######## design 1 ########
design_1/m3.png
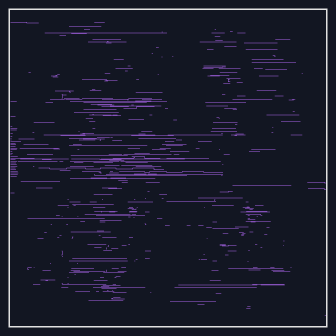

==> config.mk <==
export PLATFORM = sky130hd
export DESIGN_NAME = clk_div_bank_flat
export DESIGN_NICKNAME = d
export VERILOG_FILES = /design/src/rtl/clk_div_pkg.sv /design/src/rtl/clk_div_bank_if.sv /design/src/rtl/clk_div_chan.sv /design/src/rtl/clk_div_bank.sv /design/src/flat_wrapper.sv
export SDC_FILE = /design/constraint.sdc
export NUM_CORES = 1
export LEC_CHECK = 0
export ABC_AREA = 1
export CORE_MARGIN = 4
export CORE_UTILIZATION = 48
export CTS_CLUSTER_DIAMETER = 80
export CTS_CLUSTER_SIZE = 24
export DETAILED_ROUTE_END_ITERATION = 10
export MAX_ROUTING_LAYER = met4
export PLACE_DENSITY_LB_ADDON = 0.25
export SETUP_SLACK_MARGIN = 0.05
export SYNTH_ARGS = -nofsm -noshare
export SYNTH_HDL_FRONTEND = slang
export SYNTH_HIERARCHICAL = 1
export SYNTH_SLANG_ARGS = --single-unit
export TNS_END_PERCENT = 1
==> constraint.sdc <==
create_clock -name I_CLK -period 3.49 [get_ports I_CLK]
set_input_delay 0.698 -clock I_CLK [delete_from_list [all_inputs] [get_ports I_CLK]]
set_output_delay 0.698 -clock I_CLK [all_outputs]
set_load 0.02 [all_outputs]
==> src/rtl/clk_div_pkg.sv <==
// Shared constants and helpers for the clk_div_bank divider bank.
// Build option: define SYNC_EN to add the bank-wide phase-align input.
package clk_div_pkg;

    // Default divisor/counter width used when the bank is not overridden.
    localparam int DIV_W = 32;

    // Width of a channel-select field for a bank of ch channels.
    function automatic int cw_of(input int ch);
        return (ch > 1) ? $clog2(ch) : 1;
    endfunction

    // A reset divisor below 2 would leave every channel stopped; fall back to 2.
    function automatic int div_reset_value(input int d);
        return (d < 2) ? 2 : d;
    endfunction

endpackage

==> src/rtl/clk_div_bank_if.sv <==
// Divisor-write handshake bus of clk_div_bank (master drives, bank is slave).
interface clk_div_bank_if #(
    parameter int CH = 4,
    parameter int W  = clk_div_pkg::DIV_W
) ();
    localparam int CW = clk_div_pkg::cw_of(CH);

    logic          cfg_valid;
    logic          cfg_ready;
    logic [CW-1:0] cfg_ch;
    logic [W-1:0]  cfg_div;

    modport master (
        output cfg_valid,
        output cfg_ch,
        output cfg_div,
        input  cfg_ready
    );

    modport slave (
        input  cfg_valid,
        input  cfg_ch,
        input  cfg_div,
        output cfg_ready
    );
endinterface

==> src/rtl/clk_div_chan.sv <==
// One divider channel: counter, active/shadow divisor, and registered O_CLK/O_TICK.
// The sync input is tied low by the bank unless SYNC_EN is defined.
module clk_div_chan
    import clk_div_pkg::*;
#(
    parameter int W           = DIV_W,
    parameter int DIV_DEFAULT = 4
) (
    input  logic         I_CLK,
    input  logic         rst,
    input  logic         en,
    input  logic         wr,
    input  logic [W-1:0] wr_div,
    output logic         pending,
    output logic         O_CLK,
    output logic         O_TICK,
    input  logic         sync
);

    localparam logic [W-1:0] RST_DIV = W'(div_reset_value(DIV_DEFAULT));

    // Length of the low phase: ceil(d/2), computed without a wider adder.
    function automatic logic [W-1:0] half_ceil(input logic [W-1:0] d);
        return (d >> 1) + {{(W-1){1'b0}}, d[0]};
    endfunction

    logic [W-1:0] cnt_q, cnt_d;
    logic [W-1:0] div_q, div_d;
    logic [W-1:0] shadow_q;
    logic         pend_q, pend_d;
    logic         clk_d, tick_d;
    logic         stopped, at_end, apply;

    always_comb begin
        stopped = (div_q < W'(2));
        at_end  = (cnt_q == (div_q - W'(1)));
        apply   = pend_q & (stopped | sync | (en & at_end));

        cnt_d  = cnt_q;
        div_d  = div_q;
        pend_d = pend_q;
        clk_d  = O_CLK;
        tick_d = 1'b0;

        if (apply) begin
            div_d  = shadow_q;
            pend_d = 1'b0;
        end

        if (stopped || sync) begin
            cnt_d = '0;
            clk_d = 1'b0;
        end else if (en) begin
            if (at_end) begin
                // Wrap: new period always starts in the low phase.
                cnt_d  = '0;
                clk_d  = 1'b0;
                tick_d = 1'b1;
            end else begin
                cnt_d = cnt_q + W'(1);
                clk_d = ((cnt_q + W'(1)) >= half_ceil(div_q));
            end
        end

        // Ready is low while pending, so a write never collides with an apply.
        if (wr) begin
            pend_d = 1'b1;
        end
    end

    always_ff @(posedge I_CLK or negedge rst) begin
        if (!rst) begin
            cnt_q  <= '0;
            div_q  <= RST_DIV;
            pend_q <= 1'b0;
            O_CLK  <= 1'b0;
            O_TICK <= 1'b0;
        end else begin
            cnt_q  <= cnt_d;
            div_q  <= div_d;
            pend_q <= pend_d;
            O_CLK  <= clk_d;
            O_TICK <= tick_d;
        end
    end

    // Shadow contents are only consumed while pending is set, so it needs no reset.
    always_ff @(posedge I_CLK) begin
        if (wr) begin
            shadow_q <= wr_div;
        end
    end

    assign pending = pend_q;

endmodule

==> src/rtl/clk_div_bank.sv <==
// Bank of CH runtime-programmable clock dividers sharing one divisor-write port.
// Define SYNC_EN to add the sync input that phase-aligns all running channels.
module clk_div_bank
    import clk_div_pkg::*;
#(
    parameter int CH          = 4,
    parameter int W           = DIV_W,
    parameter int DIV_DEFAULT = 4
) (
    input  logic          I_CLK,
    input  logic          rst,
`ifdef SYNC_EN
    input  logic          sync,
`endif
    input  logic [CH-1:0] en,
    clk_div_bank_if.slave cfg,
    output logic [CH-1:0] O_CLK,
    output logic [CH-1:0] O_TICK
);

    logic [CH-1:0] pending;
    logic [CH-1:0] wr;
    logic          rdy;
    logic          sync_i;

`ifdef SYNC_EN
    assign sync_i = sync;
`else
    assign sync_i = 1'b0;
`endif

    // Out-of-range channel numbers are always ready and the write is dropped.
    always_comb begin
        rdy = 1'b1;
        for (int i = 0; i < CH; i++) begin
            if (32'(cfg.cfg_ch) == 32'(i)) begin
                rdy = ~pending[i];
            end
        end
    end

    assign cfg.cfg_ready = rdy;

    always_comb begin
        wr = '0;
        for (int i = 0; i < CH; i++) begin
            wr[i] = cfg.cfg_valid & rdy & (32'(cfg.cfg_ch) == 32'(i));
        end
    end

    for (genvar g = 0; g < CH; g++) begin : g_chan
        clk_div_chan #(
            .W           (W),
            .DIV_DEFAULT (DIV_DEFAULT)
        ) u_chan (
            .I_CLK   (I_CLK),
            .rst     (rst),
            .en      (en[g]),
            .wr      (wr[g]),
            .wr_div  (cfg.cfg_div),
            .pending (pending[g]),
            .O_CLK   (O_CLK[g]),
            .O_TICK  (O_TICK[g]),
            .sync    (sync_i)
        );
    end

endmodule
==> src/flat_wrapper.sv <==
// flat-port wrapper written by rule: the top's interface ports become plain ports
module clk_div_bank_flat import clk_div_pkg::*;
#(
    parameter int CH          = 4,
    parameter int W           = DIV_W,
    parameter int DIV_DEFAULT = 4
)
  (I_CLK, rst, en, O_CLK, O_TICK, cfg_cfg_valid, cfg_cfg_ch, cfg_cfg_div, cfg_cfg_ready);
  clk_div_bank_if #(.CH(CH), .W(W)) cfg_i ();
  input  logic I_CLK;
  input  logic rst;
  input  logic [CH-1:0] en;
  output logic [CH-1:0] O_CLK;
  output logic [CH-1:0] O_TICK;
  input wire logic [$bits(cfg_i.cfg_valid)-1:0] cfg_cfg_valid;
  input wire logic [$bits(cfg_i.cfg_ch)-1:0] cfg_cfg_ch;
  input wire logic [$bits(cfg_i.cfg_div)-1:0] cfg_cfg_div;
  output wire logic [$bits(cfg_i.cfg_ready)-1:0] cfg_cfg_ready;
  assign cfg_i.cfg_valid = cfg_cfg_valid;
  assign cfg_i.cfg_ch = cfg_cfg_ch;
  assign cfg_i.cfg_div = cfg_cfg_div;
  assign cfg_cfg_ready = cfg_i.cfg_ready;
  clk_div_bank #(.CH(CH), .W(W), .DIV_DEFAULT(DIV_DEFAULT)) u_core (.I_CLK(I_CLK), .rst(rst), .en(en), .cfg(cfg_i), .O_CLK(O_CLK), .O_TICK(O_TICK));
endmodule
######## design 2 ########
File: src/rtl/ok_snap_pkg.sv
// Shared types and constants for the snapshot bank.
package ok_snap_pkg;

  localparam int unsigned WORD_W = 32;

  typedef enum logic [1:0] {
    IDLE       = 2'd0,
    WAIT_FRESH = 2'd1,
    CAPTURE    = 2'd2,
    DONE       = 2'd3
  } state_t;

endpackage

File: src/rtl/ok_snap_avg.sv
// Per-channel block averager: sums 2^AVG_LOG2 samples, publishes the
// truncated mean and pulses fresh on the edge that completes a block.
module ok_snap_avg #(
  parameter int unsigned DATA_W   = 16,
  parameter int unsigned AVG_LOG2 = 3
) (
  input  logic              okClk,
  input  logic              rst,
  input  logic [DATA_W-1:0] sample,
  input  logic              valid,
  output logic [DATA_W-1:0] avg,
  output logic              fresh
);

  localparam int unsigned ACC_W = DATA_W + AVG_LOG2;
  localparam int unsigned CNT_W = (AVG_LOG2 > 0) ? AVG_LOG2 : 1;
  // With AVG_LOG2 = 0 this is 0, so every valid completes a block.
  localparam logic [CNT_W-1:0] CNT_LAST = CNT_W'((64'd1 << AVG_LOG2) - 64'd1);

  logic [ACC_W-1:0] acc;
  logic [ACC_W-1:0] sum_c;
  logic [CNT_W-1:0] count;
  logic             last_c;

  assign sum_c  = acc + ACC_W'(sample);
  assign last_c = (count == CNT_LAST);

  // Accumulate, and on the final sample of a block load the mean and restart.
  always_ff @(posedge okClk or posedge rst) begin
    if (rst) begin
      acc   <= '0;
      count <= '0;
      avg   <= '0;
      fresh <= 1'b0;
    end else begin
      fresh <= 1'b0;
      if (valid) begin
        if (last_c) begin
          avg   <= DATA_W'(sum_c >> AVG_LOG2);
          acc   <= '0;
          count <= '0;
          fresh <= 1'b1;
        end else begin
          acc   <= sum_c;
          count <= count + CNT_W'(1);
        end
      end
    end
  end

endmodule

File: src/rtl/ok_snapshot_bank.sv
// Coherent multi-channel snapshot of averaged sensor data for FrontPanel
// WireOuts. A host trigger waits for every channel to publish a new average
// (or for a timeout), then copies all averages in one edge.
// Optional diagnostics counters are built when OK_SNAP_STATUS_EN is defined.
module ok_snapshot_bank
  import ok_snap_pkg::*;
#(
  parameter int unsigned N_CH        = 4,
  parameter int unsigned DATA_W      = 16,
  parameter int unsigned AVG_LOG2    = 3,
  parameter int unsigned TIMEOUT_CYC = 1000000
) (
  input  logic                     okClk,
  input  logic                     rst,
  input  logic [N_CH*DATA_W-1:0]   sample_in,
  input  logic [N_CH-1:0]          sample_valid,
  input  logic                     snap_req,
  output logic [N_CH*WORD_W-1:0]   snap_out,
  output logic                     snap_busy,
  output logic                     snap_done,
  output logic [WORD_W-1:0]        status_word
);

  localparam int unsigned TMO_W = $clog2(TIMEOUT_CYC + 1);

  logic [N_CH*DATA_W-1:0] avg_flat;
  logic [N_CH-1:0]        fresh;
  logic [N_CH-1:0]        got_fresh;
  logic [N_CH-1:0]        got_all_c;
  logic [TMO_W-1:0]       tmo;
  state_t                 state_q;
  state_t                 state_d;

  for (genvar c = 0; c < N_CH; c++) begin : g_ch
    ok_snap_avg #(
      .DATA_W   (DATA_W),
      .AVG_LOG2 (AVG_LOG2)
    ) u_avg (
      .okClk  (okClk),
      .rst    (rst),
      .sample (sample_in[c*DATA_W +: DATA_W]),
      .valid  (sample_valid[c]),
      .avg    (avg_flat[c*DATA_W +: DATA_W]),
      .fresh  (fresh[c])
    );
  end

  // A fresh pulse in the deciding cycle still counts toward completion.
  assign got_all_c = got_fresh | fresh;

  // State register.
  always_ff @(posedge okClk or posedge rst) begin
    if (rst) state_q <= IDLE;
    else     state_q <= state_d;
  end

  // Next-state logic; all-fresh wins over a simultaneous timeout.
  always_comb begin
    state_d = state_q;
    unique case (state_q)
      IDLE:       if (snap_req) state_d = WAIT_FRESH;
      WAIT_FRESH: if ((&got_all_c) || (tmo == '0)) state_d = CAPTURE;
      CAPTURE:    state_d = DONE;
      DONE:       state_d = IDLE;
      default:    state_d = IDLE;
    endcase
  end

  // Request bookkeeping, coherent capture and registered handshake outputs.
  always_ff @(posedge okClk or posedge rst) begin
    if (rst) begin
      got_fresh <= '0;
      tmo       <= '0;
      snap_out  <= '0;
      snap_busy <= 1'b0;
      snap_done <= 1'b0;
    end else begin
      snap_busy <= (state_d != IDLE);
      snap_done <= (state_d == DONE);
      unique case (state_q)
        IDLE: begin
          if (snap_req) begin
            got_fresh <= '0;
            tmo       <= TMO_W'(TIMEOUT_CYC);
          end
        end
        WAIT_FRESH: begin
          got_fresh <= got_all_c;
          if (tmo != '0) tmo <= tmo - TMO_W'(1);
        end
        CAPTURE: begin
          for (int c = 0; c < N_CH; c++) begin
            snap_out[c*WORD_W +: WORD_W] <= WORD_W'(avg_flat[c*DATA_W +: DATA_W]);
          end
        end
        default: ;
      endcase
    end
  end

`ifdef OK_SNAP_STATUS_EN
  logic [15:0]     snap_cnt;
  logic [7:0]      drop_cnt;
  logic [N_CH-1:0] stale;

  // Completed-snapshot count (wrapping), dropped requests (saturating), stale mask.
  always_ff @(posedge okClk or posedge rst) begin
    if (rst) begin
      snap_cnt <= '0;
      drop_cnt <= '0;
      stale    <= '0;
    end else begin
      if (state_q == CAPTURE) begin
        snap_cnt <= snap_cnt + 16'd1;
        stale    <= ~got_fresh;
      end
      if (snap_req && (state_q != IDLE) && (drop_cnt != 8'hFF)) begin
        drop_cnt <= drop_cnt + 8'd1;
      end
    end
  end

  assign status_word = {8'(stale), drop_cnt, snap_cnt};
`else
  assign status_word = '0;
`endif

endmodule
File: config.mk
export PLATFORM = sky130hd
export DESIGN_NAME = ok_snapshot_bank
export DESIGN_NICKNAME = d
export VERILOG_FILES = /design/src/rtl/ok_snap_pkg.sv /design/src/rtl/ok_snap_avg.sv /design/src/rtl/ok_snapshot_bank.sv
export SDC_FILE = /design/constraint.sdc
export NUM_CORES = 1
export LEC_CHECK = 0
export ABC_AREA = 1
export CAP_MARGIN = 10
export CORE_MARGIN = 8
export CORE_UTILIZATION = 50
export DETAILED_ROUTE_END_ITERATION = 10
export GPL_ROUTABILITY_DRIVEN = 0
export PLACE_DENSITY = 0.75
export SETUP_SLACK_MARGIN = 0.15
export SYNTH_ARGS = -nofsm -noshare
export SYNTH_HDL_FRONTEND = slang
export SYNTH_HIERARCHICAL = 1
export SYNTH_SLANG_ARGS = --single-unit
File: constraint.sdc
create_clock -name okClk -period 3.95 [get_ports okClk]
set_input_delay 0.5925 -clock okClk [delete_from_list [all_inputs] [get_ports okClk]]
set_output_delay 0.5925 -clock okClk [all_outputs]
set_load 0.01 [all_outputs]
design_1/port_trees.png
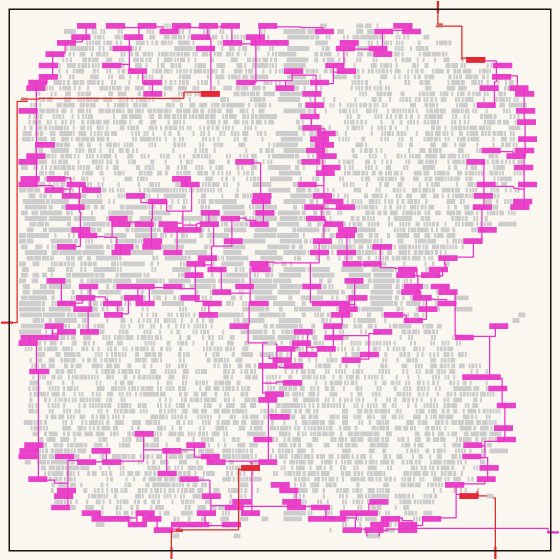
legend:
  red:
    port: `O_CLK`
    bits: 4
    direction: output
    edge: 2 bottom, 1 left, 1 top
    end_cells: 4
    wire: 378 um
  magenta:
    port: `rst`
    bits: 1
    direction: input
    edge: right
    end_cells: 268
    wire: 2470 um

Notes on design_1/m3.png above:
share of all routed wire: 5.9%
longest straight run: 99.8 um
nets with wire on the layer: 305
wire length on this layer: 5230 um

==> impl_summary.log, design 1 <==
[flow] collecting metrics
[metrics] per-instance average area after synthesis: 7.33 um2
[metrics] worst slack at placement: -0.0446 ns
[metrics] clock-pin slew on the worst setup and hold paths: 0.09 ns
[metrics] remaining global-route overflow: 0
[metrics] power attributed to the clock group: 3.72 mW
[metrics] die outline height: 259 um
[metrics] status: finished with violations
[metrics] post-layout instance count excluding filler cells: 5090
[metrics] ys flops: 396
[metrics] final-report setup violation count: 1
[metrics] violated checks: negative setup slack
[metrics] instance tally after logic synthesis: 4135
[metrics] detailed-route via count: 26800
[metrics] Fill cells: 5949
[metrics] Final Worst Setup Slack: -0.0511 ns
-- design 1: kinds of logic after synthesis --
group,after synthesis,share of synthesized area [%]
AND/OR/NAND/NOR,2415,36.6
buffers and inverters,683,9.69
flip-flops,396,34.8
XOR/XNOR,307,8.92
AND-OR/OR-AND,189,3.97
adder cells (fa/ha/maj),144,5.95
other,1,0.0124
-- design 1: synthesized netlist by cell type, drive strengths merged, types with 65 or more instances --
master	n	area (um2)
a21oi	70	350
buf	100	739
clkbuf	67	259
dfrtp	264	6610
edfxtp	128	3840
ha	144	1800
inv	512	1920
nand2	1359	5240
nand3	266	1480
nand4	175	1090
nor2	423	2010
nor3	98	602
o21ai	65	333
xnor2	70	613
xor2	236	2070
-- design 1: final cells by class --
cell class | instances | area (um2) | share of cell area [%]
Clock inverter | 17 | 278 | 0.824
Multi-Input combinational cell | 3059 | 17200 | 51.1
Tap cell | 837 | 1050 | 3.10
Clock buffer | 35 | 758 | 2.25
Sequential cell | 396 | 10600 | 31.3
Inverter | 516 | 1940 | 5.74
Timing Repair Buffer | 230 | 1930 | 5.72
-- design 1: timing repair --
action | CTS | global route
setup buffers | 3 | 18
resized | 8 | 71
pin swaps | 3 | 45
endpoints found under the setup margin | 4 | 4
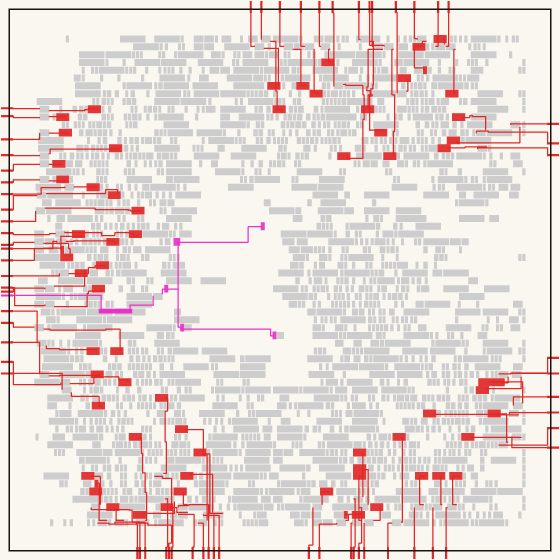
design_2/port_trees.png
legend:
  red:
    port: `sample_in`
    bits: 64
    direction: input
    edge: 21 bottom, 21 left, 13 top, 9 right
    end_cells: 68
    wire: 2240 um
  magenta:
    port: `rst`
    bits: 1
    direction: input
    edge: left
    end_cells: 5
    wire: 168 um

==> impl_summary.log, design 2 <==
[flow] collecting metrics
[metrics] status: finished clean
[metrics] Wirelength per Cell: 14.2 um
[metrics] top-area cell type share of the netlist area: 41.8%
[metrics] clock tree from TritonCTS: yes
[metrics] critical register-to-register path endpoint: g_ch[3].u_avg/avg[5]
[metrics] mapped cell area: 0.0148 mm2
[metrics] power attributed to the clock group: 2.91 mW
[metrics] Slew @ Worst Pin: 1.15 ns
[metrics] clock insertion delay at the later pin of the skew report: 0.55 ns
[metrics] startpoint type of the worst setup path: input port
[metrics] Die W: 188 um
[metrics] most numerous cell on the critical path: inv_1
[metrics] area added between synthesis and finish: 16.0%
[metrics] first-pass GRT wire length: 60300 um
[metrics] Clock Skews: 0.0102 ns
[metrics] Core Util at FP: 50.5%
## design 2: registers in the layout, summed over array words and instances, names as in the netlist
name,cells
g_ch.u_avg/acc,76
snap_out,64
tmo,20
snap_done,1
g_ch.u_avg/fresh,4
g_ch.u_avg/avg,64
g_ch.u_avg/count,12
got_fresh,4
state_q,2
snap_busy,1
## design 2: final cells by class
cell class / instances / area (um2)
fill: 2677 / 12200
multi-input combinational: 1541 / 7430
sequential: 248 / 6210
timing repair buffer: 148 / 1450
clock buffer: 32 / 747
inverter: 161 / 607
tap: 390 / 488
clock inverter: 20 / 297
## design 2: worst min-delay path: cells and delay by family (launching register included)
| kind | cells | cell delay (ns) |
|---|---|---|
| flip-flops | 1 | 0.34 |
| AND/OR/NAND/NOR | 2 | 0.09 |
## design 2: metal layers
metal	share of wire [%]	GRT usage, %	wire length [um]
met5	0.028	0	10
met3	6.1	3.25	2190
met4	2.6	5.18	951
met1	45	26.1	16100
met2	47	33.5	16800
## design 2: cells by family after synthesis
logic type                 share of synthesized area [%]
AOI/OAI and AO/OA                                   5.09
xor gates and xnor gates                            1.36
adders and majority gates                           6.78
buffers and inverters                               10.6
DFF                                                 41.8
other                                             0.0253
and+or+nand+nor                                     34.3

## Gallery

Placed standard cells.
panel A
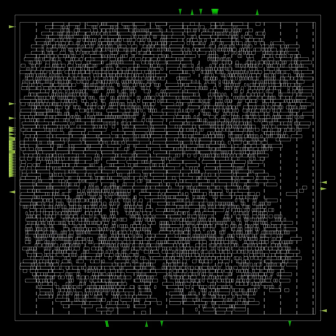
panel B
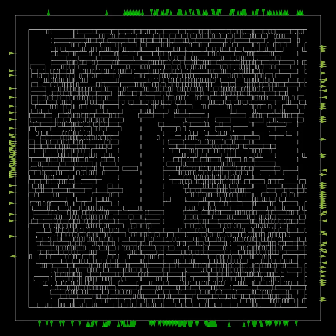
panel B: design 2
panel A: design 1


######## design 3 ########
design_3/m3.png
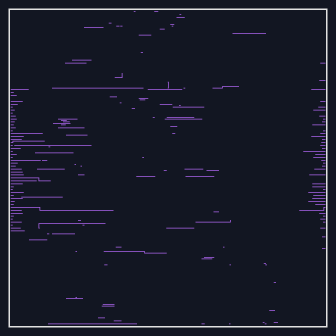

==> src/rtl/alu_seq_ctrl.sv <==
`default_nettype none
// ============================================================================
// Module      : alu_seq_ctrl
// Description : Two-requester round-robin sequencer around a shared
//               combinational ALU. Runs single-cycle ops in one EXEC cycle
//               and expands shift-by-1 ALU codes into shift-by-N by
//               iterating the ALU N cycles. Results are returned on a
//               valid/ready response channel tagged with the requester id.
//               Optional macro ALU_SEQ_BACK2BACK_EN lets the arbiter accept
//               a new request in the same cycle a response is consumed.
// Revision    : 1.0 - initial release
// ============================================================================
module alu_seq_ctrl #(
    parameter int DATA_WIDTH  = 32,
    parameter int SHAMT_WIDTH = 5
) (
    input  logic                  clk,
    input  logic                  rst_n,
    input  logic                  req0_valid,
    output logic                  req0_ready,
    input  logic [3:0]            req0_ctrl,
    input  logic [DATA_WIDTH-1:0] req0_a,
    input  logic [DATA_WIDTH-1:0] req0_b,
    input  logic                  req1_valid,
    output logic                  req1_ready,
    input  logic [3:0]            req1_ctrl,
    input  logic [DATA_WIDTH-1:0] req1_a,
    input  logic [DATA_WIDTH-1:0] req1_b,
    output logic                  rsp_valid,
    input  logic                  rsp_ready,
    output logic                  rsp_id,
    output logic [DATA_WIDTH-1:0] rsp_result,
    output logic [DATA_WIDTH-1:0] alu_operand_a,
    output logic [DATA_WIDTH-1:0] alu_operand_b,
    output logic [3:0]            alu_control,
    input  logic [DATA_WIDTH-1:0] alu_result,
    output logic                  busy
);

    typedef enum logic [1:0] {
        ST_IDLE  = 2'd0,
        ST_EXEC  = 2'd1,
        ST_SHIFT = 2'd2,
        ST_RESP  = 2'd3
    } state_t;

    state_t                 state_q;
    logic                   rr_q;      // preferred requester when both are valid
    logic [3:0]             ctrl_q;
    logic [DATA_WIDTH-1:0]  a_q;
    logic [DATA_WIDTH-1:0]  b_q;
    logic                   id_q;
    logic [DATA_WIDTH-1:0]  acc_q;     // running shift value
    logic [SHAMT_WIDTH-1:0] cnt_q;     // shift iterations still to run
    logic [DATA_WIDTH-1:0]  result_q;

    logic                   grant_vld_d;
    logic                   grant_id_d;
    logic                   accept_en_d;
    logic                   accept_d;
    logic [3:0]             sel_ctrl_d;
    logic [DATA_WIDTH-1:0]  sel_a_d;
    logic [DATA_WIDTH-1:0]  sel_b_d;
    logic                   sel_is_shift_d;

    // Arbitration: lone requester wins, otherwise the round-robin pointer decides
    always_comb begin
        grant_vld_d = req0_valid | req1_valid;
        grant_id_d  = (req0_valid & req1_valid) ? rr_q : req1_valid;
`ifdef ALU_SEQ_BACK2BACK_EN
        accept_en_d = (state_q == ST_IDLE) | ((state_q == ST_RESP) & rsp_ready);
`else
        accept_en_d = (state_q == ST_IDLE);
`endif
        req0_ready     = accept_en_d & grant_vld_d & ~grant_id_d;
        req1_ready     = accept_en_d & grant_vld_d &  grant_id_d;
        accept_d       = req0_ready | req1_ready;
        sel_ctrl_d     = grant_id_d ? req1_ctrl : req0_ctrl;
        sel_a_d        = grant_id_d ? req1_a    : req0_a;
        sel_b_d        = grant_id_d ? req1_b    : req0_b;
        sel_is_shift_d = (sel_ctrl_d == 4'b0101) || (sel_ctrl_d == 4'b0110) ||
                         (sel_ctrl_d == 4'b0111);
    end

    // Sequencer FSM: accept, execute or iterate shifts, then hold the response
    always_ff @(posedge clk or negedge rst_n) begin
        if (!rst_n) begin
            state_q  <= ST_IDLE;
            rr_q     <= 1'b0;
            ctrl_q   <= '0;
            a_q      <= '0;
            b_q      <= '0;
            id_q     <= 1'b0;
            acc_q    <= '0;
            cnt_q    <= '0;
            result_q <= '0;
        end else begin
            case (state_q)
                ST_IDLE, ST_RESP: begin
                    if ((state_q == ST_RESP) && rsp_ready) begin
                        state_q <= ST_IDLE;
                    end
                    // A new accept overrides the return to IDLE above
                    if (accept_d) begin
                        ctrl_q <= sel_ctrl_d;
                        a_q    <= sel_a_d;
                        b_q    <= sel_b_d;
                        id_q   <= grant_id_d;
                        rr_q   <= ~grant_id_d;
                        if (sel_is_shift_d) begin
                            cnt_q <= sel_b_d[SHAMT_WIDTH-1:0];
                            if (sel_b_d[SHAMT_WIDTH-1:0] == '0) begin
                                result_q <= sel_a_d;
                                state_q  <= ST_RESP;
                            end else begin
                                acc_q   <= sel_a_d;
                                state_q <= ST_SHIFT;
                            end
                        end else begin
                            state_q <= ST_EXEC;
                        end
                    end
                end
                ST_EXEC: begin
                    result_q <= alu_result;
                    state_q  <= ST_RESP;
                end
                ST_SHIFT: begin
                    acc_q <= alu_result;
                    cnt_q <= cnt_q - SHAMT_WIDTH'(1);
                    // Last iteration: this ALU output is the final value
                    if (cnt_q == SHAMT_WIDTH'(1)) begin
                        result_q <= alu_result;
                        state_q  <= ST_RESP;
                    end
                end
                default: state_q <= ST_IDLE;
            endcase
        end
    end

    // ALU drive and response outputs decoded from the registered state
    always_comb begin
        alu_operand_a = '0;
        alu_operand_b = '0;
        alu_control   = 4'b0000;
        if (state_q == ST_EXEC) begin
            alu_operand_a = a_q;
            alu_operand_b = b_q;
            alu_control   = ctrl_q;
        end else if (state_q == ST_SHIFT) begin
            alu_operand_a = acc_q;
            alu_operand_b = b_q;
            alu_control   = ctrl_q;
        end
        rsp_valid  = (state_q == ST_RESP);
        rsp_id     = rsp_valid & id_q;
        rsp_result = rsp_valid ? result_q : '0;
        busy       = (state_q != ST_IDLE);
    end

endmodule
`default_nettype wire

==> config.mk <==
export PLATFORM = sky130hd
export DESIGN_NAME = alu_seq_ctrl
export DESIGN_NICKNAME = d
export VERILOG_FILES = /design/src/rtl/alu_seq_ctrl.sv
export SDC_FILE = /design/constraint.sdc
export NUM_CORES = 1
export LEC_CHECK = 0
export ABC_CLOCK_PERIOD_IN_PS = 6500
export CORE_UTILIZATION = 39
export CTS_BUF_LIST = sky130_fd_sc_hd__clkbuf_8
export CTS_CLUSTER_DIAMETER = 50
export CTS_CLUSTER_SIZE = 20
export DETAILED_ROUTE_END_ITERATION = 16
export GPL_ROUTABILITY_DRIVEN = 0
export PLACE_DENSITY = 0.78
export SLEW_MARGIN = 0
export SYNTH_ARGS = -nofsm -noshare
export SYNTH_HDL_FRONTEND = slang
export SYNTH_SLANG_ARGS = --single-unit
export TNS_END_PERCENT = 30
==> constraint.sdc <==
create_clock -name clk -period 6.5 [get_ports clk]
set_input_delay 0.975 -clock clk [delete_from_list [all_inputs] [get_ports clk]]
set_output_delay 0.975 -clock clk [all_outputs]
set_load 0.03 [all_outputs]
######## design 4 ########
$ cat src/rtl/vdc_sched.sv
// vdc_sched: shared period trigger, staggered soft-start/drain of NCH VDC channels,
// and double-buffered NH updates that only take effect on a period boundary.
module vdc_sched #(
   parameter int unsigned  NCH    = 4,
   parameter int           NT_MIN = 2,
   localparam int unsigned CHW    = (NCH > 1) ? $clog2(NCH) : 1
) (
   input  logic                  clk,
   input  logic                  rst,
   input  logic                  en,
   input  logic signed [31:0]    NT,
   input  logic                  nh_wr,
   input  logic [CHW-1:0]        nh_ch,
   input  logic signed [31:0]    nh_in,
   output logic                  vdc_trig,
   output logic [NCH-1:0]        on,
   output logic [NCH*32-1:0]     NH,
   output logic [NCH-1:0]        sat,
   output logic [1:0]            state
);

   localparam int unsigned DW = 32;

   localparam logic [1:0] S_IDLE    = 2'd0;
   localparam logic [1:0] S_STAGGER = 2'd1;
   localparam logic [1:0] S_RUN     = 2'd2;
   localparam logic [1:0] S_DRAIN   = 2'd3;

   localparam logic signed [DW-1:0] NT_MIN_S = DW'(NT_MIN);

   logic [1:0]                state_q, state_d;
   logic [DW-1:0]             pcnt_q, pcnt_d;
   logic signed [DW-1:0]      nt_l_q, nt_l_d;
   logic                      trig_q, trig_d;
   logic [NCH-1:0]            on_q, on_d;
   logic [NCH-1:0][DW-1:0]    nh_q, nh_d;
   logic [NCH-1:0][DW-1:0]    shadow_q, shadow_d;
   logic [NCH-1:0]            sat_q, sat_d;
   logic [NCH-1:0]            pend_q, pend_d;

   logic signed [DW-1:0]      nt_new;
   logic [DW-1:0]             per_len;
   logic                      boundary;
   logic [NCH-1:0]            on_up;
   logic [NCH-1:0]            on_dn;

   // Period length for the period starting now, and the contiguous enable masks.
   assign nt_new   = (NT < NT_MIN_S) ? NT_MIN_S : NT;
   assign boundary = (state_q != S_IDLE) && (pcnt_q == '0);
   assign per_len  = (pcnt_q == '0) ? nt_new : nt_l_q;
   assign on_up    = NCH'({on_q, 1'b1});
   assign on_dn    = on_q >> 1;

   always_comb begin
      state_d  = state_q;
      pcnt_d   = pcnt_q;
      nt_l_d   = nt_l_q;
      trig_d   = boundary;
      on_d     = on_q;
      nh_d     = nh_q;
      sat_d    = sat_q;
      shadow_d = shadow_q;
      pend_d   = pend_q;

      if (pcnt_q == '0) nt_l_d = nt_new;

      // Apply uses the pre-write shadow; a same-cycle write re-arms pending below.
      if (boundary) begin
         for (int k = 0; k < int'(NCH); k++) begin
            if (pend_q[k]) begin
               pend_d[k] = 1'b0;
               if ($signed(shadow_q[k]) < 32'sd0) begin
                  nh_d[k]  = '0;
                  sat_d[k] = 1'b1;
               end else if ($signed(shadow_q[k]) > nt_new) begin
                  nh_d[k]  = nt_new;
                  sat_d[k] = 1'b1;
               end else begin
                  nh_d[k]  = shadow_q[k];
                  sat_d[k] = 1'b0;
               end
            end
         end
      end

      if (nh_wr) begin
         for (int k = 0; k < int'(NCH); k++) begin
            if (nh_ch == CHW'(k)) begin
               shadow_d[k] = nh_in;
               pend_d[k]   = 1'b1;
            end
         end
      end

      case (state_q)
         S_IDLE: begin
            if (en) state_d = S_STAGGER;
         end
         S_STAGGER: begin
            if (!en) begin
               state_d = S_DRAIN;
            end else if (&on_q) begin
               state_d = S_RUN;
            end else if (boundary) begin
               on_d = on_up;
               if (&on_up) state_d = S_RUN;
            end
         end
         S_RUN: begin
            if (!en) state_d = S_DRAIN;
         end
         S_DRAIN: begin
            if (en) begin
               state_d = S_STAGGER;
            end else if (on_q == '0) begin
               state_d = S_IDLE;
            end else if (boundary) begin
               on_d = on_dn;
               if (on_dn == '0) state_d = S_IDLE;
            end
         end
         default: state_d = S_IDLE;
      endcase

      // Counter sits at 0 in IDLE so the first cycle after leaving IDLE is a boundary.
      if ((state_q == S_IDLE) || (state_d == S_IDLE)) begin
         pcnt_d = '0;
      end else if (pcnt_q >= (per_len - DW'(1))) begin
         pcnt_d = '0;
      end else begin
         pcnt_d = pcnt_q + DW'(1);
      end
   end

   always_ff @(posedge clk) begin
      if (rst) begin
         state_q  <= S_IDLE;
         pcnt_q   <= '0;
         nt_l_q   <= NT_MIN_S;
         trig_q   <= 1'b0;
         on_q     <= '0;
         nh_q     <= '0;
         shadow_q <= '0;
         sat_q    <= '0;
         pend_q   <= '0;
      end else begin
         state_q  <= state_d;
         pcnt_q   <= pcnt_d;
         nt_l_q   <= nt_l_d;
         trig_q   <= trig_d;
         on_q     <= on_d;
         nh_q     <= nh_d;
         shadow_q <= shadow_d;
         sat_q    <= sat_d;
         pend_q   <= pend_d;
      end
   end

   assign vdc_trig = trig_q;
   assign on       = on_q;
   assign NH       = nh_q;
   assign sat      = sat_q;
   assign state    = state_q;

endmodule

$ cat config.mk
export PLATFORM = sky130hd
export DESIGN_NAME = vdc_sched
export DESIGN_NICKNAME = d
export VERILOG_FILES = /design/src/rtl/vdc_sched.sv
export SDC_FILE = /design/constraint.sdc
export NUM_CORES = 1
export LEC_CHECK = 0
export CAP_MARGIN = 20
export CORE_ASPECT_RATIO = 0.8
export CORE_UTILIZATION = 45
export DETAILED_ROUTE_END_ITERATION = 6
export GPL_ROUTABILITY_DRIVEN = 0
export GPL_TIMING_DRIVEN = 0
export PLACE_DENSITY = 0.66
export SLEW_MARGIN = 40
export SYNTH_ARGS = -nofsm -noshare
export SYNTH_HDL_FRONTEND = slang
export SYNTH_SLANG_ARGS = --single-unit
$ cat constraint.sdc
create_clock -name clk -period 7.6 [get_ports clk]
set_input_delay 1.52 -clock clk [delete_from_list [all_inputs] [get_ports clk]]
set_output_delay 1.52 -clock clk [all_outputs]
set_load 0.01 [all_outputs]
######## design 5 ########
## config.mk

```make
export PLATFORM = sky130hd
export DESIGN_NAME = event_arbiter_flat
export DESIGN_NICKNAME = d
export VERILOG_FILES = /design/src/rtl/event_arbiter_pkg.sv /design/src/rtl/event_arbiter_if.sv /design/src/rtl/event_arbiter_fall_timer.sv /design/src/rtl/event_arbiter.sv /design/src/flat_wrapper.sv
export SDC_FILE = /design/constraint.sdc
export NUM_CORES = 1
export LEC_CHECK = 0
export CORE_MARGIN = 1.5
export CORE_UTILIZATION = 65
export CTS_BUF_LIST = sky130_fd_sc_hd__clkbuf_8
export CTS_CLUSTER_SIZE = 10
export DETAILED_ROUTE_END_ITERATION = 8
export GPL_TIMING_DRIVEN = 0
export PLACE_DENSITY_LB_ADDON = 0.2
export SETUP_SLACK_MARGIN = 0.2
export SYNTH_ARGS = -nofsm -noshare
export SYNTH_HDL_FRONTEND = slang
export SYNTH_SLANG_ARGS = --single-unit
```

## constraint.sdc

```tcl
create_clock -name clk -period 20.4 [get_ports clk]
set_input_delay 4.08 -clock clk [delete_from_list [all_inputs] [get_ports clk]]
set_output_delay 4.08 -clock clk [all_outputs]
set_load 0.05 [all_outputs]
```

## src/rtl/event_arbiter_pkg.sv

```systemverilog
// Shared event encoding, arbitration state and helpers for the event arbiter.
// Bit order of every event vector: UP, DOWN, RIGHT, LEFT, SPACE, FALL.
package event_arbiter_pkg;

  localparam int EVENT_LEN       = 6;
  localparam int LEVEL_LEN       = 4;
  localparam int EVENT_KEY_UP    = 0;
  localparam int EVENT_KEY_DOWN  = 1;
  localparam int EVENT_KEY_RIGHT = 2;
  localparam int EVENT_KEY_LEFT  = 3;
  localparam int EVENT_KEY_SPACE = 4;
  localparam int EVENT_FALL      = 5;

  typedef logic [EVENT_LEN-1:0] event_t;

  localparam event_t SPACE_MASK = 6'b010000;

  typedef enum logic {
    IDLE  = 1'b0,
    GRANT = 1'b1
  } arb_state_t;

  // Fixed priority from bit 0 upward, unless a starved FALL jumps the queue.
  function automatic event_t pick_winner(input event_t req, input logic fall_first);
    event_t win;
    win = '0;
    if (fall_first && req[EVENT_FALL]) begin
      win[EVENT_FALL] = 1'b1;
    end else begin
      for (int i = 0; i < EVENT_LEN; i++) begin
        if (req[i] && (win == '0)) win[i] = 1'b1;
      end
    end
    return win;
  endfunction

  function automatic logic [2:0] count_ones(input logic [4:0] v);
    logic [2:0] n;
    n = '0;
    for (int i = 0; i < 5; i++) n = n + {2'b00, v[i]};
    return n;
  endfunction

endpackage

```

## src/rtl/event_arbiter_if.sv

```systemverilog
// One-hot grant/acknowledge handshake between the event arbiter and the game FSM.
// The arbiter is the master: it owns event_out; the FSM returns fsm_ready and event_received.
interface event_arbiter_if;
  import event_arbiter_pkg::*;

  event_t event_out;
  event_t event_received;
  logic   fsm_ready;

  modport master (output event_out, input event_received, input fsm_ready);
  modport slave  (input event_out, output event_received, output fsm_ready);

endinterface

```

## src/rtl/event_arbiter_fall_timer.sv

```systemverilog
// Gravity timer: level-dependent period, counts only while enabled, tick is combinational
// on the final count so the FALL request lands on the same edge the counter wraps.
module event_arbiter_fall_timer
  import event_arbiter_pkg::*;
#(
  parameter logic [23:0] BASE_PERIOD = 24'd4000,
  parameter logic [23:0] STEP        = 24'd250,
  parameter logic [23:0] MIN_PERIOD  = 24'd250
) (
  input  logic                 clk,
  input  logic                 rst,
  input  logic                 enable,
  input  logic [LEVEL_LEN-1:0] level,
  input  logic                 restart,
  output logic                 tick
);

  logic [23:0] count;
  logic [23:0] reduction;
  logic [23:0] period;

  // Guard against BASE_PERIOD - reduction wrapping when STEP is large.
  always_comb begin
    reduction = 24'(level) * STEP;
    if ((reduction >= BASE_PERIOD) || ((BASE_PERIOD - reduction) < MIN_PERIOD)) begin
      period = MIN_PERIOD;
    end else begin
      period = BASE_PERIOD - reduction;
    end
  end

  assign tick = enable && (count >= (period - 24'd1));

  always_ff @(posedge clk) begin
    if (rst || !enable || restart || tick) begin
      count <= '0;
    end else begin
      count <= count + 24'd1;
    end
  end

endmodule

```

## src/rtl/event_arbiter.sv

```systemverilog
// Pends key presses and gravity ticks, grants one at a time over a one-hot req/ack handshake.
// Grant registers one edge after a request is pending; at least one idle cycle follows every ack.
module event_arbiter
  import event_arbiter_pkg::*;
#(
  parameter logic [23:0] BASE_PERIOD  = 24'd4000,
  parameter logic [23:0] STEP         = 24'd250,
  parameter logic [23:0] MIN_PERIOD   = 24'd250,
  parameter logic [15:0] STARVE_LIMIT = 16'd2000
) (
  input  logic                 clk,
  input  logic                 rst,
  input  logic [4:0]           key_press,
  input  logic [LEVEL_LEN-1:0] level,
  input  logic                 enable,
  event_arbiter_if.master      bus,
  output logic [7:0]           dropped_cnt,
  output logic                 protocol_err
);

  arb_state_t  state, state_nxt;
  event_t      pending, pending_nxt;
  event_t      grant_nxt;
  event_t      allow;
  event_t      req_set;
  event_t      ack_clr;
  logic [4:0]  drops;
  logic [8:0]  drop_sum;
  logic [7:0]  dropped_nxt;
  logic [15:0] age, age_nxt;
  logic        tick;
  logic        ack_match;
  logic        ack_bad;
  logic        perr_nxt;

  event_arbiter_fall_timer #(
    .BASE_PERIOD (BASE_PERIOD),
    .STEP        (STEP),
    .MIN_PERIOD  (MIN_PERIOD)
  ) u_fall_timer (
    .clk     (clk),
    .rst     (rst),
    .enable  (enable),
    .level   (level),
    .restart (ack_clr[EVENT_KEY_DOWN]),
    .tick    (tick)
  );

  // On the start screen only SPACE may pend or win.
  assign allow     = enable ? '1 : SPACE_MASK;
  assign ack_match = (state == GRANT) && (bus.event_received == bus.event_out);
  assign ack_bad   = (state == GRANT) && (bus.event_received != '0) && !ack_match;
  assign ack_clr   = ack_match ? bus.event_out : '0;
  assign req_set   = {tick, key_press} & allow;

  // A press on the acked bit is a fresh request, not a drop; gravity never counts.
  always_comb begin
    drops       = key_press & allow[4:0] & pending[4:0] & ~ack_clr[4:0];
    drop_sum    = {1'b0, dropped_cnt} + {6'b0, count_ones(drops)};
    dropped_nxt = drop_sum[8] ? 8'hFF : drop_sum[7:0];
    pending_nxt = ((pending & ~ack_clr) | req_set) & allow;
  end

  always_comb begin
    if (ack_clr[EVENT_FALL] || !pending[EVENT_FALL]) begin
      age_nxt = '0;
    end else if (!bus.event_out[EVENT_FALL] && (age != 16'hFFFF)) begin
      age_nxt = age + 16'd1;
    end else begin
      age_nxt = age;
    end
  end

  always_comb begin
    state_nxt = state;
    grant_nxt = bus.event_out;
    perr_nxt  = protocol_err;
    case (state)
      IDLE: begin
        if (bus.fsm_ready && ((pending & allow) != '0)) begin
          grant_nxt = pick_winner(pending & allow, age >= STARVE_LIMIT);
          state_nxt = GRANT;
        end
      end
      GRANT: begin
        if (ack_match) begin
          grant_nxt = '0;
          state_nxt = IDLE;
        end else if (ack_bad) begin
          perr_nxt = 1'b1;
        end
      end
      default: state_nxt = IDLE;
    endcase
  end

  always_ff @(posedge clk) begin
    if (rst) begin
      state         <= IDLE;
      pending       <= '0;
      age           <= '0;
      dropped_cnt   <= '0;
      protocol_err  <= 1'b0;
      bus.event_out <= '0;
    end else begin
      state         <= state_nxt;
      pending       <= pending_nxt;
      age           <= age_nxt;
      dropped_cnt   <= dropped_nxt;
      protocol_err  <= perr_nxt;
      bus.event_out <= grant_nxt;
    end
  end

endmodule

```

## src/flat_wrapper.sv

```systemverilog
// flat-port wrapper written by rule: the top's interface ports become plain ports
module event_arbiter_flat import event_arbiter_pkg::*;
#(
  parameter logic [23:0] BASE_PERIOD  = 24'd4000,
  parameter logic [23:0] STEP         = 24'd250,
  parameter logic [23:0] MIN_PERIOD   = 24'd250,
  parameter logic [15:0] STARVE_LIMIT = 16'd2000
)
  (clk, rst, key_press, level, enable, dropped_cnt, protocol_err, bus_event_out, bus_event_received, bus_fsm_ready);
  event_arbiter_if bus_i ();
  input  logic clk;
  input  logic rst;
  input  logic [4:0] key_press;
  input  logic [LEVEL_LEN-1:0] level;
  input  logic enable;
  output logic [7:0] dropped_cnt;
  output logic protocol_err;
  output wire logic [$bits(bus_i.event_out)-1:0] bus_event_out;
  input wire logic [$bits(bus_i.event_received)-1:0] bus_event_received;
  input wire logic [$bits(bus_i.fsm_ready)-1:0] bus_fsm_ready;
  assign bus_event_out = bus_i.event_out;
  assign bus_i.event_received = bus_event_received;
  assign bus_i.fsm_ready = bus_fsm_ready;
  event_arbiter #(.BASE_PERIOD(BASE_PERIOD), .STEP(STEP), .MIN_PERIOD(MIN_PERIOD), .STARVE_LIMIT(STARVE_LIMIT)) u_core (.clk(clk), .rst(rst), .key_press(key_press), .level(level), .enable(enable), .bus(bus_i), .dropped_cnt(dropped_cnt), .protocol_err(protocol_err));
endmodule
```

design_3/placed.png
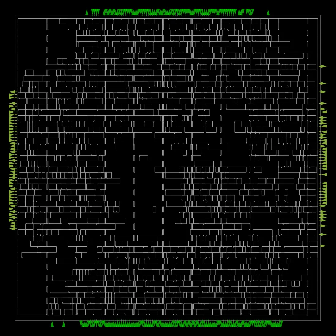
total number of placement rows: 52
registers: 141
fin util: 56.1%

## Picture notes: design_3/m3.png
share of all routed wire: 3.7%
longest straight run: 41.9 um
main direction: horizontal
nets with wire on the layer: 144
wire length on this layer: 976 um

==> impl_summary.log, design 3 <==
[flow] collecting metrics
[metrics] status: finished clean
[metrics] longest individual stage delay on the worst path: 0.78 ns
[metrics] area added between synthesis and finish: 40.6%
[metrics] CP Max Fanout: 34
[metrics] proportion of power drawn by flip-flops and latches: 26.7%
[metrics] area share of and-or/or-and cells after synthesis: 11.7%
[metrics] top metal layer carrying routed signals: met4
[metrics] number of detailed-route iterations in the first pass: 5
[metrics] first element of the critical path: state_q[0]
[metrics] worst hold-check slack: 0.462 ns
[metrics] crit path to: alu_operand_a[15]
[metrics] fraction of met2 tracks used by global routing: 42.6%
[metrics] detailed-route via count: 7668
[metrics] maxcap violations: 0
[metrics] root buffer cell: clkbuf_8
[metrics] total net switching power: 2.85 mW
[metrics] number of cells on the critical path: 7
[metrics] count of cells resized by post-cts repair: 0
[metrics] post-synthesis share of cell area spent on xor and xnor gates: 0%
[metrics] Cells after DPL: 1417
[metrics] synthesized net count: 1113
[metrics] startpoint type of the worst setup path: flip-flop
[metrics] Core Util at FP: 39.9%
[metrics] Final Max-Slew Violation Tally: 0
[metrics] instance tally after logic synthesis: 934
[metrics] Fin Setup TNS: 0 ns
[metrics] WS Path Type: reg2out
[metrics] Die W: 146 um
design 3: flip-flops by register name (all words and copies together), names as in the netlist:
register  flops
result_q     32
cnt_q         5
state_q       2
id_q          1
a_q          32
b_q          32
ctrl_q        4
acc_q        32
rr_q          1
design 3: cell type report:
class / count / area [um2]
repair buffers: 287 / 2850
clock buffers: 17 / 234
well taps: 270 / 338
inverters: 9 / 33.8
diodes: 1 / 2.50
flip-flops and latches: 141 / 3530
clock inverters: 15 / 169
fillers: 1811 / 8890
multi-input cells: 710 / 4190
design 3: Yosys cell counts (all sizes together) (2+ instances only):
library cell,count,area [um2]
inv,8,30.0
o22ai,33,206
or2,2,12.5
nor2,40,158
nand3,3,15.0
clkbuf,48,180
o21ai,16,80.1
a21oi,9,56.3
nor3,98,505
nor2b,37,231
o211ai,2,15.0
dfrtp,141,3530
nand2b,2,20.0
a22o,32,280
ha,6,75.1
nand2,275,1030
and2,36,225
mux2,68,837
a31oi,31,194
buf,26,169
nand3b,2,27.5
mux2i,3,33.8
design 3: cell families after synthesis:
family          count (synthesis)
simple gates                  500
flops                         141
compound gates                133
buf+inv                        83
mux                            71
fa+ha+maj                       6
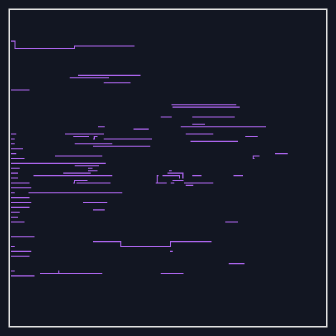
design_5/m3.png
share of all routed wire: 5.2%
wire length on this layer: 542 um
longest straight run: 26.0 um

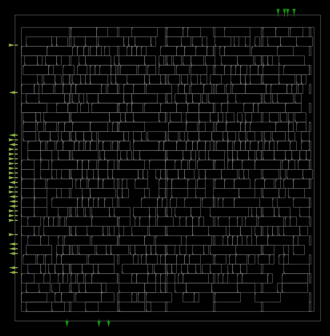
design_5/placed.png
Fill cells: 498
post-layout instance count excluding filler cells: 724
total number of placement rows: 30
registers: 62
number of tap cells inserted: 96

==> impl_summary.log, design 5 <==
[flow] collecting metrics
[metrics] Antenna Nets Post-Route: 0
[metrics] upper clock frequency limit: 81.1 MHz
[metrics] share of layout cells above drive strength 1: 5.25%
[metrics] number of buffers inserted during clock tree synthesis: 9
[metrics] flip-flop count of the largest register, all copies and words added: 24
[metrics] detailed-routing wirelength on met1: 4500 um
[metrics] status: finished clean
[metrics] layout inverter count without the clock tree: 29
[metrics] part of the Yosys area used for sequential elements: 26.5%
[metrics] number of logic gates: 472
[metrics] critical register-to-register path endpoint: u_core.dropped_cnt[7]
[metrics] comb. cell area: 0.00327 mm2
[metrics] final hold viol count: 0
[metrics] class of the tightest hold or removal check: reg2reg
[metrics] root buffer cell: clkbuf_8
## design 5: power by group through the flow
stage / Sequential, mW / Combinational (mW) / Clock (mW)
2_1_floorplan: 0.130 / 0.103 / 0
3_3_place_gp: 0.127 / 0.129 / 0
3_5_place_dp: 0.127 / 0.135 / 0
4_1_cts: 0.125 / 0.136 / 0.124
5_1_grt: 0.125 / 0.152 / 0.130
6_report: 0.125 / 0.137 / 0.122
## design 5: cells in the final DEF, fill, tap and decap left out, types with 3 or more instances in the layout
cell type and count:
clkbuf_1 14, a21o_1 14, o21ai_0 9, a31oi_1 7, and3_1 7, nand3_1 32, o211ai_1 5, nand2_1 46
nor3_1 11, clkdlybuf4s50_1 32, nand3b_1 4, clkinvlp_4 3, fa_1 10, or2_2 4, or4_1 3, a21oi_1 26
clkbuf_8 10, nand2b_1 7, nor2b_1 4, nand4_1 12, xnor2_1 28, dfxtp_1 62, mux2i_1 4, and4_1 7
or3_1 6, conb_1 3, ha_1 48, inv_1 30, and2_1 3, nor2_1 98, xor2_1 31
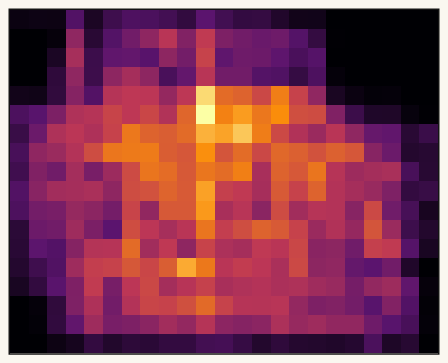
design_4/route_heat.png
The die is cut into 23 by 18 equal tiles; black is low, pale yellow is high, scaled to the fullest tile. Values are wire area over tile area, all layers added.
fullest tile: 0.97
mean over tiles: 0.33
tiles over half the peak: 24%
emptiest ninth of the die: upper right

==> impl_summary.log, design 4 <==
[flow] collecting metrics
[metrics] number of buffers inserted during clock tree synthesis: 38
[metrics] Die W: 226 um
[metrics] final net count: 2707
[metrics] number of DRC violations after detailed-routing iteration 0: 2764
[metrics] Core Util at FP: 45.9%
[metrics] longest individual stage delay on the worst path: 0.73 ns
[metrics] post-synth area from yosys stat: 0.0181 mm2
[metrics] family of cells with the greatest summed delay on the critical path: buffers and inverters
[metrics] fraction of synthesis flops using an asynchronous set or reset pin: 0%
[metrics] mapped cell area: 0.0181 mm2
[metrics] fraction of met2 tracks used by global routing: 48.6%
[metrics] cell count of the worst reg-to-reg path: 21
[metrics] status: finished clean
[metrics] DR WL met3: 11900 um
[metrics] Cells after DPL: 2960
[metrics] most frequent cells in the layout: nand2_1 (421), dfxtp_1 (335), a21oi_1 (246), clkdlybuf4s50_1 (207), ha_1 (162)
[metrics] Worst Hold Endpoint: NH[102]
[metrics] antenna fix cells: 0
[metrics] GR Util All Layers: 36.2%
[metrics] Min-Delay Path Depth: 2
==> design 4: report_power, final <==
group | internal [mW] | switching (mW) | total (mW)
Combinational | 0.262 | 0.561 | 0.823
Clock | 1.12 | 0.797 | 1.92
Sequential | 1.80 | 0.0458 | 1.85
==> design 4: tightest hold or removal path, delay by kind of cell (launching register included) <==
family	cells	cell delay, ns
AND/OR/NAND/NOR	1	0.05
flip-flops	1	0.33
AND-OR/OR-AND	1	0.06
==> design 4: through the flow <==
| step | TNS (ns) | worst slack [ns] |
|---|---|---|
| 3_3_place_gp | -265.38 | -2.35 |
| 4_1_cts | 0 | 0.0175 |
| 3_5_place_dp | -230.60 | -2.57 |
| 5_1_grt | -0.0320 | -0.0202 |
| 6_report | 0 | 0.0903 |
| 2_1_floorplan | 0 | 0.620 |
==> design 4: cells by family (layout without fill, tap and decap cells) <==
logic type                 after synthesis  count (layout)  share of synthesized area [%]
buffers and inverters                  205             488                           4.43
adders and majority gates              164             164                           11.3
AOI/OAI and AO/OA                      527             527                           19.4
muxes                                   18              18                           1.03
xor gates and xnor gates                64              64                           3.09
and+or+nand+nor                        903             903                           23.8
DFF                                    335             335                           37.0

######## design 6 ########
design_6/ff_map.png
Other sequential cells in the stronger grey, the rest of the logic in the fainter grey.
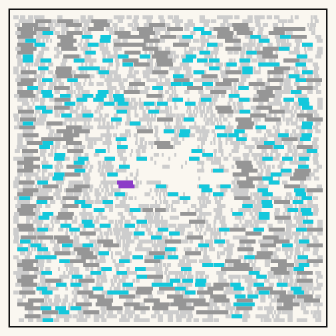

<file path="config.mk">
export PLATFORM = sky130hd
export DESIGN_NAME = activation_pipe
export DESIGN_NICKNAME = d
export VERILOG_FILES = /design/src/rtl/activation_pipe.sv
export SDC_FILE = /design/constraint.sdc
export NUM_CORES = 1
export LEC_CHECK = 0
export CORE_MARGIN = 2
export CORE_UTILIZATION = 45
export CTS_BUF_LIST = sky130_fd_sc_hd__clkbuf_2 sky130_fd_sc_hd__clkbuf_4 sky130_fd_sc_hd__clkbuf_8
export DETAILED_ROUTE_END_ITERATION = 8
export GPL_TIMING_DRIVEN = 0
export PLACE_DENSITY_LB_ADDON = 0.05
export SETUP_SLACK_MARGIN = 0.02
export SLEW_MARGIN = 20
export SYNTH_ARGS = -nofsm -noshare
export SYNTH_HDL_FRONTEND = slang
export SYNTH_SLANG_ARGS = --single-unit
</file>
<file path="constraint.sdc">
create_clock -name clk -period 21.3 [get_ports clk]
set_input_delay 3.195 -clock clk [delete_from_list [all_inputs] [get_ports clk]]
set_output_delay 3.195 -clock clk [all_outputs]
set_load 0.005 [all_outputs]
</file>
<file path="src/rtl/activation_pipe.sv">
// -----------------------------------------------------------------------------
// activation_pipe
//
// Two-stage pipelined, element-wise activation unit. It takes one vector of
// LANES signed fixed-point elements per beat over a valid/ready handshake and
// applies the activation selected for that beat. The result leaves two cycles
// after acceptance. The unit runs at full throughput and holds two beats when
// the output is stalled.
//
// Modes (in_mode):
//   0 bypass       : y = x
//   1 ReLU         : y = (x < 0) ? 0 : x
//   2 leaky ReLU   : y = (x < 0) ? x >>> LEAK_SHIFT : x
//   3 clipped ReLU : y = clamp(x, 0, CLIP_VAL)
//
// Optional feature macro: ACTIVATION_PIPE_STATS_EN
//   When defined, stat_neg_cnt counts the negative elements of every accepted
//   beat. The count saturates at 2^32-1, and stat_clr clears it (clear wins
//   over a coincident beat). When undefined, stat_neg_cnt is tied to 0 and
//   stat_clr is ignored.
//
// Ports:
//   clk          in   clock, rising edge
//   rst          in   synchronous active-high reset
//   in_valid     in   input beat present
//   in_ready     out  beat can be accepted this cycle
//   in_data      in   LANES x DATA_W packed vector, lane i at [i*DATA_W +: DATA_W]
//   in_mode      in   activation mode for this beat
//   out_valid    out  output beat present
//   out_ready    in   downstream accepts
//   out_data     out  LANES x DATA_W packed result
//   stat_clr     in   clear negative-element counter
//   stat_neg_cnt out  negative-element counter
// -----------------------------------------------------------------------------
module activation_pipe #(
  parameter int     LANES      = 8,
  parameter int     DATA_W     = 32,
  parameter int     FRAC_W     = 16,
  parameter int     LEAK_SHIFT = 3,
  parameter longint CLIP_VAL   = 64'(6) << FRAC_W
) (
  input  logic                    clk,
  input  logic                    rst,
  input  logic                    in_valid,
  output logic                    in_ready,
  input  logic [LANES*DATA_W-1:0] in_data,
  input  logic [1:0]              in_mode,
  output logic                    out_valid,
  input  logic                    out_ready,
  output logic [LANES*DATA_W-1:0] out_data,
  input  logic                    stat_clr,
  output logic [31:0]             stat_neg_cnt
);

  localparam logic signed [DATA_W-1:0] CLIP_S = DATA_W'(CLIP_VAL);
  localparam int                       CNT_W  = $clog2(LANES + 1);

  typedef enum logic [1:0] {
    MODE_BYPASS = 2'd0,
    MODE_RELU   = 2'd1,
    MODE_LEAKY  = 2'd2,
    MODE_CLIP   = 2'd3
  } mode_e;

  // Per-element activation. The leaky path needs no saturation because an
  // arithmetic right shift of any negative value stays representable.
  function automatic logic signed [DATA_W-1:0] f_activate(
    input logic signed [DATA_W-1:0] x,
    input logic                     neg,
    input mode_e                    mode
  );
    logic signed [DATA_W-1:0] y;
    y = x;
    case (mode)
      MODE_BYPASS: y = x;
      MODE_RELU:   y = neg ? '0 : x;
      MODE_LEAKY:  y = neg ? (x >>> LEAK_SHIFT) : x;
      MODE_CLIP: begin
        if (neg)              y = '0;
        else if (x > CLIP_S)  y = CLIP_S;
        else                  y = x;
      end
      default:     y = x;
    endcase
    return y;
  endfunction

  logic                    w_s1_ready;
  logic                    w_s2_ready;
  logic                    w_in_fire;
  logic [LANES-1:0]        w_in_neg;
  logic [LANES*DATA_W-1:0] w_act;

  logic                    r_vld_p1;
  logic [LANES*DATA_W-1:0] r_data_p1;
  logic [LANES-1:0]        r_neg_p1;
  mode_e                   r_mode_p1;

  logic                    r_vld_p2;
  logic [LANES*DATA_W-1:0] r_data_p2;

  // A stage may load when it is empty or when the stage after it is emptying.
  // That lets a beat enter S1 while S2 is stalled, so capacity is two beats.
  assign w_s2_ready = !r_vld_p2 || out_ready;
  assign w_s1_ready = !r_vld_p1 || w_s2_ready;
  // Ready is held high during reset, but no beat is taken in that cycle.
  assign in_ready   = w_s1_ready || rst;
  assign w_in_fire  = in_valid && w_s1_ready && !rst;

  always_comb begin
    w_in_neg = '0;
    for (int i = 0; i < LANES; i++) begin
      w_in_neg[i] = in_data[i*DATA_W + DATA_W - 1];
    end
  end

  // ---- stage p1: capture input vector, mode and per-lane sign ----
  always_ff @(posedge clk) begin
    if (rst) begin
      r_vld_p1 <= 1'b0;
    end else if (w_s1_ready) begin
      r_vld_p1 <= in_valid;
    end
  end

  always_ff @(posedge clk) begin
    if (w_in_fire) begin
      r_data_p1 <= in_data;
      r_mode_p1 <= mode_e'(in_mode);
      r_neg_p1  <= w_in_neg;
    end
  end

  always_comb begin
    w_act = '0;
    for (int i = 0; i < LANES; i++) begin
      w_act[i*DATA_W +: DATA_W] = f_activate(r_data_p1[i*DATA_W +: DATA_W],
                                             r_neg_p1[i], r_mode_p1);
    end
  end

  // ---- stage p2: register activation result, drives the output ----
  always_ff @(posedge clk) begin
    if (rst) begin
      r_vld_p2  <= 1'b0;
      r_data_p2 <= '0;
    end else if (w_s2_ready) begin
      r_vld_p2 <= r_vld_p1;
      if (r_vld_p1) begin
        r_data_p2 <= w_act;
      end
    end
  end

  assign out_valid = r_vld_p2;
  assign out_data  = r_data_p2;

`ifdef ACTIVATION_PIPE_STATS_EN
  function automatic logic [31:0] f_sat_add(
    input logic [31:0]      acc,
    input logic [CNT_W-1:0] inc
  );
    logic [32:0] sum;
    sum = {1'b0, acc} + 33'(inc);
    return sum[32] ? 32'hFFFF_FFFF : sum[31:0];
  endfunction

  logic [CNT_W-1:0] w_neg_cnt;
  logic [31:0]      r_stat_cnt;

  always_comb begin
    w_neg_cnt = '0;
    for (int i = 0; i < LANES; i++) begin
      w_neg_cnt = w_neg_cnt + CNT_W'(w_in_neg[i]);
    end
  end

  // Clear takes priority over a beat accepted on the same edge.
  always_ff @(posedge clk) begin
    if (rst || stat_clr) begin
      r_stat_cnt <= '0;
    end else if (w_in_fire) begin
      r_stat_cnt <= f_sat_add(r_stat_cnt, w_neg_cnt);
    end
  end

  assign stat_neg_cnt = r_stat_cnt;
`else
  logic w_unused_stat_clr;
  assign w_unused_stat_clr = stat_clr;
  assign stat_neg_cnt      = '0;
`endif

endmodule

</file>
######## design 7 ########
[src/rtl/updi_line_ctrl_if.sv]
// Protocol-engine side of the UPDI line controller: break request/status and byte handshake.
interface updi_line_ctrl_if;
  logic       brk_req;
  logic       brk_done;
  logic       link_drop;
  logic       link_up;
  logic       tx_valid;
  logic       tx_ready;
  logic [7:0] tx_data;
  logic       tx_done;
  logic       err;
  logic       busy;

  modport master (
    output brk_req, link_drop, tx_valid, tx_data,
    input  brk_done, link_up, tx_ready, tx_done, err, busy
  );

  modport slave (
    input  brk_req, link_drop, tx_valid, tx_data,
    output brk_done, link_up, tx_ready, tx_done, err, busy
  );
endinterface

[src/rtl/updi_line_ctrl.sv]
// UPDI TX line owner: sequences double-break, post-break guard time and byte transmissions.
// Optional macro UPDI_LINE_CTRL_AUTO_BREAK_EN: a byte request while the link is down triggers a break.
module updi_line_ctrl #(
  parameter int GUARD_CLK   = 32,
  parameter int ACK_TIMEOUT = 8
) (
  input  logic               clk,
  input  logic               rst_n,
  updi_line_ctrl_if.slave    host,
  output logic               brk_start,
  input  logic               brk_busy,
  input  logic               brk_line,
  output logic               uart_start,
  output logic [7:0]         uart_data,
  input  logic               uart_busy,
  input  logic               uart_line,
  output logic               updi_tx,
  output logic               updi_oe
);

  localparam int CNT_MAX = (GUARD_CLK > ACK_TIMEOUT) ? GUARD_CLK : ACK_TIMEOUT;
  localparam int CW      = (CNT_MAX < 1) ? 1 : $clog2(CNT_MAX + 1);
  localparam logic [CW-1:0] CNT_SAT    = CW'(CNT_MAX);
  localparam logic [CW-1:0] GUARD_LAST = CW'((GUARD_CLK > 0) ? GUARD_CLK - 1 : 0);
  localparam logic [CW-1:0] ACK_LAST   = CW'((ACK_TIMEOUT > 0) ? ACK_TIMEOUT - 1 : 0);

  typedef enum logic [2:0] {
    ST_IDLE      = 3'd0,
    ST_BRK_START = 3'd1,
    ST_BRK_WAIT  = 3'd2,
    ST_GUARD     = 3'd3,
    ST_TX_START  = 3'd4,
    ST_TX_WAIT   = 3'd5
  } state_e;

  state_e        state_q, state_d;
  logic [CW-1:0] cnt_q, cnt_d, cnt_inc_s;
  logic          seen_q, seen_d;
  logic          pending_q, pending_d;
  logic          link_up_q, link_up_d;
  logic [7:0]    uart_data_q, uart_data_d;
  logic          brk_done_q, brk_done_d;
  logic          tx_done_q, tx_done_d;
  logic          err_q, err_d;
  logic          brk_start_q, uart_start_q, busy_q, updi_oe_q, updi_tx_q;
  logic          line_d_s, link_set_s, tx_ready_s, auto_brk_s, phy_busy_s;

  // Next-state, counter, link and pending-flag logic
  always_comb begin
    state_d     = state_q;
    cnt_d       = cnt_q;
    seen_d      = seen_q;
    uart_data_d = uart_data_q;
    brk_done_d  = 1'b0;
    tx_done_d   = 1'b0;
    err_d       = 1'b0;
    link_set_s  = 1'b0;
    tx_ready_s  = 1'b0;
    auto_brk_s  = 1'b0;
    phy_busy_s  = (state_q == ST_BRK_WAIT) ? brk_busy : uart_busy;
    cnt_inc_s   = (cnt_q == CNT_SAT) ? cnt_q : cnt_q + CW'(1);

    case (state_q)
      ST_IDLE: begin
        if (pending_q) begin
          state_d = ST_BRK_START;
        end else begin
          tx_ready_s = link_up_q && !host.brk_req;
          if (tx_ready_s && host.tx_valid) begin
            uart_data_d = host.tx_data;
            state_d     = ST_TX_START;
          end else begin
`ifdef UPDI_LINE_CTRL_AUTO_BREAK_EN
            auto_brk_s = !link_up_q && host.tx_valid;
`else
            auto_brk_s = 1'b0;
`endif
          end
        end
      end
      ST_BRK_START, ST_TX_START: begin
        cnt_d   = '0;
        seen_d  = 1'b0;
        state_d = (state_q == ST_BRK_START) ? ST_BRK_WAIT : ST_TX_WAIT;
      end
      // Shared PHY handshake: wait for busy to rise (bounded), then for it to fall
      ST_BRK_WAIT, ST_TX_WAIT: begin
        if (!seen_q) begin
          if (phy_busy_s) begin
            seen_d = 1'b1;
          end else if (cnt_q == ACK_LAST) begin
            err_d   = 1'b1;
            state_d = ST_IDLE;
          end else begin
            cnt_d = cnt_inc_s;
          end
        end else if (!phy_busy_s) begin
          if (state_q == ST_TX_WAIT) begin
            tx_done_d = 1'b1;
            state_d   = ST_IDLE;
          end else if (GUARD_CLK == 0) begin
            brk_done_d = 1'b1;
            link_set_s = 1'b1;
            state_d    = ST_IDLE;
          end else begin
            cnt_d   = '0;
            state_d = ST_GUARD;
          end
        end else begin
          state_d = state_q;
        end
      end
      ST_GUARD: begin
        if (cnt_q == GUARD_LAST) begin
          brk_done_d = 1'b1;
          link_set_s = 1'b1;
          state_d    = ST_IDLE;
        end else begin
          cnt_d = cnt_inc_s;
        end
      end
      default: begin
        state_d = ST_IDLE;
      end
    endcase

    // Break completion re-establishes the link even if it was dropped during the guard
    if (link_set_s) begin
      link_up_d = 1'b1;
    end else if (err_d || host.link_drop) begin
      link_up_d = 1'b0;
    end else begin
      link_up_d = link_up_q;
    end

    if (host.brk_req || auto_brk_s) begin
      pending_d = 1'b1;
    end else if ((state_q == ST_IDLE) && (state_d == ST_BRK_START)) begin
      pending_d = 1'b0;
    end else begin
      pending_d = pending_q;
    end

    case (state_d)
      ST_BRK_START, ST_BRK_WAIT: line_d_s = brk_line;
      ST_TX_START, ST_TX_WAIT:   line_d_s = uart_line;
      default:                   line_d_s = 1'b1;
    endcase
  end

  // State, datapath and registered outputs
  always_ff @(posedge clk or negedge rst_n) begin
    if (!rst_n) begin
      state_q      <= ST_IDLE;
      cnt_q        <= '0;
      seen_q       <= 1'b0;
      pending_q    <= 1'b0;
      link_up_q    <= 1'b0;
      uart_data_q  <= 8'h00;
      brk_done_q   <= 1'b0;
      tx_done_q    <= 1'b0;
      err_q        <= 1'b0;
      brk_start_q  <= 1'b0;
      uart_start_q <= 1'b0;
      busy_q       <= 1'b0;
      updi_oe_q    <= 1'b0;
      updi_tx_q    <= 1'b1;
    end else begin
      state_q      <= state_d;
      cnt_q        <= cnt_d;
      seen_q       <= seen_d;
      pending_q    <= pending_d;
      link_up_q    <= link_up_d;
      uart_data_q  <= uart_data_d;
      brk_done_q   <= brk_done_d;
      tx_done_q    <= tx_done_d;
      err_q        <= err_d;
      brk_start_q  <= (state_d == ST_BRK_START);
      uart_start_q <= (state_d == ST_TX_START);
      busy_q       <= (state_d != ST_IDLE);
      updi_oe_q    <= (state_d != ST_IDLE);
      updi_tx_q    <= line_d_s;
    end
  end

  assign host.tx_ready = tx_ready_s;
  assign host.brk_done = brk_done_q;
  assign host.link_up  = link_up_q;
  assign host.tx_done  = tx_done_q;
  assign host.err      = err_q;
  assign host.busy     = busy_q;
  assign brk_start     = brk_start_q;
  assign uart_start    = uart_start_q;
  assign uart_data     = uart_data_q;
  assign updi_tx       = updi_tx_q;
  assign updi_oe       = updi_oe_q;

endmodule

[src/flat_wrapper.sv]
// flat-port wrapper written by rule: the top's interface ports become plain ports
module updi_line_ctrl_flat 
#(
  parameter int GUARD_CLK   = 32,
  parameter int ACK_TIMEOUT = 8
)
  (clk, rst_n, brk_start, brk_busy, brk_line, uart_start, uart_data, uart_busy, uart_line, updi_tx, updi_oe, host_brk_req, host_link_drop, host_tx_valid, host_tx_data, host_brk_done, host_link_up, host_tx_ready, host_tx_done, host_err, host_busy);
  updi_line_ctrl_if host_i ();
  input  logic clk;
  input  logic rst_n;
  output logic brk_start;
  input  logic brk_busy;
  input  logic brk_line;
  output logic uart_start;
  output logic [7:0] uart_data;
  input  logic uart_busy;
  input  logic uart_line;
  output logic updi_tx;
  output logic updi_oe;
  input wire logic [$bits(host_i.brk_req)-1:0] host_brk_req;
  input wire logic [$bits(host_i.link_drop)-1:0] host_link_drop;
  input wire logic [$bits(host_i.tx_valid)-1:0] host_tx_valid;
  input wire logic [$bits(host_i.tx_data)-1:0] host_tx_data;
  output wire logic [$bits(host_i.brk_done)-1:0] host_brk_done;
  output wire logic [$bits(host_i.link_up)-1:0] host_link_up;
  output wire logic [$bits(host_i.tx_ready)-1:0] host_tx_ready;
  output wire logic [$bits(host_i.tx_done)-1:0] host_tx_done;
  output wire logic [$bits(host_i.err)-1:0] host_err;
  output wire logic [$bits(host_i.busy)-1:0] host_busy;
  assign host_i.brk_req = host_brk_req;
  assign host_i.link_drop = host_link_drop;
  assign host_i.tx_valid = host_tx_valid;
  assign host_i.tx_data = host_tx_data;
  assign host_brk_done = host_i.brk_done;
  assign host_link_up = host_i.link_up;
  assign host_tx_ready = host_i.tx_ready;
  assign host_tx_done = host_i.tx_done;
  assign host_err = host_i.err;
  assign host_busy = host_i.busy;
  updi_line_ctrl #(.GUARD_CLK(GUARD_CLK), .ACK_TIMEOUT(ACK_TIMEOUT)) u_core (.clk(clk), .rst_n(rst_n), .host(host_i), .brk_start(brk_start), .brk_busy(brk_busy), .brk_line(brk_line), .uart_start(uart_start), .uart_data(uart_data), .uart_busy(uart_busy), .uart_line(uart_line), .updi_tx(updi_tx), .updi_oe(updi_oe));
endmodule
[config.mk]
export PLATFORM = sky130hd
export DESIGN_NAME = updi_line_ctrl_flat
export DESIGN_NICKNAME = d
export VERILOG_FILES = /design/src/rtl/updi_line_ctrl_if.sv /design/src/rtl/updi_line_ctrl.sv /design/src/flat_wrapper.sv
export SDC_FILE = /design/constraint.sdc
export NUM_CORES = 1
export LEC_CHECK = 0
export ABC_AREA = 1
export CAP_MARGIN = 20
export CORE_ASPECT_RATIO = 0.6
export CORE_MARGIN = 3
export CORE_UTILIZATION = 30
export CTS_BUF_LIST = sky130_fd_sc_hd__clkbuf_4
export DETAILED_ROUTE_END_ITERATION = 16
export GPL_ROUTABILITY_DRIVEN = 1
export MAX_ROUTING_LAYER = met4
export SLEW_MARGIN = 20
export SYNTH_ARGS = -nofsm -noshare
export SYNTH_HDL_FRONTEND = slang
export SYNTH_SLANG_ARGS = --single-unit
export TNS_END_PERCENT = 10
[constraint.sdc]
create_clock -name clk -period 3 [get_ports clk]
set_input_delay 0.9 -clock clk [delete_from_list [all_inputs] [get_ports clk]]
set_output_delay 0.9 -clock clk [all_outputs]
set_load 0.03 [all_outputs]
######## design 8 ########
File: config.mk
export PLATFORM = sky130hd
export DESIGN_NAME = id_imm_skid_stage
export DESIGN_NICKNAME = d
export VERILOG_FILES = /design/src/rtl/id_imm_skid_stage_pkg.sv /design/src/rtl/id_imm_skid_stage_imm_extend.sv /design/src/rtl/id_imm_skid_stage.sv
export SDC_FILE = /design/constraint.sdc
export NUM_CORES = 1
export LEC_CHECK = 0
export CAP_MARGIN = 10
export CORE_MARGIN = 1
export CORE_UTILIZATION = 50
export CTS_BUF_LIST = sky130_fd_sc_hd__clkbuf_8 sky130_fd_sc_hd__clkbuf_16
export CTS_CLUSTER_SIZE = 40
export DETAILED_ROUTE_END_ITERATION = 10
export GPL_ROUTABILITY_DRIVEN = 0
export HOLD_SLACK_MARGIN = 0.02
export PLACE_DENSITY = 0.77
export SETUP_SLACK_MARGIN = 0.02
export SLEW_MARGIN = 20
export SYNTH_ARGS = -nofsm -noshare
export SYNTH_HDL_FRONTEND = slang
export SYNTH_SLANG_ARGS = --single-unit
File: constraint.sdc
create_clock -name clk -period 2.68 [get_ports clk]
set_clock_uncertainty 0.1 [all_clocks]
set_input_delay 0.536 -clock clk [delete_from_list [all_inputs] [get_ports clk]]
set_output_delay 0.536 -clock clk [all_outputs]
set_load 0.02 [all_outputs]
File: src/rtl/id_imm_skid_stage_pkg.sv
// Shared definitions for the decode-to-execute immediate/skid stage.
//   - Immediate-format select encodings (in_imm_sel).
//   - Skid-buffer occupancy state encoding.
package id_imm_skid_stage_pkg;

  localparam int DATA_W_DEFAULT = 16;

  localparam logic [1:0] IMM_SEL_5    = 2'b00;  // imm = instr[4:0]
  localparam logic [1:0] IMM_SEL_8    = 2'b01;  // imm = instr[7:0]
  localparam logic [1:0] IMM_SEL_11   = 2'b10;  // imm = instr[10:0]
  localparam logic [1:0] IMM_SEL_NONE = 2'b11;  // no immediate, reads as zero

  typedef enum logic [1:0] {
    ST_EMPTY = 2'b00,  // no entry buffered
    ST_ONE   = 2'b01,  // main register holds the head entry
    ST_FULL  = 2'b10   // main holds head, skid holds the next entry
  } state_e;

endpackage

File: src/rtl/id_imm_skid_stage_imm_extend.sv
// Combinational immediate extractor / extender.
// Ports:
//   imm_field  in  11      instr[10:0], the only bits any immediate format uses
//   imm_sel    in  2       immediate format (IMM_SEL_*)
//   sign       in  1       1 = sign-extend, 0 = zero-extend
//   imm        out DATA_W  extended immediate
module imm_extend
  import id_imm_skid_stage_pkg::*;
#(
  parameter int DATA_W = DATA_W_DEFAULT
) (
  input  logic [10:0]       imm_field,
  input  logic [1:0]        imm_sel,
  input  logic              sign,
  output logic [DATA_W-1:0] imm
);

  always_comb begin
    // NOTE: every combinational output gets a default before the case so no
    // path leaves it unassigned, which would infer a latch.
    imm = '0;
    case (imm_sel)
      IMM_SEL_5:  imm = {{(DATA_W-5){sign & imm_field[4]}},   imm_field[4:0]};
      IMM_SEL_8:  imm = {{(DATA_W-8){sign & imm_field[7]}},   imm_field[7:0]};
      IMM_SEL_11: imm = {{(DATA_W-11){sign & imm_field[10]}}, imm_field[10:0]};
      default:    imm = '0;  // IMM_SEL_NONE
    endcase
  end

endmodule

File: src/rtl/id_imm_skid_stage.sv
// Decode-to-execute boundary stage. Extends the instruction's immediate on
// the way in and holds entries in a 2-entry skid buffer (main + skid) so that
// in_ready is a flop and never depends combinationally on out_ready.
// Ports:
//   clk, rst_n                      clock, async active-low reset
//   in_valid/in_ready               decode-side handshake (in_ready registered)
//   in_instr, in_pc                 instruction word and its PC+2
//   in_imm_sel, in_sign             immediate format and extension mode
//   flush                           drop everything buffered and incoming
//   out_valid/out_ready             execute-side handshake (out_valid registered)
//   out_instr, out_pc, out_imm      head entry, driven straight from main reg
module id_imm_skid_stage
  import id_imm_skid_stage_pkg::*;
#(
  parameter int DATA_W = DATA_W_DEFAULT
) (
  input  logic              clk,
  input  logic              rst_n,
  input  logic              in_valid,
  output logic              in_ready,
  input  logic [DATA_W-1:0] in_instr,
  input  logic [DATA_W-1:0] in_pc,
  input  logic [1:0]        in_imm_sel,
  input  logic              in_sign,
  input  logic              flush,
  output logic              out_valid,
  input  logic              out_ready,
  output logic [DATA_W-1:0] out_instr,
  output logic [DATA_W-1:0] out_pc,
  output logic [DATA_W-1:0] out_imm
);

  typedef struct packed {
    logic [DATA_W-1:0] instr;
    logic [DATA_W-1:0] pc;
    logic [DATA_W-1:0] imm;
  } entry_t;

  state_e            state;
  entry_t            main_q;
  entry_t            skid_q;
  entry_t            in_entry;
  logic [DATA_W-1:0] in_imm;
  logic              accept;
  logic              pop;

  imm_extend #(.DATA_W(DATA_W)) u_imm_extend (
    .imm_field (in_instr[10:0]),
    .imm_sel   (in_imm_sel),
    .sign      (in_sign),
    .imm       (in_imm)
  );

  assign in_entry = '{instr: in_instr, pc: in_pc, imm: in_imm};
  assign accept   = in_valid & in_ready;
  assign pop      = out_valid & out_ready;

  assign out_instr = main_q.instr;
  assign out_pc    = main_q.pc;
  assign out_imm   = main_q.imm;

  // out_valid and in_ready are registered alongside the state so they are
  // pure flop outputs: out_valid == (state != EMPTY), in_ready == (state != FULL).
  always_ff @(posedge clk or negedge rst_n) begin
    if (!rst_n) begin
      // NOTE: the two data registers are cleared on reset so out_* read as
      // zero straight out of reset; they are small enough that this is cheap.
      state     <= ST_EMPTY;
      out_valid <= 1'b0;
      in_ready  <= 1'b1;
      main_q    <= '0;
      skid_q    <= '0;
    end else if (flush) begin
      // Flush wins over everything: concurrent accept and pop are discarded.
      // Data registers keep stale contents; out_valid is what matters.
      state     <= ST_EMPTY;
      out_valid <= 1'b0;
      in_ready  <= 1'b1;
    end else begin
      // NOTE: all state here uses non-blocking assignments so every register
      // samples the pre-edge values regardless of statement order.
      case (state)
        ST_EMPTY: begin
          if (accept) begin
            main_q    <= in_entry;
            state     <= ST_ONE;
            out_valid <= 1'b1;
          end
        end
        ST_ONE: begin
          if (accept && !pop) begin
            skid_q   <= in_entry;
            state    <= ST_FULL;
            in_ready <= 1'b0;
          end else if (accept && pop) begin
            main_q <= in_entry;
          end else if (pop) begin
            state     <= ST_EMPTY;
            out_valid <= 1'b0;
          end
        end
        ST_FULL: begin
          // in_ready is low, so nothing can be accepted here.
          if (pop) begin
            main_q   <= skid_q;
            state    <= ST_ONE;
            in_ready <= 1'b1;
          end
        end
        default: begin
          state     <= ST_EMPTY;
          out_valid <= 1'b0;
          in_ready  <= 1'b1;
        end
      endcase
    end
  end

endmodule
design_7/placed.png
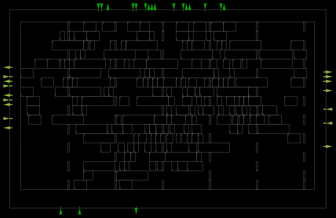
Fill cells: 420
fin util: 42.5%

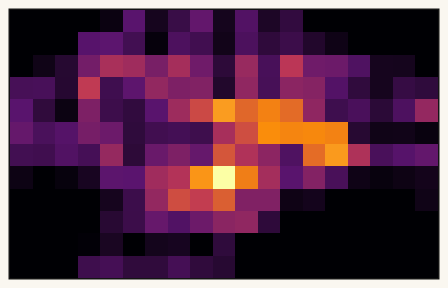
design_7/route_heat.png
The die is cut into 19 by 12 equal tiles; black is low, pale yellow is high, scaled to the fullest tile. Values are wire area over tile area, all layers added.
nearly empty tiles: 29%
tiles over half the peak: 8.8%
densest ninth of the die: centre
fullest tile: 0.47
mean over tiles: 0.089

==> impl_summary.log, design 7 <==
[flow] collecting metrics
[metrics] status: finished clean
[metrics] flip-flops with a built-in enable: 0
[metrics] layout inverter count without the clock tree: 23
[metrics] fraction of the cycle the final worst path needs: 94.3%
[metrics] mapped cell area: 0.00135 mm2
[metrics] proportion of power drawn by flip-flops and latches: 41.4%
[metrics] switching part of the total: 42.5%
[metrics] post-detailed-routing wire length: 2980 um
[metrics] crit path DRT: 2.10 ns
[metrics] comb. cell area: 574 um2
[metrics] Cells after DPL: 256
[metrics] critical register-to-register path endpoint: u_core.host.busy
[metrics] area added between synthesis and finish: 32.4%
[metrics] type of destination of the critical path: output pin
[metrics] number of global-route vias before repair: 1093
[metrics] RSZ-0062 raised after global routing: false
[metrics] detailed-routing wirelength on met1: 1620 um
[metrics] Worst Path Arrival: 1.93 ns
[metrics] fraction of synthesis flops using an asynchronous set or reset pin: 100%
[metrics] Fin Setup TNS: 0 ns
[metrics] Wirelength per Cell: 11.5 um
[metrics] number of detailed-route iterations in the first pass: 4
[design 7: registers in the layout (all words and copies together), names as in the netlist]
register / count
u_core.state_q: 3
u_core.cnt_q: 6
u_core.host.err: 1
u_core.host.busy: 1
u_core.pending_q: 1
u_core.host.link_up: 1
u_core.host.brk_done: 1
u_core.host.tx_done: 1
u_core.uart_start: 1
u_core.seen_q: 1
u_core.updi_tx: 1
u_core.brk_start: 1
u_core.uart_data: 8
[design 7: logic make-up (layout without fill, tap and decap cells)]
logic type      count (synthesis)  count (layout)  share of synthesized area [%]
flops                          27              27                           50.1
xor+xnor                        1               1                          0.648
simple gates                   91              91                           32.1
compound gates                 17              17                           7.87
fa+ha+maj                       2               2                           1.85
buf+inv                        25              62                           7.41
[design 7: layout by cell type, fill, tap and decap left out, types with 2 or more instances in the layout]
cell,synthesis,routed
nor2_4,2,2
inv_2,5,5
o21ai_0,3,3
nand2_2,5,5
nor3_2,2,2
nand4_1,3,3
ha_1,2,2
a21oi_1,6,6
nand2_1,45,45
inv_1,16,16
nor2_1,15,15
o31ai_1,3,3
dfrtp_1,26,26
nor3_1,3,3
clkdlybuf4s50_1,0,33
nand3_1,10,10
buf_4,1,2
clkbuf_4,0,3
nand3_2,2,2
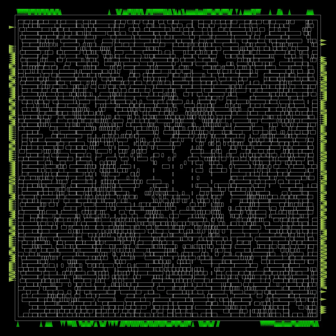
design_6/placed.png
number of tap cells inserted: 600
fin util: 63.8%

## Picture notes: design_6/ff_map.png
legend:
  cyan:
    name_in_the_netlist: `out_data`
    sequential_cells: 256
    where: widely spread
  purple:
    name_in_the_netlist: `r_mode_p1`
    sequential_cells: 2
not coloured: 258

==> impl_summary.log, design 6 <==
[flow] collecting metrics
[metrics] Worst Path Arrival: 4.66 ns
[metrics] WS Path Type: in2out
[metrics] Clock Skews: 0.0255 ns
[metrics] area added between synthesis and finish: 39.9%
[metrics] fraction of synthesis flops using an asynchronous set or reset pin: 0%
[metrics] Slew @ Worst Pin: 1.11 ns
[metrics] Slew Limit Headroom: 26.0%
[metrics] total cells reported by yosys after synthesis: 1841
[metrics] final non-filler cell area: 0.0290 mm2
[metrics] clock insertion delay at the later pin of the skew report: 0.67 ns
[metrics] Worst Hold Endpoint: out_data[129]
[metrics] main logic family after synthesis: AND-OR/OR-AND gates
[metrics] post-synth cell types: 62
[metrics] status: finished clean
[metrics] Placer Congestion: 0.882
[metrics] Post-CTS Hold Buffers: 0
[metrics] pin count of the biggest net entering global routing: 26
[metrics] fraction of met2 tracks used by global routing: 50.0%
[metrics] maxcap violations: 0
[metrics] family of cells with the greatest summed delay on the critical path: buffers and inverters
[metrics] per-instance average area after synthesis: 11.2 um2
[metrics] initial antenna violation count: 7
[metrics] number of buffers inserted during clock tree synthesis: 88
[metrics] Leakage Power: 10.5 nW
[metrics] flip-flops with a built-in enable: 258
[metrics] number of global-route vias before repair: 17700
[metrics] CTS H-tree lvls: 3
[metrics] startpoint type of the worst setup path: input port
[metrics] post-synthesis share of cell area spent on xor and xnor gates: 0%
[metrics] area leader, netlist: edfxtp_1
[metrics] detailed-routing wirelength on met1: 29200 um
[metrics] most frequent cells in the layout: clkdlybuf4s50_1 (519), dfxtp_1 (258), edfxtp_1 (258), nand2_1 (252), o21ai_0 (126)
design 6: power breakdown:
group / total (mW) / switching [mW] / internal [mW]
Sequential: 1.13 / 0.0368 / 1.09
Clock: 0.910 / 0.408 / 0.502
Combinational: 0.242 / 0.116 / 0.127
design 6: worst max-delay path by stage:
stage | from | to | slack, ns | cells past startpoint
global route | out_ready | in_ready | 13.36 | 4
finish | rst | in_ready | 13.45 | 4
global placement | rst | r_data_p1[128] | -1.98 | 4
floorplan | rst | r_data_p1[0] | 4.38 | 3
detailed placement | rst | in_ready | 13.47 | 4
CTS | rst | in_ready | 13.47 | 4
design 6: final cells by class:
type | instances | share of cell area (%)
clock inverter | 25 | 0.484
clock buffer | 140 | 5.79
antenna | 4 | 0.0346
sequential | 516 | 44.6
inverter | 17 | 0.220
buffer | 164 | 2.67
multi-input combinational | 1175 | 24.5
tap | 600 | 2.59
timing repair buffer | 532 | 19.2
design 6: sequential cells by signal, summed over array words and instances, names as in the netlist:
register / flops
r_data_p1: 256
out_valid: 1
out_data: 256
r_vld_p1: 1
r_mode_p1: 2
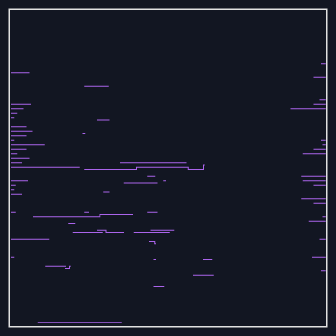
design_8/m3.png
longest straight run: 25.1 um
main direction: horizontal
wire length on this layer: 373 um
nets with wire on the layer: 57
share of all routed wire: 3.9%

==> impl_summary.log, design 8 <==
[flow] collecting metrics
[metrics] initial antenna violation count: 0
[metrics] via count normalized by instance count: 5.71
[metrics] post-detailed-routing wire length: 9600 um
[metrics] area added between synthesis and finish: 26.8%
[metrics] startpoint type of the worst setup path: flip-flop
[metrics] Final Max-Slew Violation Tally: 0
[metrics] leading post-synthesis cells by instance count: dfrtp_1 (91), o21ai_0 (51), o21ai_2 (36)
[metrics] top cell type by instance count after synthesis: dfrtp_1
[metrics] final hold viol count: 0
[metrics] Fill cells: 646
[metrics] number of buffers inserted during clock tree synthesis: 9
[metrics] per-instance average area after synthesis: 11.8 um2
[metrics] CTS H-tree lvls: 3
[metrics] fraction of the cycle the final worst path needs: 80.8%
[metrics] count of port buffers added during placement: 89
[metrics] post-synthesis share of cell area spent on xor and xnor gates: 0%
[metrics] total tool warning count: 26
[metrics] status: finished clean
[metrics] GR Util All Layers: 22.8%
[metrics] total power draw: 5.44 mW
[metrics] upper clock frequency limit: 462 MHz
[metrics] Slew @ Worst Pin: 0.788 ns
[metrics] post-synth area from yosys stat: 0.00436 mm2
-- design 8: worst min-delay path by stage --
stage	startpoint	to	slack, ns
floorplan	rst_n	out_imm[0]	0.14
global placement	skid_q[38]	skid_q[38]	0.37
detailed placement	skid_q[38]	skid_q[38]	0.38
CTS	rst_n	skid_q[9]	0.06
global route	rst_n	skid_q[41]	0.09
finish	rst_n	skid_q[10]	0.05
-- design 8: flip-flops by register name, summed over array words and instances, names as in the netlist --
name	cells
state	2
skid_q	44
out_valid	1
out_instr	16
out_pc	16
out_imm	12
in_ready	1
-- design 8: layout make-up --
class,count,area share [%]
clock buffer,9,2.24
clock inverter,7,1.94
inverter,8,0.543
multi-input combinational,239,33.0
sequential,92,41.6
tap,105,2.37
timing repair buffer,99,18.2
-- design 8: metal layers --
layer  GRT usage, %  wire length (um)
met1           29.4              4230
met5              0                 0
met4           10.8               187
met2           37.9              4810
met3           3.19               373
-- design 8: where the power goes --
group / internal (mW) / total, mW / switching (mW)
Combinational: 1.04 / 2.05 / 1.01
Sequential: 1.99 / 2.32 / 0.326
Clock: 0.610 / 1.07 / 0.461
Total: 3.65 / 5.44 / 1.80

######## design 9 ########
design_9/placed.png
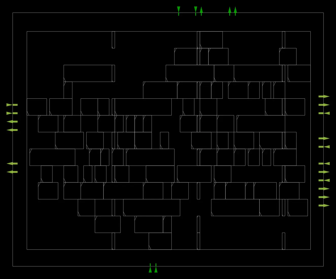

===== src/rtl/universal_shift_reg_pkg.sv =====
// Shared types and constants for the universal shift register slice.
// Holds the operation-mode encoding and the default register width.
package usr_pkg;

    // Default number of storage bits.
    localparam int DEFAULT_WIDTH = 4;

    // Operation select encoding.
    typedef enum logic [1:0] {
        MODE_HOLD = 2'b00,
        MODE_SHR  = 2'b01,
        MODE_SHL  = 2'b10,
        MODE_LOAD = 2'b11
    } mode_e;

endpackage : usr_pkg


===== src/rtl/universal_shift_reg_d_ff_cell.sv =====
// Single D flip-flop storage cell with synchronous active-high reset.
// q is the stored bit; qb is its complement (1 while in reset).
module d_ff_cell (
    input  logic clk,
    input  logic rst,
    input  logic d,
    output logic q,
    output logic qb
);

    logic q_r;

    // Capture d on every rising edge; reset forces the stored bit low.
    always_ff @(posedge clk) begin
        if (rst) begin
            q_r <= 1'b0;
        end else begin
            q_r <= d;
        end
    end

    assign q  = q_r;
    assign qb = ~q_r;

endmodule : d_ff_cell


===== src/rtl/universal_shift_reg.sv =====
// WIDTH-bit universal shift register: hold, shift right, shift left and
// parallel load. A saturating shift counter and a full flag indicate that
// WIDTH serial bits have been captured since the last load or reset.
// Optional build macro: USR_ROTATE_EN (shifts rotate; sin_r/sin_l ignored).
module universal_shift_reg
    import usr_pkg::*;
#(
    parameter int WIDTH = DEFAULT_WIDTH,
    parameter int CNT_W = $clog2(WIDTH + 1)
) (
    input  logic             clk,
    input  logic             rst,
    input  logic [1:0]       mode,
    input  logic             sin_r,
    input  logic             sin_l,
    input  logic [WIDTH-1:0] pdata,
    output logic [WIDTH-1:0] q,
    output logic [WIDTH-1:0] qb,
    output logic             sout_r,
    output logic             sout_l,
    output logic [CNT_W-1:0] shift_cnt,
    output logic             full
);

    mode_e            mode_s;
    logic [WIDTH-1:0] d_s;
    logic [WIDTH-1:0] q_s;
    logic [WIDTH-1:0] qb_s;
    logic             shr_in_s;
    logic             shl_in_s;
    logic [CNT_W-1:0] cnt_r;

    assign mode_s = mode_e'(mode);

`ifdef USR_ROTATE_EN
    // Rotation: the bit leaving one end re-enters at the other.
    assign shr_in_s = q_s[0];
    assign shl_in_s = q_s[WIDTH-1];
`else
    assign shr_in_s = sin_r;
    assign shl_in_s = sin_l;
`endif

    // Per-bit next-state select: each bit picks itself, its upper or lower
    // neighbour, or the parallel input according to the mode.
    always_comb begin
        d_s = q_s;
        case (mode_s)
            MODE_HOLD: d_s = q_s;
            MODE_SHR:  d_s = {shr_in_s, q_s[WIDTH-1:1]};
            MODE_SHL:  d_s = {q_s[WIDTH-2:0], shl_in_s};
            MODE_LOAD: d_s = pdata;
            default:   d_s = q_s;
        endcase
    end

    // One storage cell per bit; clock is never gated, hold recirculates q.
    for (genvar i = 0; i < WIDTH; i++) begin : g_cell
        d_ff_cell u_cell (
            .clk (clk),
            .rst (rst),
            .d   (d_s[i]),
            .q   (q_s[i]),
            .qb  (qb_s[i])
        );
    end

    // Count shifts in either direction, saturating at WIDTH; load clears it.
    always_ff @(posedge clk) begin
        if (rst) begin
            cnt_r <= {CNT_W{1'b0}};
        end else begin
            case (mode_s)
                MODE_SHR, MODE_SHL: begin
                    if (cnt_r != CNT_W'(WIDTH)) begin
                        cnt_r <= cnt_r + CNT_W'(1);
                    end else begin
                        cnt_r <= cnt_r;
                    end
                end
                MODE_LOAD: cnt_r <= {CNT_W{1'b0}};
                MODE_HOLD: cnt_r <= cnt_r;
                default:   cnt_r <= cnt_r;
            endcase
        end
    end

    // Serial outputs show the pre-edge contents so instances chain cleanly.
    assign q         = q_s;
    assign qb        = qb_s;
    assign sout_r    = q_s[0];
    assign sout_l    = q_s[WIDTH-1];
    assign shift_cnt = cnt_r;
    assign full      = (cnt_r == CNT_W'(WIDTH));

endmodule : universal_shift_reg


===== config.mk =====
export PLATFORM = sky130hd
export DESIGN_NAME = universal_shift_reg
export DESIGN_NICKNAME = d
export VERILOG_FILES = /design/src/rtl/universal_shift_reg_pkg.sv /design/src/rtl/universal_shift_reg_d_ff_cell.sv /design/src/rtl/universal_shift_reg.sv
export SDC_FILE = /design/constraint.sdc
export NUM_CORES = 1
export LEC_CHECK = 0
export ABC_AREA = 0
export CORE_ASPECT_RATIO = 0.8
export CORE_MARGIN = 2
export CORE_UTILIZATION = 30
export DETAILED_ROUTE_END_ITERATION = 10
export PLACE_DENSITY = 0.7
export SLEW_MARGIN = 15
export SYNTH_ARGS = -nofsm -noshare
export SYNTH_HDL_FRONTEND = slang
export SYNTH_SLANG_ARGS = --single-unit

===== constraint.sdc =====
create_clock -name clk -period 1.5 [get_ports clk]
set_clock_uncertainty 0.2 [all_clocks]
set_input_delay 0.3 -clock clk [delete_from_list [all_inputs] [get_ports clk]]
set_output_delay 0.3 -clock clk [all_outputs]
set_load 0.005 [all_outputs]

######## design 10 ########
`config.mk`:
```
export PLATFORM = sky130hd
export DESIGN_NAME = ilc_sequencer
export DESIGN_NICKNAME = d
export VERILOG_FILES = /design/src/rtl/ilc_pkg.sv /design/src/rtl/ilc_phase_timer.sv /design/src/rtl/ilc_sequencer.sv
export SDC_FILE = /design/constraint.sdc
export NUM_CORES = 1
export LEC_CHECK = 0
export CAP_MARGIN = 40
export CORE_ASPECT_RATIO = 1.75
export CORE_UTILIZATION = 47
export CTS_BUF_LIST = sky130_fd_sc_hd__clkbuf_16
export DETAILED_ROUTE_END_ITERATION = 12
export PLACE_DENSITY = 0.91
export SLEW_MARGIN = 10
export SYNTH_ARGS = -nofsm -noshare
export SYNTH_HDL_FRONTEND = slang
export SYNTH_SLANG_ARGS = --single-unit
```
`constraint.sdc`:
```
create_clock -name clk -period 3.12 [get_ports clk]
set_input_delay 0.624 -clock clk [delete_from_list [all_inputs] [get_ports clk]]
set_output_delay 0.624 -clock clk [all_outputs]
set_load 0.01 [all_outputs]
```
`src/rtl/ilc_pkg.sv`:
```
// ILC sequencer shared types, request opcodes and parameter helpers.
package ilc_pkg;

  typedef enum logic [2:0] {
    ST_RUN,
    ST_QUIESCE,
    ST_ACT,
    ST_HALT,
    ST_STEP
  } state_e;

  typedef enum logic [1:0] {
    OP_DUMP   = 2'd0,
    OP_LOAD   = 2'd1,
    OP_RESUME = 2'd2,
    OP_STEP   = 2'd3
  } op_e;

  function automatic int unsigned max_u(input int unsigned a, input int unsigned b);
    return (a > b) ? a : b;
  endfunction

  // Phase timer width: must hold the larger of the two phase reload values.
  function automatic int unsigned timer_w(input int unsigned q, input int unsigned h);
    return $clog2(max_u(q, h) + 1);
  endfunction

  function automatic bit params_ok(input int unsigned cnt_w, input int unsigned q,
                                   input int unsigned h, input int unsigned auto_dump);
    return (cnt_w >= 1) && (q >= 1) && (h >= 1) && (auto_dump <= 1);
  endfunction

endpackage

```
`src/rtl/ilc_phase_timer.sv`:
```
// Loadable down-counter shared by the QUIESCE and ACT phases.
module ilc_phase_timer #(
  parameter int unsigned W = 2
) (
  input  logic         clk,
  input  logic         reset_n,
  input  logic         load,
  input  logic [W-1:0] load_val,
  output logic         expire
);

  logic [W-1:0] cnt_q;
  logic [W-1:0] cnt_d;

  // Reload on request, otherwise count down and park at zero.
  always_comb begin
    cnt_d = cnt_q;
    if (load) begin
      cnt_d = load_val;
    end else if (cnt_q != '0) begin
      cnt_d = cnt_q - 1'b1;
    end
  end

  // Counter register.
  always_ff @(posedge clk) begin
    if (!reset_n) begin
      cnt_q <= '0;
    end else begin
      cnt_q <= cnt_d;
    end
  end

  assign expire = (cnt_q == '0);

endmodule

```
`src/rtl/ilc_sequencer.sv`:
```
// Interrupt/load/checkpoint sequencer: gates the user clock enable, times the
// quiesce and strobe phases, counts enabled cycles and handles breakpoints.
module ilc_sequencer
  import ilc_pkg::*;
#(
  parameter int unsigned CNT_W        = 32,
  parameter int unsigned QUIESCE_CYC  = 2,
  parameter int unsigned HOLD_CYC     = 2,
  parameter int unsigned BP_AUTO_DUMP = 1
) (
  input  logic             clk,
  input  logic             reset_n,
  input  logic             req_valid,
  input  logic [1:0]       req_op,
  input  logic [CNT_W-1:0] ld_cnt,
  input  logic             bp_en,
  input  logic [CNT_W-1:0] breakpoint,
  output logic             req_ack,
  output logic             clk_en,
  output logic             save,
  output logic             restore,
  output logic             busy,
  output logic             halted,
  output logic             done,
  output logic [CNT_W-1:0] cycle_cnt
);

  if (!params_ok(CNT_W, QUIESCE_CYC, HOLD_CYC, BP_AUTO_DUMP)) begin : g_param_err
    $error("ilc_sequencer: CNT_W, QUIESCE_CYC, HOLD_CYC must be >= 1 and BP_AUTO_DUMP 0 or 1");
  end

  localparam int unsigned TW = timer_w(QUIESCE_CYC, HOLD_CYC);
  // Timer expires on its reload value's last cycle, so phases load N-1.
  localparam logic [TW-1:0] Q_LOAD = TW'(QUIESCE_CYC - 1);
  localparam logic [TW-1:0] H_LOAD = TW'(HOLD_CYC - 1);

  state_e           state_q, state_d;
  op_e              op_q, op_d;
  op_e              req_op_e;
  logic             ret_halt_q, ret_halt_d;
  logic             ack_q, ack_d;
  logic             clk_en_q, clk_en_d;
  logic [CNT_W-1:0] cnt_q, cnt_d;
  logic [CNT_W-1:0] cnt_inc;
  logic             tmr_load;
  logic [TW-1:0]    tmr_val;
  logic             tmr_expire;

  assign req_op_e = op_e'(req_op);
  assign cnt_inc  = cnt_q + 1'b1;

  ilc_phase_timer #(
    .W (TW)
  ) u_timer (
    .clk      (clk),
    .reset_n  (reset_n),
    .load     (tmr_load),
    .load_val (tmr_val),
    .expire   (tmr_expire)
  );

  // Next-state, request acceptance, phase timer control and cycle counter.
  always_comb begin
    state_d    = state_q;
    op_d       = op_q;
    ret_halt_d = ret_halt_q;
    ack_d      = 1'b0;
    tmr_load   = 1'b0;
    tmr_val    = Q_LOAD;
    cnt_d      = clk_en_q ? cnt_inc : cnt_q;

    case (state_q)
      ST_RUN: begin
        // Breakpoint takes priority; a coincident request waits for HALT.
        if (bp_en && (cnt_inc == breakpoint)) begin
          if (BP_AUTO_DUMP != 0) begin
            state_d    = ST_QUIESCE;
            op_d       = OP_DUMP;
            ret_halt_d = 1'b1;
            tmr_load   = 1'b1;
          end else begin
            state_d = ST_HALT;
          end
        end else if (req_valid) begin
          ack_d = 1'b1;
          if ((req_op_e == OP_DUMP) || (req_op_e == OP_LOAD)) begin
            state_d    = ST_QUIESCE;
            op_d       = req_op_e;
            ret_halt_d = 1'b0;
            tmr_load   = 1'b1;
          end
        end
      end
      ST_QUIESCE: begin
        if (tmr_expire) begin
          state_d  = ST_ACT;
          tmr_load = 1'b1;
          tmr_val  = H_LOAD;
        end
      end
      ST_ACT: begin
        if (tmr_expire) begin
          if (op_q == OP_LOAD) begin
            cnt_d = ld_cnt;
          end
          state_d = ret_halt_q ? ST_HALT : ST_RUN;
        end
      end
      ST_HALT: begin
        if (req_valid) begin
          ack_d = 1'b1;
          case (req_op_e)
            OP_DUMP, OP_LOAD: begin
              state_d    = ST_QUIESCE;
              op_d       = req_op_e;
              ret_halt_d = 1'b1;
              tmr_load   = 1'b1;
            end
            OP_RESUME: state_d = ST_RUN;
            OP_STEP:   state_d = ST_STEP;
          endcase
        end
      end
      ST_STEP: begin
        state_d = ST_HALT;
      end
      default: begin
        state_d = ST_RUN;
      end
    endcase

    clk_en_d = (state_d == ST_RUN) || (state_d == ST_STEP);
  end

  // State, handshake, clock enable and counter registers.
  always_ff @(posedge clk) begin
    if (!reset_n) begin
      state_q    <= ST_RUN;
      op_q       <= OP_DUMP;
      ret_halt_q <= 1'b0;
      ack_q      <= 1'b0;
      clk_en_q   <= 1'b1;
      cnt_q      <= '0;
    end else begin
      state_q    <= state_d;
      op_q       <= op_d;
      ret_halt_q <= ret_halt_d;
      ack_q      <= ack_d;
      clk_en_q   <= clk_en_d;
      cnt_q      <= cnt_d;
    end
  end

  assign req_ack   = ack_q;
  assign clk_en    = clk_en_q;
  assign save      = (state_q == ST_ACT) && (op_q == OP_DUMP);
  assign restore   = (state_q == ST_ACT) && (op_q == OP_LOAD);
  assign busy      = (state_q == ST_QUIESCE) || (state_q == ST_ACT);
  assign halted    = (state_q == ST_HALT);
  assign done      = (state_q == ST_ACT) && tmr_expire;
  assign cycle_cnt = cnt_q;

endmodule

```
design_9/route_heat.png
The die is cut into 10 by 8 equal tiles; black is low, pale yellow is high, scaled to the fullest tile. Values are wire area over tile area, all layers added.
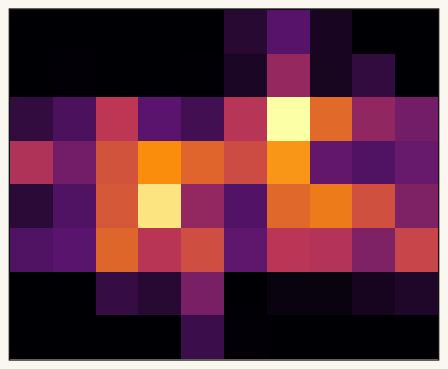
fullest tile: 0.40
densest ninth of the die: centre
emptiest ninth of the die: upper left
nearly empty tiles: 31%
tiles over half the peak: 19%
mean over tiles: 0.10

Notes on design_9/placed.png above:
post-layout instance count excluding filler cells: 111
registers: 7
number of tap cells inserted: 22
core region area: 0.00163 mm2
fin util: 50.6%

==> impl_summary.log, design 9 <==
[flow] collecting metrics
[metrics] number of global-route vias before repair: 475
[metrics] total number of placement rows: 13
[metrics] status: finished with violations
[metrics] root buffer cell: clkbuf_4
[metrics] number of logic gates: 36
[metrics] area leader, netlist: dfxtp_1
[metrics] proportion of power drawn by flip-flops and latches: 37.1%
[metrics] GR Util All Layers: 13.6%
[metrics] part of the Yosys area used for sequential elements: 27.1%
[metrics] violated checks: negative setup slack
[metrics] Antenna Nets Post-Route: 0
[metrics] Num Clock Sinks: 7
[metrics] Final Worst Setup Slack: -0.0555 ns
[metrics] final-report setup violation count: 2
[metrics] Slew Limit Headroom: 82.9%
[metrics] comb. cell area: 305 um2
[metrics] via count normalized by instance count: 4.65
[metrics] Die Area: 0.00207 mm2
[metrics] ys flops: 7
[metrics] fraction of the cycle the final worst path needs: 104%
[metrics] mapped cell area: 517 um2
[metrics] longest individual stage delay on the worst path: 0.33 ns
[metrics] total net switching power: 0.158 mW
[metrics] class of the tightest hold or removal check: reg2reg
[metrics] DR WL met3: 140 um
[metrics] total tool warning count: 33
[metrics] Min-Delay Path Depth: 2
[metrics] number of buffers inserted during clock tree synthesis: 3
[metrics] clock insertion delay at the later pin of the skew report: 0.25 ns
[metrics] per-instance average area after synthesis: 8.47 um2
[metrics] fraction of cell area in non-clock buffers: 34.8%
[metrics] final non-filler cell area: 823 um2
[metrics] leading post-synthesis cells by instance count: a21oi_1 (10), buf_4 (8), inv_1 (8)
[metrics] family of cells with the greatest summed delay on the critical path: AND-OR/OR-AND gates
[metrics] antenna fix cells: 0
[metrics] top-level port count: 24
[metrics] remaining global-route overflow: 0
design 9: layout by cell type (no fill, tap or decap), drive strengths merged:
cell type	synthesis	routed
nor3b	4	4
a21oi	10	10
clkdlybuf4s15	0	1
a31o	1	1
clkbuf	0	7
a221oi	4	4
clkdlybuf4s50	0	7
dlygate4sd2	0	12
and2	1	1
ha	6	6
o21a	1	1
dfxtp	7	7
nand2	2	2
or4b	1	1
o21ai	2	2
or3	1	1
nor2	2	2
inv	8	8
nand3b	1	1
buf	10	11
design 9: how the worst max path moves through the flow:
stage / start / slack [ns] / cells past startpoint / endpoint
floorplan: mode[1] / -0.007 / 6 / shift_cnt[0]
global placement: mode[0] / -0.55 / 6 / shift_cnt[0]
detailed placement: mode[1] / -0.60 / 6 / shift_cnt[0]
CTS: shift_cnt[1] / -0.15 / 4 / full
global route: shift_cnt[0] / -0.08 / 6 / shift_cnt[0]
finish: shift_cnt[1] / -0.06 / 6 / shift_cnt[0]
design 9: timing repair:
item                       4_1_cts  5_1_grt
setup buffers                    2        0
pin swaps                        3        0
hold buffers                     0        0
gates cloned                     0        0
setup endpoints to repair       21       10
gates resized                   23       11
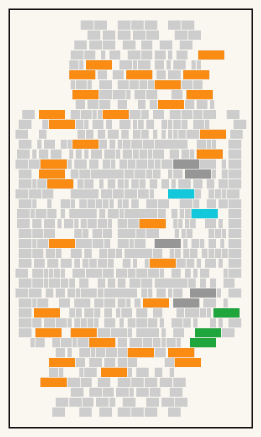
design_10/ff_map.png
Other sequential cells in the stronger grey, the rest of the logic in the fainter grey.
legend:
  green:
    name_in_the_netlist: `state_q`
    sequential_cells: 3
  orange:
    name_in_the_netlist: `cycle_cnt`
    sequential_cells: 32
    where: widely spread
  cyan:
    name_in_the_netlist: `op_q`
    sequential_cells: 2

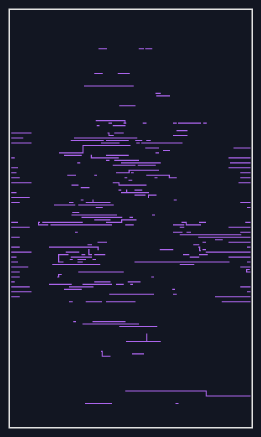
design_10/m3.png
nets with wire on the layer: 133
share of all routed wire: 7.3%
longest straight run: 25.8 um

==> impl_summary.log, design 10 <==
[flow] collecting metrics
[metrics] status: finished clean
[metrics] PD cells: 333 mW/mm2
[metrics] type of destination of the critical path: flip-flop
[metrics] instance tally after logic synthesis: 448
[metrics] pin count of the biggest net entering global routing: 65
[metrics] area leader, netlist: dfxtp_1
[metrics] Cell area leaders: dfxtp_1 (25%), xnor2_1 (10%), xor2_1 (8.3%)
[metrics] final non-filler cell area: 0.00473 mm2
[metrics] core region area: 0.00691 mm2
[metrics] Num Clock Sinks: 42
[metrics] post-synth area from yosys stat: 0.00339 mm2
[metrics] Clock Skews: 0.00504 ns
[metrics] count of cells resized by post-cts repair: 0
[metrics] Fin Setup TNS: 0 ns
[metrics] final-report setup violation count: 0
[metrics] ys flops: 42
[metrics] Slew @ Worst Pin: 0.603 ns
[metrics] flip-flops with a built-in enable: 0
[metrics] crit path to: clk_en
[metrics] first element of the critical path: cycle_cnt[4]
[metrics] sequential cell area: 841 um2
[metrics] total cells reported by yosys after synthesis: 448
[metrics] post-detailed-routing wire length: 11100 um
[metrics] maxcap violations: 0
[metrics] Worst Path Arrival: 2.95 ns
[metrics] upper clock frequency limit: 355 MHz
[metrics] top-level port count: 109
[metrics] Antenna Nets Post-Route: 0
[metrics] top-area cell type share of the netlist area: 24.8%
[metrics] die outline height: 114 um
[metrics] per-instance average area after synthesis: 7.56 um2
[metrics] Slew Limit Headroom: 59.8%
[metrics] Placer Congestion: 0.974
[metrics] fin util: 68.5%
[metrics] number of detailed-route iterations in the first pass: 5
==> design 10: sequential cells by signal, indices dropped and copies added, names as in the netlist <==
signal,count
ret_halt_q,1
u_timer.cnt_q,2
clk_en,1
cycle_cnt,32
state_q,3
req_ack,1
op_q,2
==> design 10: where the power goes <==
part           internal, mW  switching, mW
clock network         0.289          0.208
logic                 0.251          0.219
registers             0.570         0.0395
total                  1.11          0.467
==> design 10: critical path, cell delays in order, from the launching register on <==
cell,delay (ns)
dfxtp_1,0.53
nand3_4,0.25
nor3_1,0.50
and3_1,0.24
o32ai_1,0.08
or4b_4,0.53
nor4_4,0.24
buf_4,0.19
o221ai_1,0.11
==> design 10: layout make-up <==
| cell class | instances | share of cell area, % |
|---|---|---|
| clock buffer | 5 | 2.65 |
| timing repair buffer | 126 | 25.7 |
| clock inverter | 3 | 0.265 |
| multi-input combinational | 365 | 50.4 |
| inverter | 12 | 0.952 |
| tap | 84 | 2.22 |
| sequential | 42 | 17.8 |
==> design 10: routing by layer <==
metal | up-vias | GRT usage, % | routed length (um)
li1 | 1839 | - | -
met5 | - | 0 | 0
met2 | 260 | 53.9 | 5770
met1 | 1822 | 32.8 | 3930
met3 | 70 | 3.39 | 815
met4 | 0 | 18.2 | 630

######## design 11 ########
design_11/placed.png
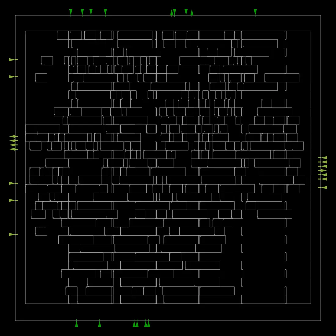

**src/rtl/uart_burst_transmitter.sv**
```systemverilog
// Buffered UART frame transmitter. Words are queued in a small FIFO and sent back-to-back
// using a frame format (bit period, parity, stop bits, idle gap) captured at each frame start.
module uart_burst_transmitter #(
  parameter int DATA_WIDTH     = 8,
  parameter int FIFO_DEPTH     = 4,
  parameter int PRESCALE_WIDTH = 6,
  parameter int GAP_WIDTH      = 4
) (
  input  logic                          UART_clk,
  input  logic                          reset,
  input  logic [DATA_WIDTH-1:0]         data_in,
  input  logic                          data_valid,
  output logic                          data_ready,
  input  logic [PRESCALE_WIDTH-1:0]     prescale,
  input  logic                          parity_enable,
  input  logic                          parity_type,
  input  logic                          two_stop_bits,
  input  logic [GAP_WIDTH-1:0]          frame_gap,
  output logic                          serial_data_out,
  output logic                          busy,
  output logic                          frame_done,
  output logic [$clog2(FIFO_DEPTH):0]   fifo_count
);

  localparam int PTR_W = $clog2(FIFO_DEPTH);
  localparam int CNT_W = PTR_W + 1;
  localparam int IDX_W = $clog2(DATA_WIDTH) + 1;

  typedef enum logic [2:0] {IDLE, START, DATA, PARITY, STOP, GAP} state_t;

  state_t                     state, state_nxt;
  logic [DATA_WIDTH-1:0]      fifo_mem [FIFO_DEPTH];
  logic [PTR_W-1:0]           wr_ptr, rd_ptr;
  logic                       push, pop, start_entry;

  logic [DATA_WIDTH-1:0]      shifter;
  logic                       par_bit;
  logic [PRESCALE_WIDTH-1:0]  p_lat, p_eff, bit_cnt;
  logic                       par_en_lat, two_stop_lat;
  logic [GAP_WIDTH-1:0]       gap_lat, gap_cnt;
  logic [IDX_W-1:0]           bit_idx;
  logic                       bit_end, fifo_nonempty;

  assign data_ready    = (fifo_count != CNT_W'(FIFO_DEPTH));
  assign fifo_nonempty = (fifo_count != '0);
  assign push          = data_valid & data_ready;
  assign start_entry   = (state_nxt == START) && (state != START);
  assign pop           = start_entry;
  assign p_eff         = (prescale == '0) ? PRESCALE_WIDTH'(1) : prescale;
  assign bit_end       = (bit_cnt == '0);

  // FIFO storage and pointers; a reset flushes by clearing pointers and count
  always_ff @(posedge UART_clk) begin
    if (push) fifo_mem[wr_ptr] <= data_in;
  end

  always_ff @(posedge UART_clk) begin
    if (!reset) begin
      wr_ptr     <= '0;
      rd_ptr     <= '0;
      fifo_count <= '0;
    end else begin
      if (push) wr_ptr <= wr_ptr + 1'b1;
      if (pop)  rd_ptr <= rd_ptr + 1'b1;
      case ({push, pop})
        2'b10:   fifo_count <= fifo_count + 1'b1;
        2'b01:   fifo_count <= fifo_count - 1'b1;
        default: fifo_count <= fifo_count;
      endcase
    end
  end

  // FSM state register
  always_ff @(posedge UART_clk) begin
    if (!reset) state <= IDLE;
    else        state <= state_nxt;
  end

  // FSM next-state logic
  always_comb begin
    state_nxt = state;
    case (state)
      IDLE:   if (fifo_nonempty) state_nxt = START;
      START:  if (bit_end) state_nxt = DATA;
      DATA:   if (bit_end && bit_idx == '0) state_nxt = par_en_lat ? PARITY : STOP;
      PARITY: if (bit_end) state_nxt = STOP;
      STOP: begin
        if (bit_end && bit_idx == '0) begin
          if (gap_lat != '0)      state_nxt = GAP;
          else if (fifo_nonempty) state_nxt = START;
          else                    state_nxt = IDLE;
        end
      end
      GAP:    if (gap_cnt == '0) state_nxt = fifo_nonempty ? START : IDLE;
      default: state_nxt = IDLE;
    endcase
  end

  // Frame datapath: word/format capture at frame start, bit timing and bit indexing.
  // bit_idx counts data bits in DATA and the remaining extra stop bit in STOP.
  always_ff @(posedge UART_clk) begin
    if (start_entry) begin
      shifter      <= fifo_mem[rd_ptr];
      par_bit      <= (^fifo_mem[rd_ptr]) ^ parity_type;
      p_lat        <= p_eff;
      par_en_lat   <= parity_enable;
      two_stop_lat <= two_stop_bits;
      gap_lat      <= frame_gap;
      bit_cnt      <= p_eff - 1'b1;
    end else begin
      case (state)
        START: begin
          bit_cnt <= bit_end ? p_lat - 1'b1 : bit_cnt - 1'b1;
          if (bit_end) bit_idx <= IDX_W'(DATA_WIDTH - 1);
        end
        DATA: begin
          bit_cnt <= bit_end ? p_lat - 1'b1 : bit_cnt - 1'b1;
          if (bit_end) begin
            if (bit_idx != '0) begin
              shifter <= shifter >> 1;
              bit_idx <= bit_idx - 1'b1;
            end else begin
              bit_idx <= two_stop_lat ? IDX_W'(1) : IDX_W'(0);
            end
          end
        end
        PARITY: bit_cnt <= bit_end ? p_lat - 1'b1 : bit_cnt - 1'b1;
        STOP: begin
          bit_cnt <= bit_end ? p_lat - 1'b1 : bit_cnt - 1'b1;
          if (bit_end && bit_idx != '0) bit_idx <= bit_idx - 1'b1;
          if (bit_end && bit_idx == '0) gap_cnt <= gap_lat - 1'b1;
        end
        GAP:     gap_cnt <= gap_cnt - 1'b1;
        default: bit_cnt <= bit_cnt;
      endcase
    end
  end

  // FSM outputs
  always_comb begin
    serial_data_out = 1'b1;
    busy            = (state != IDLE);
    frame_done      = 1'b0;
    case (state)
      START:   serial_data_out = 1'b0;
      DATA:    serial_data_out = shifter[0];
      PARITY:  serial_data_out = par_bit;
      STOP:    frame_done      = bit_end && (bit_idx == '0);
      default: serial_data_out = 1'b1;
    endcase
  end

endmodule

```
**config.mk**
```make
export PLATFORM = sky130hd
export DESIGN_NAME = uart_burst_transmitter
export DESIGN_NICKNAME = d
export VERILOG_FILES = /design/src/rtl/uart_burst_transmitter.sv
export SDC_FILE = /design/constraint.sdc
export NUM_CORES = 1
export LEC_CHECK = 0
export CELL_PAD_IN_SITES_DETAIL_PLACEMENT = 0
export CELL_PAD_IN_SITES_GLOBAL_PLACEMENT = 1
export CORE_MARGIN = 3
export CORE_UTILIZATION = 45
export DETAILED_ROUTE_END_ITERATION = 10
export PLACE_DENSITY = 0.86
export SLEW_MARGIN = 5
export SYNTH_ARGS = -nofsm -noshare
export SYNTH_HDL_FRONTEND = slang
export SYNTH_SLANG_ARGS = --single-unit
```
**constraint.sdc**
```tcl
create_clock -name UART_clk -period 3.9 [get_ports UART_clk]
set_input_delay 1.17 -clock UART_clk [delete_from_list [all_inputs] [get_ports UART_clk]]
set_output_delay 1.17 -clock UART_clk [all_outputs]
set_load 0.02 [all_outputs]
```
######## design 12 ########
<file path="src/rtl/karatsuba_bde_factors.sv">
// rtl/karatsuba_bde_factors.sv - Karatsuba B/D/E factor generator for 8x8 multiplies.
// Optional KARATSUBA_BDE_ITERATIVE_MUL_EN selects a 4-cycle shift-add multiplier for B.
module karatsuba_bde_factors (
  input  logic       clock,
  input  logic       reset,
  input  logic       start,
  input  logic [7:0] X,
  input  logic [7:0] Y,
  output logic [9:0] B,
  output logic [4:0] D,
  output logic [4:0] E,
  output logic       busy,
  output logic       done
);

  typedef enum logic [1:0] {IDLE, CALC, DONE} state_t;

  state_t     state;
  logic [7:0] xr;
  logic [7:0] yr;
  logic [3:0] xh, xl, yh, yl;
  logic [4:0] dsum;
  logic [4:0] esum;

  assign xh   = xr[7:4];
  assign xl   = xr[3:0];
  assign yh   = yr[7:4];
  assign yl   = yr[3:0];
  assign dsum = {1'b0, xh} + {1'b0, xl};
  assign esum = {1'b0, yh} + {1'b0, yl};

`ifdef KARATSUBA_BDE_ITERATIVE_MUL_EN
  logic [7:0] acc;
  logic [1:0] step;
  logic [7:0] partial;
  logic [7:0] acc_next;

  // One partial product per cycle, yh bit selected by the step counter (LSB first)
  assign partial  = yh[step] ? ({4'b0000, xh} << step) : 8'd0;
  assign acc_next = acc + partial;
`else
  logic [7:0] prod;

  assign prod = {4'b0000, xh} * {4'b0000, yh};
`endif

  always_ff @(posedge clock) begin
    if (reset) begin
      state <= IDLE;
      xr    <= 8'd0;
      yr    <= 8'd0;
      B     <= 10'd0;
      D     <= 5'd0;
      E     <= 5'd0;
      busy  <= 1'b0;
      done  <= 1'b0;
`ifdef KARATSUBA_BDE_ITERATIVE_MUL_EN
      acc   <= 8'd0;
      step  <= 2'd0;
`endif
    end else begin
      case (state)
        IDLE: begin
          done <= 1'b0;
          if (start) begin
            xr    <= X;
            yr    <= Y;
            busy  <= 1'b1;
            state <= CALC;
`ifdef KARATSUBA_BDE_ITERATIVE_MUL_EN
            acc   <= 8'd0;
            step  <= 2'd0;
`endif
          end
        end
        CALC: begin
`ifdef KARATSUBA_BDE_ITERATIVE_MUL_EN
          if (step == 2'd3) begin
            B     <= {2'b00, acc_next};
            D     <= dsum;
            E     <= esum;
            done  <= 1'b1;
            state <= DONE;
          end else begin
            acc  <= acc_next;
            step <= step + 2'd1;
          end
`else
          B     <= {2'b00, prod};
          D     <= dsum;
          E     <= esum;
          done  <= 1'b1;
          state <= DONE;
`endif
        end
        DONE: begin
          done  <= 1'b0;
          busy  <= 1'b0;
          state <= IDLE;
        end
        default: begin
          done  <= 1'b0;
          busy  <= 1'b0;
          state <= IDLE;
        end
      endcase
    end
  end

endmodule

</file>
<file path="config.mk">
export PLATFORM = sky130hd
export DESIGN_NAME = karatsuba_bde_factors
export DESIGN_NICKNAME = d
export VERILOG_FILES = /design/src/rtl/karatsuba_bde_factors.sv
export SDC_FILE = /design/constraint.sdc
export NUM_CORES = 1
export LEC_CHECK = 0
export ABC_AREA = 1
export CAP_MARGIN = 20
export CORE_MARGIN = 2
export CORE_UTILIZATION = 50
export CTS_BUF_LIST = sky130_fd_sc_hd__clkbuf_16
export CTS_CLUSTER_DIAMETER = 60
export CTS_CLUSTER_SIZE = 20
export DETAILED_ROUTE_END_ITERATION = 10
export PLACE_DENSITY = 0.83
export SLEW_MARGIN = 10
export SYNTH_ARGS = -nofsm -noshare
export SYNTH_HDL_FRONTEND = slang
export SYNTH_SLANG_ARGS = --single-unit
</file>
<file path="constraint.sdc">
create_clock -name clock -period 4.7 [get_ports clock]
set_input_delay 0.94 -clock clock [delete_from_list [all_inputs] [get_ports clock]]
set_output_delay 0.94 -clock clock [all_outputs]
set_load 0.01 [all_outputs]
</file>
design_11/route_heat.png
The die is cut into 19 by 19 equal tiles; black is low, pale yellow is high, scaled to the fullest tile. Values are wire area over tile area, all layers added.
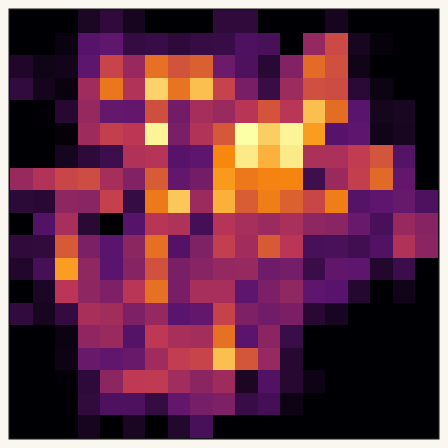
tiles over half the peak: 18%
emptiest ninth of the die: lower right
densest ninth of the die: centre

Notes on design_11/placed.png above:
number of tap cells inserted: 102
total number of placement rows: 32
post-layout instance count excluding filler cells: 422
fin util: 54.4%

==> impl_summary.log, design 11 <==
[flow] collecting metrics
[metrics] top cell type by instance count after synthesis: edfxtp_1
[metrics] post-detailed-routing wire length: 6710 um
[metrics] family of cells with the greatest summed delay on the critical path: buffers and inverters
[metrics] part of the power in the clock network: 17.5%
[metrics] top metal layer carrying routed signals: met4
[metrics] count of port buffers added during placement: 30
[metrics] final hold viol count: 0
[metrics] Post-Synth Simple-Gate Area: 11.2%
[metrics] share of layout cells above drive strength 1: 12.5%
[metrics] total tool warning count: 30
[metrics] initial antenna violation count: 0
[metrics] upper clock frequency limit: 284 MHz
[metrics] fraction of synthesis flops using an asynchronous set or reset pin: 0%
[metrics] leading post-synthesis cells by instance count: edfxtp_1 (67), nor2_1 (20), nand2_1 (17)
[metrics] mapped cell area: 0.00377 mm2
[metrics] type of destination of the critical path: output pin
[metrics] Reg-to-Reg Start: bit_idx[0]
[metrics] number of post-CTS setup repair buffers: 0
[metrics] status: finished clean
[metrics] GR Util All Layers: 15.0%
-- design 11: stage by stage --
stage,util [%],setup slack (ns),instances,total power [mW]
after global placement,52.1,0.525,406,2.67
after detailed placement,52.1,0.443,406,2.71
after floorplan,-,0.658,286,2.45
final,54.4,0.374,422,3.25
after global routing,54.4,0.00813,422,3.47
after CTS,54.4,0.368,422,3.28
-- design 11: final cells by class --
class                           instances  share of cell area [%]
Tap cell                              102                    2.96
Multi-Input combinational cell        178                    31.8
Sequential cell                        79                    52.2
Clock inverter                          7                    1.51
Clock buffer                            9                    2.87
Inverter                               14                    1.22
Timing Repair Buffer                   33                    7.48
-- design 11: routing by layer --
metal | GRT usage [%] | vias up
met5 | 0 | -
li1 | - | 1124
met3 | 2.58 | 7
met4 | 5.43 | 0
met2 | 23.0 | 46
met1 | 21.3 | 1104
-- design 11: power by group through the flow --
stage / registers (mW) / logic (mW) / clock network (mW)
detailed placement: 1.46 / 1.25 / 0
global placement: 1.46 / 1.21 / 0
CTS: 1.44 / 1.25 / 0.580
finish: 1.44 / 1.23 / 0.568
floorplan: 1.39 / 1.05 / 0
global route: 1.47 / 1.38 / 0.620
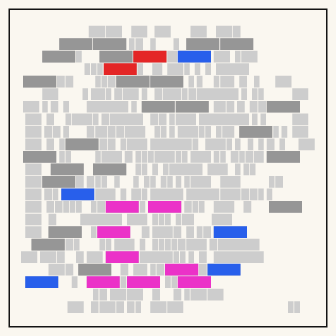
design_12/ff_map.png
Other sequential cells in the stronger grey, the rest of the logic in the fainter grey.
legend:
  red:
    name_in_the_netlist: `state`
    sequential_cells: 2
  magenta:
    name_in_the_netlist: `xr`
    sequential_cells: 8
    where: bottom centre
  blue:
    name_in_the_netlist: `D`
    sequential_cells: 5
not coloured: 23

==> impl_summary.log, design 12 <==
[flow] collecting metrics
[metrics] status: finished clean
[metrics] CP Max Fanout: 6
[metrics] longest individual stage delay on the worst path: 0.56 ns
[metrics] clock insertion delay at the later pin of the skew report: 0.28 ns
[metrics] upper clock frequency limit: 347 MHz
[metrics] Comb/total area: 41.2%
[metrics] via count normalized by instance count: 5.07
[metrics] Post-CTS Hold Buffers: 0
[metrics] highest-utilization routing layer at the global route stage: met2
[metrics] final non-filler cell area: 0.00261 mm2
[metrics] number of DRC violations after detailed-routing iteration 0: 79
[metrics] Cell area leaders: dfxtp_1 (36%), ha_1 (12%), nor2_1 (9.4%)
[metrics] Slew @ Worst Pin: 0.638 ns
[metrics] cell type of the slowest stage on the worst timing path: fa_1
[metrics] total power draw: 0.941 mW
[metrics] met3 Track Usage GR: 5.68%
[metrics] die outline height: 68.6 um
[metrics] met2 wirelength from detailed routing: 2260 um
[metrics] Placer Congestion: 0.916
[metrics] number of global-route vias before repair: 1821
[metrics] Worst Path Arrival: 3.11 ns
[metrics] routing usage on met1: 24.8%
[metrics] registers with the most flip-flops: B x8, xr x8, yr x8
[metrics] pin count of the biggest net entering global routing: 31
[metrics] total tool warning count: 26
## design 12: cell families (layout without fill, tap and decap cells)
group	after synthesis	in the layout	synth area share (%)
AOI/OAI and AO/OA	54	54	13.3
xor gates and xnor gates	3	3	1.26
adders and majority gates	26	26	17.7
buffers and inverters	49	83	12.3
DFF	38	38	36.5
other	1	2	0.180
and+or+nand+nor	95	95	18.8
## design 12: final timing paths
| path | startpoint | end | slack, ns | depth (start not counted) |
|---|---|---|---|---|
| setup / recovery | yr[7] | B[6] | 1.82 | 11 |
| setup reg to reg | yr[7] | B[6] | 1.82 | 11 |
| hold / removal | busy | busy | 0.49 | 2 |
| hold reg to reg | busy | busy | 0.49 | 2 |
## design 12: where the power goes
group	switching (mW)	total [mW]	internal (mW)	leakage, nW
combinational	0.0752	0.143	0.0673	0.859
sequential	0.0203	0.367	0.347	0.313
clock	0.129	0.431	0.302	0.0915
## design 12: per-stage QoR
step | std cells | utilization, %
3_5_place_dp | 343 | 60.4
3_3_place_gp | 343 | 60.4
2_1_floorplan | 267 | -
5_1_grt | 351 | 65.1
6_report | 351 | 65.1
4_1_cts | 351 | 65.1


==> gallery <==
Nets reached from selected ports.
shot_01.png
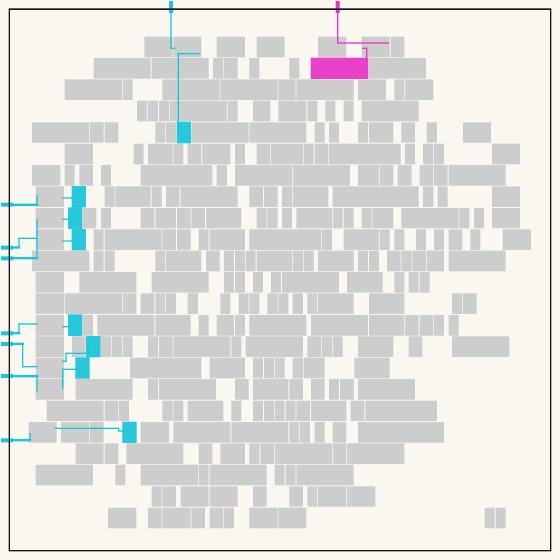
shot_02.png
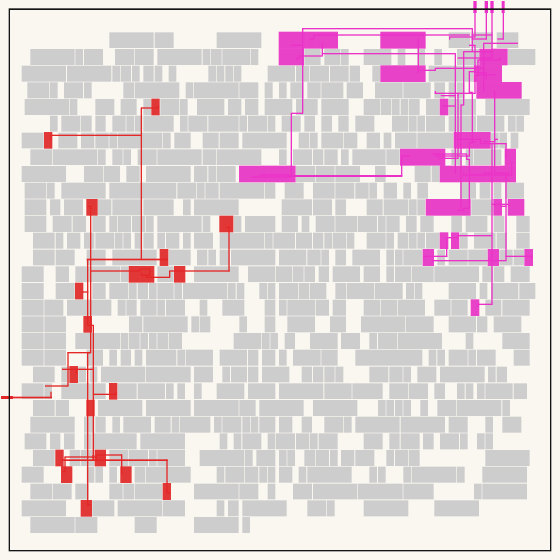
shot_03.png
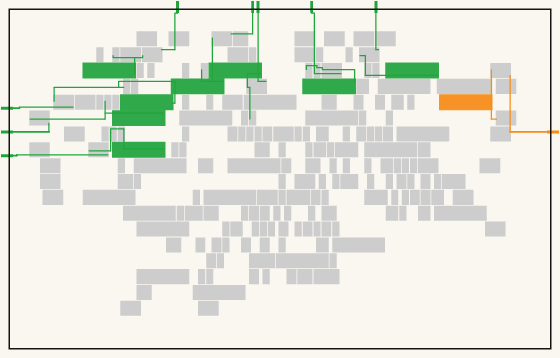
shot_04.png
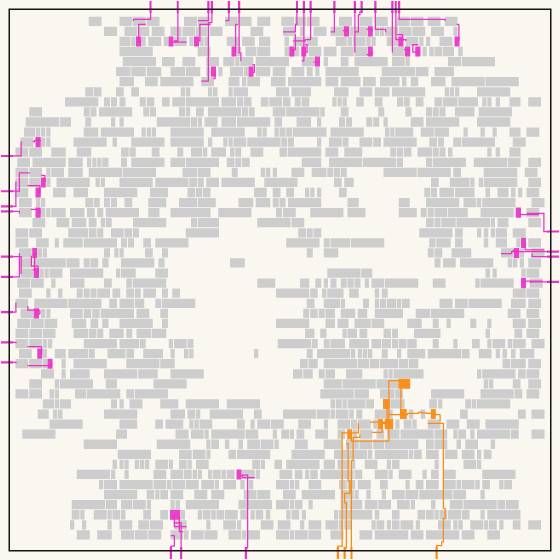
shot_05.png
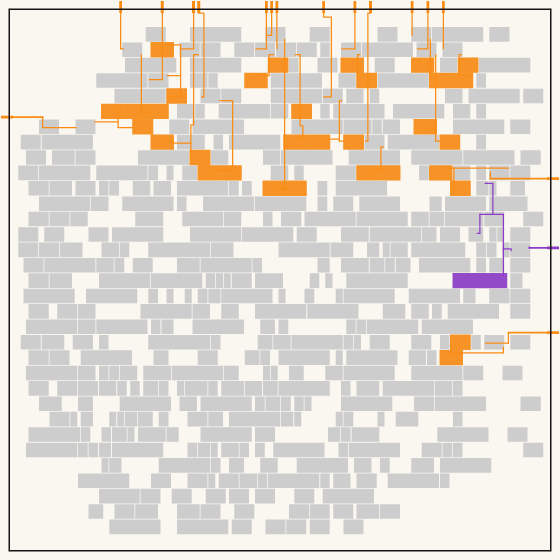
shot_06.png
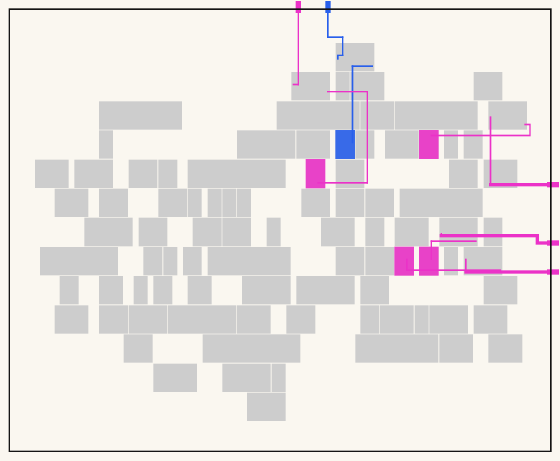
Of these, most cells: shot_04.png
Of these, fewest cells: shot_06.png
For design 9, see shot_06.png.
For design 8, see shot_05.png.
For design 3, see shot_04.png.
For design 12, see shot_01.png.
For design 5, see shot_02.png.
For design 7, see shot_03.png.


## Gallery

Signal wires on met3.
image #1
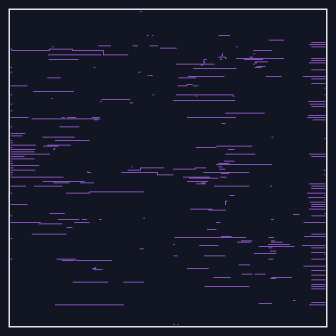
image #2
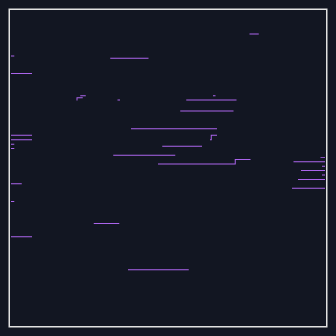
image #3
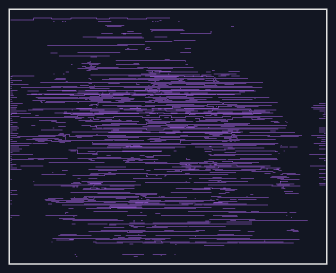
image #4
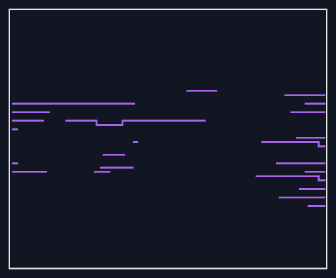
image #5
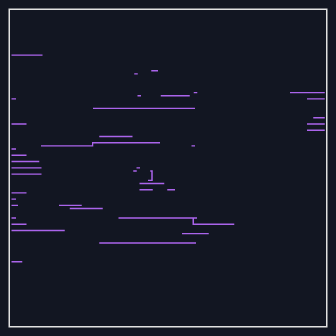
image #6
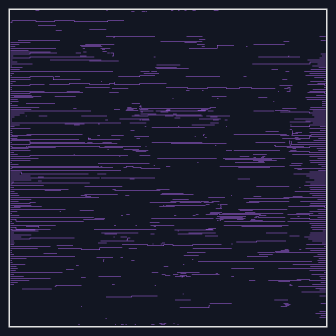
For design 11, see image #2.
For design 6, see image #6.
For design 2, see image #1.
For design 12, see image #5.
For design 4, see image #3.
For design 9, see image #4.

Power and IR drop assume default switching activity.
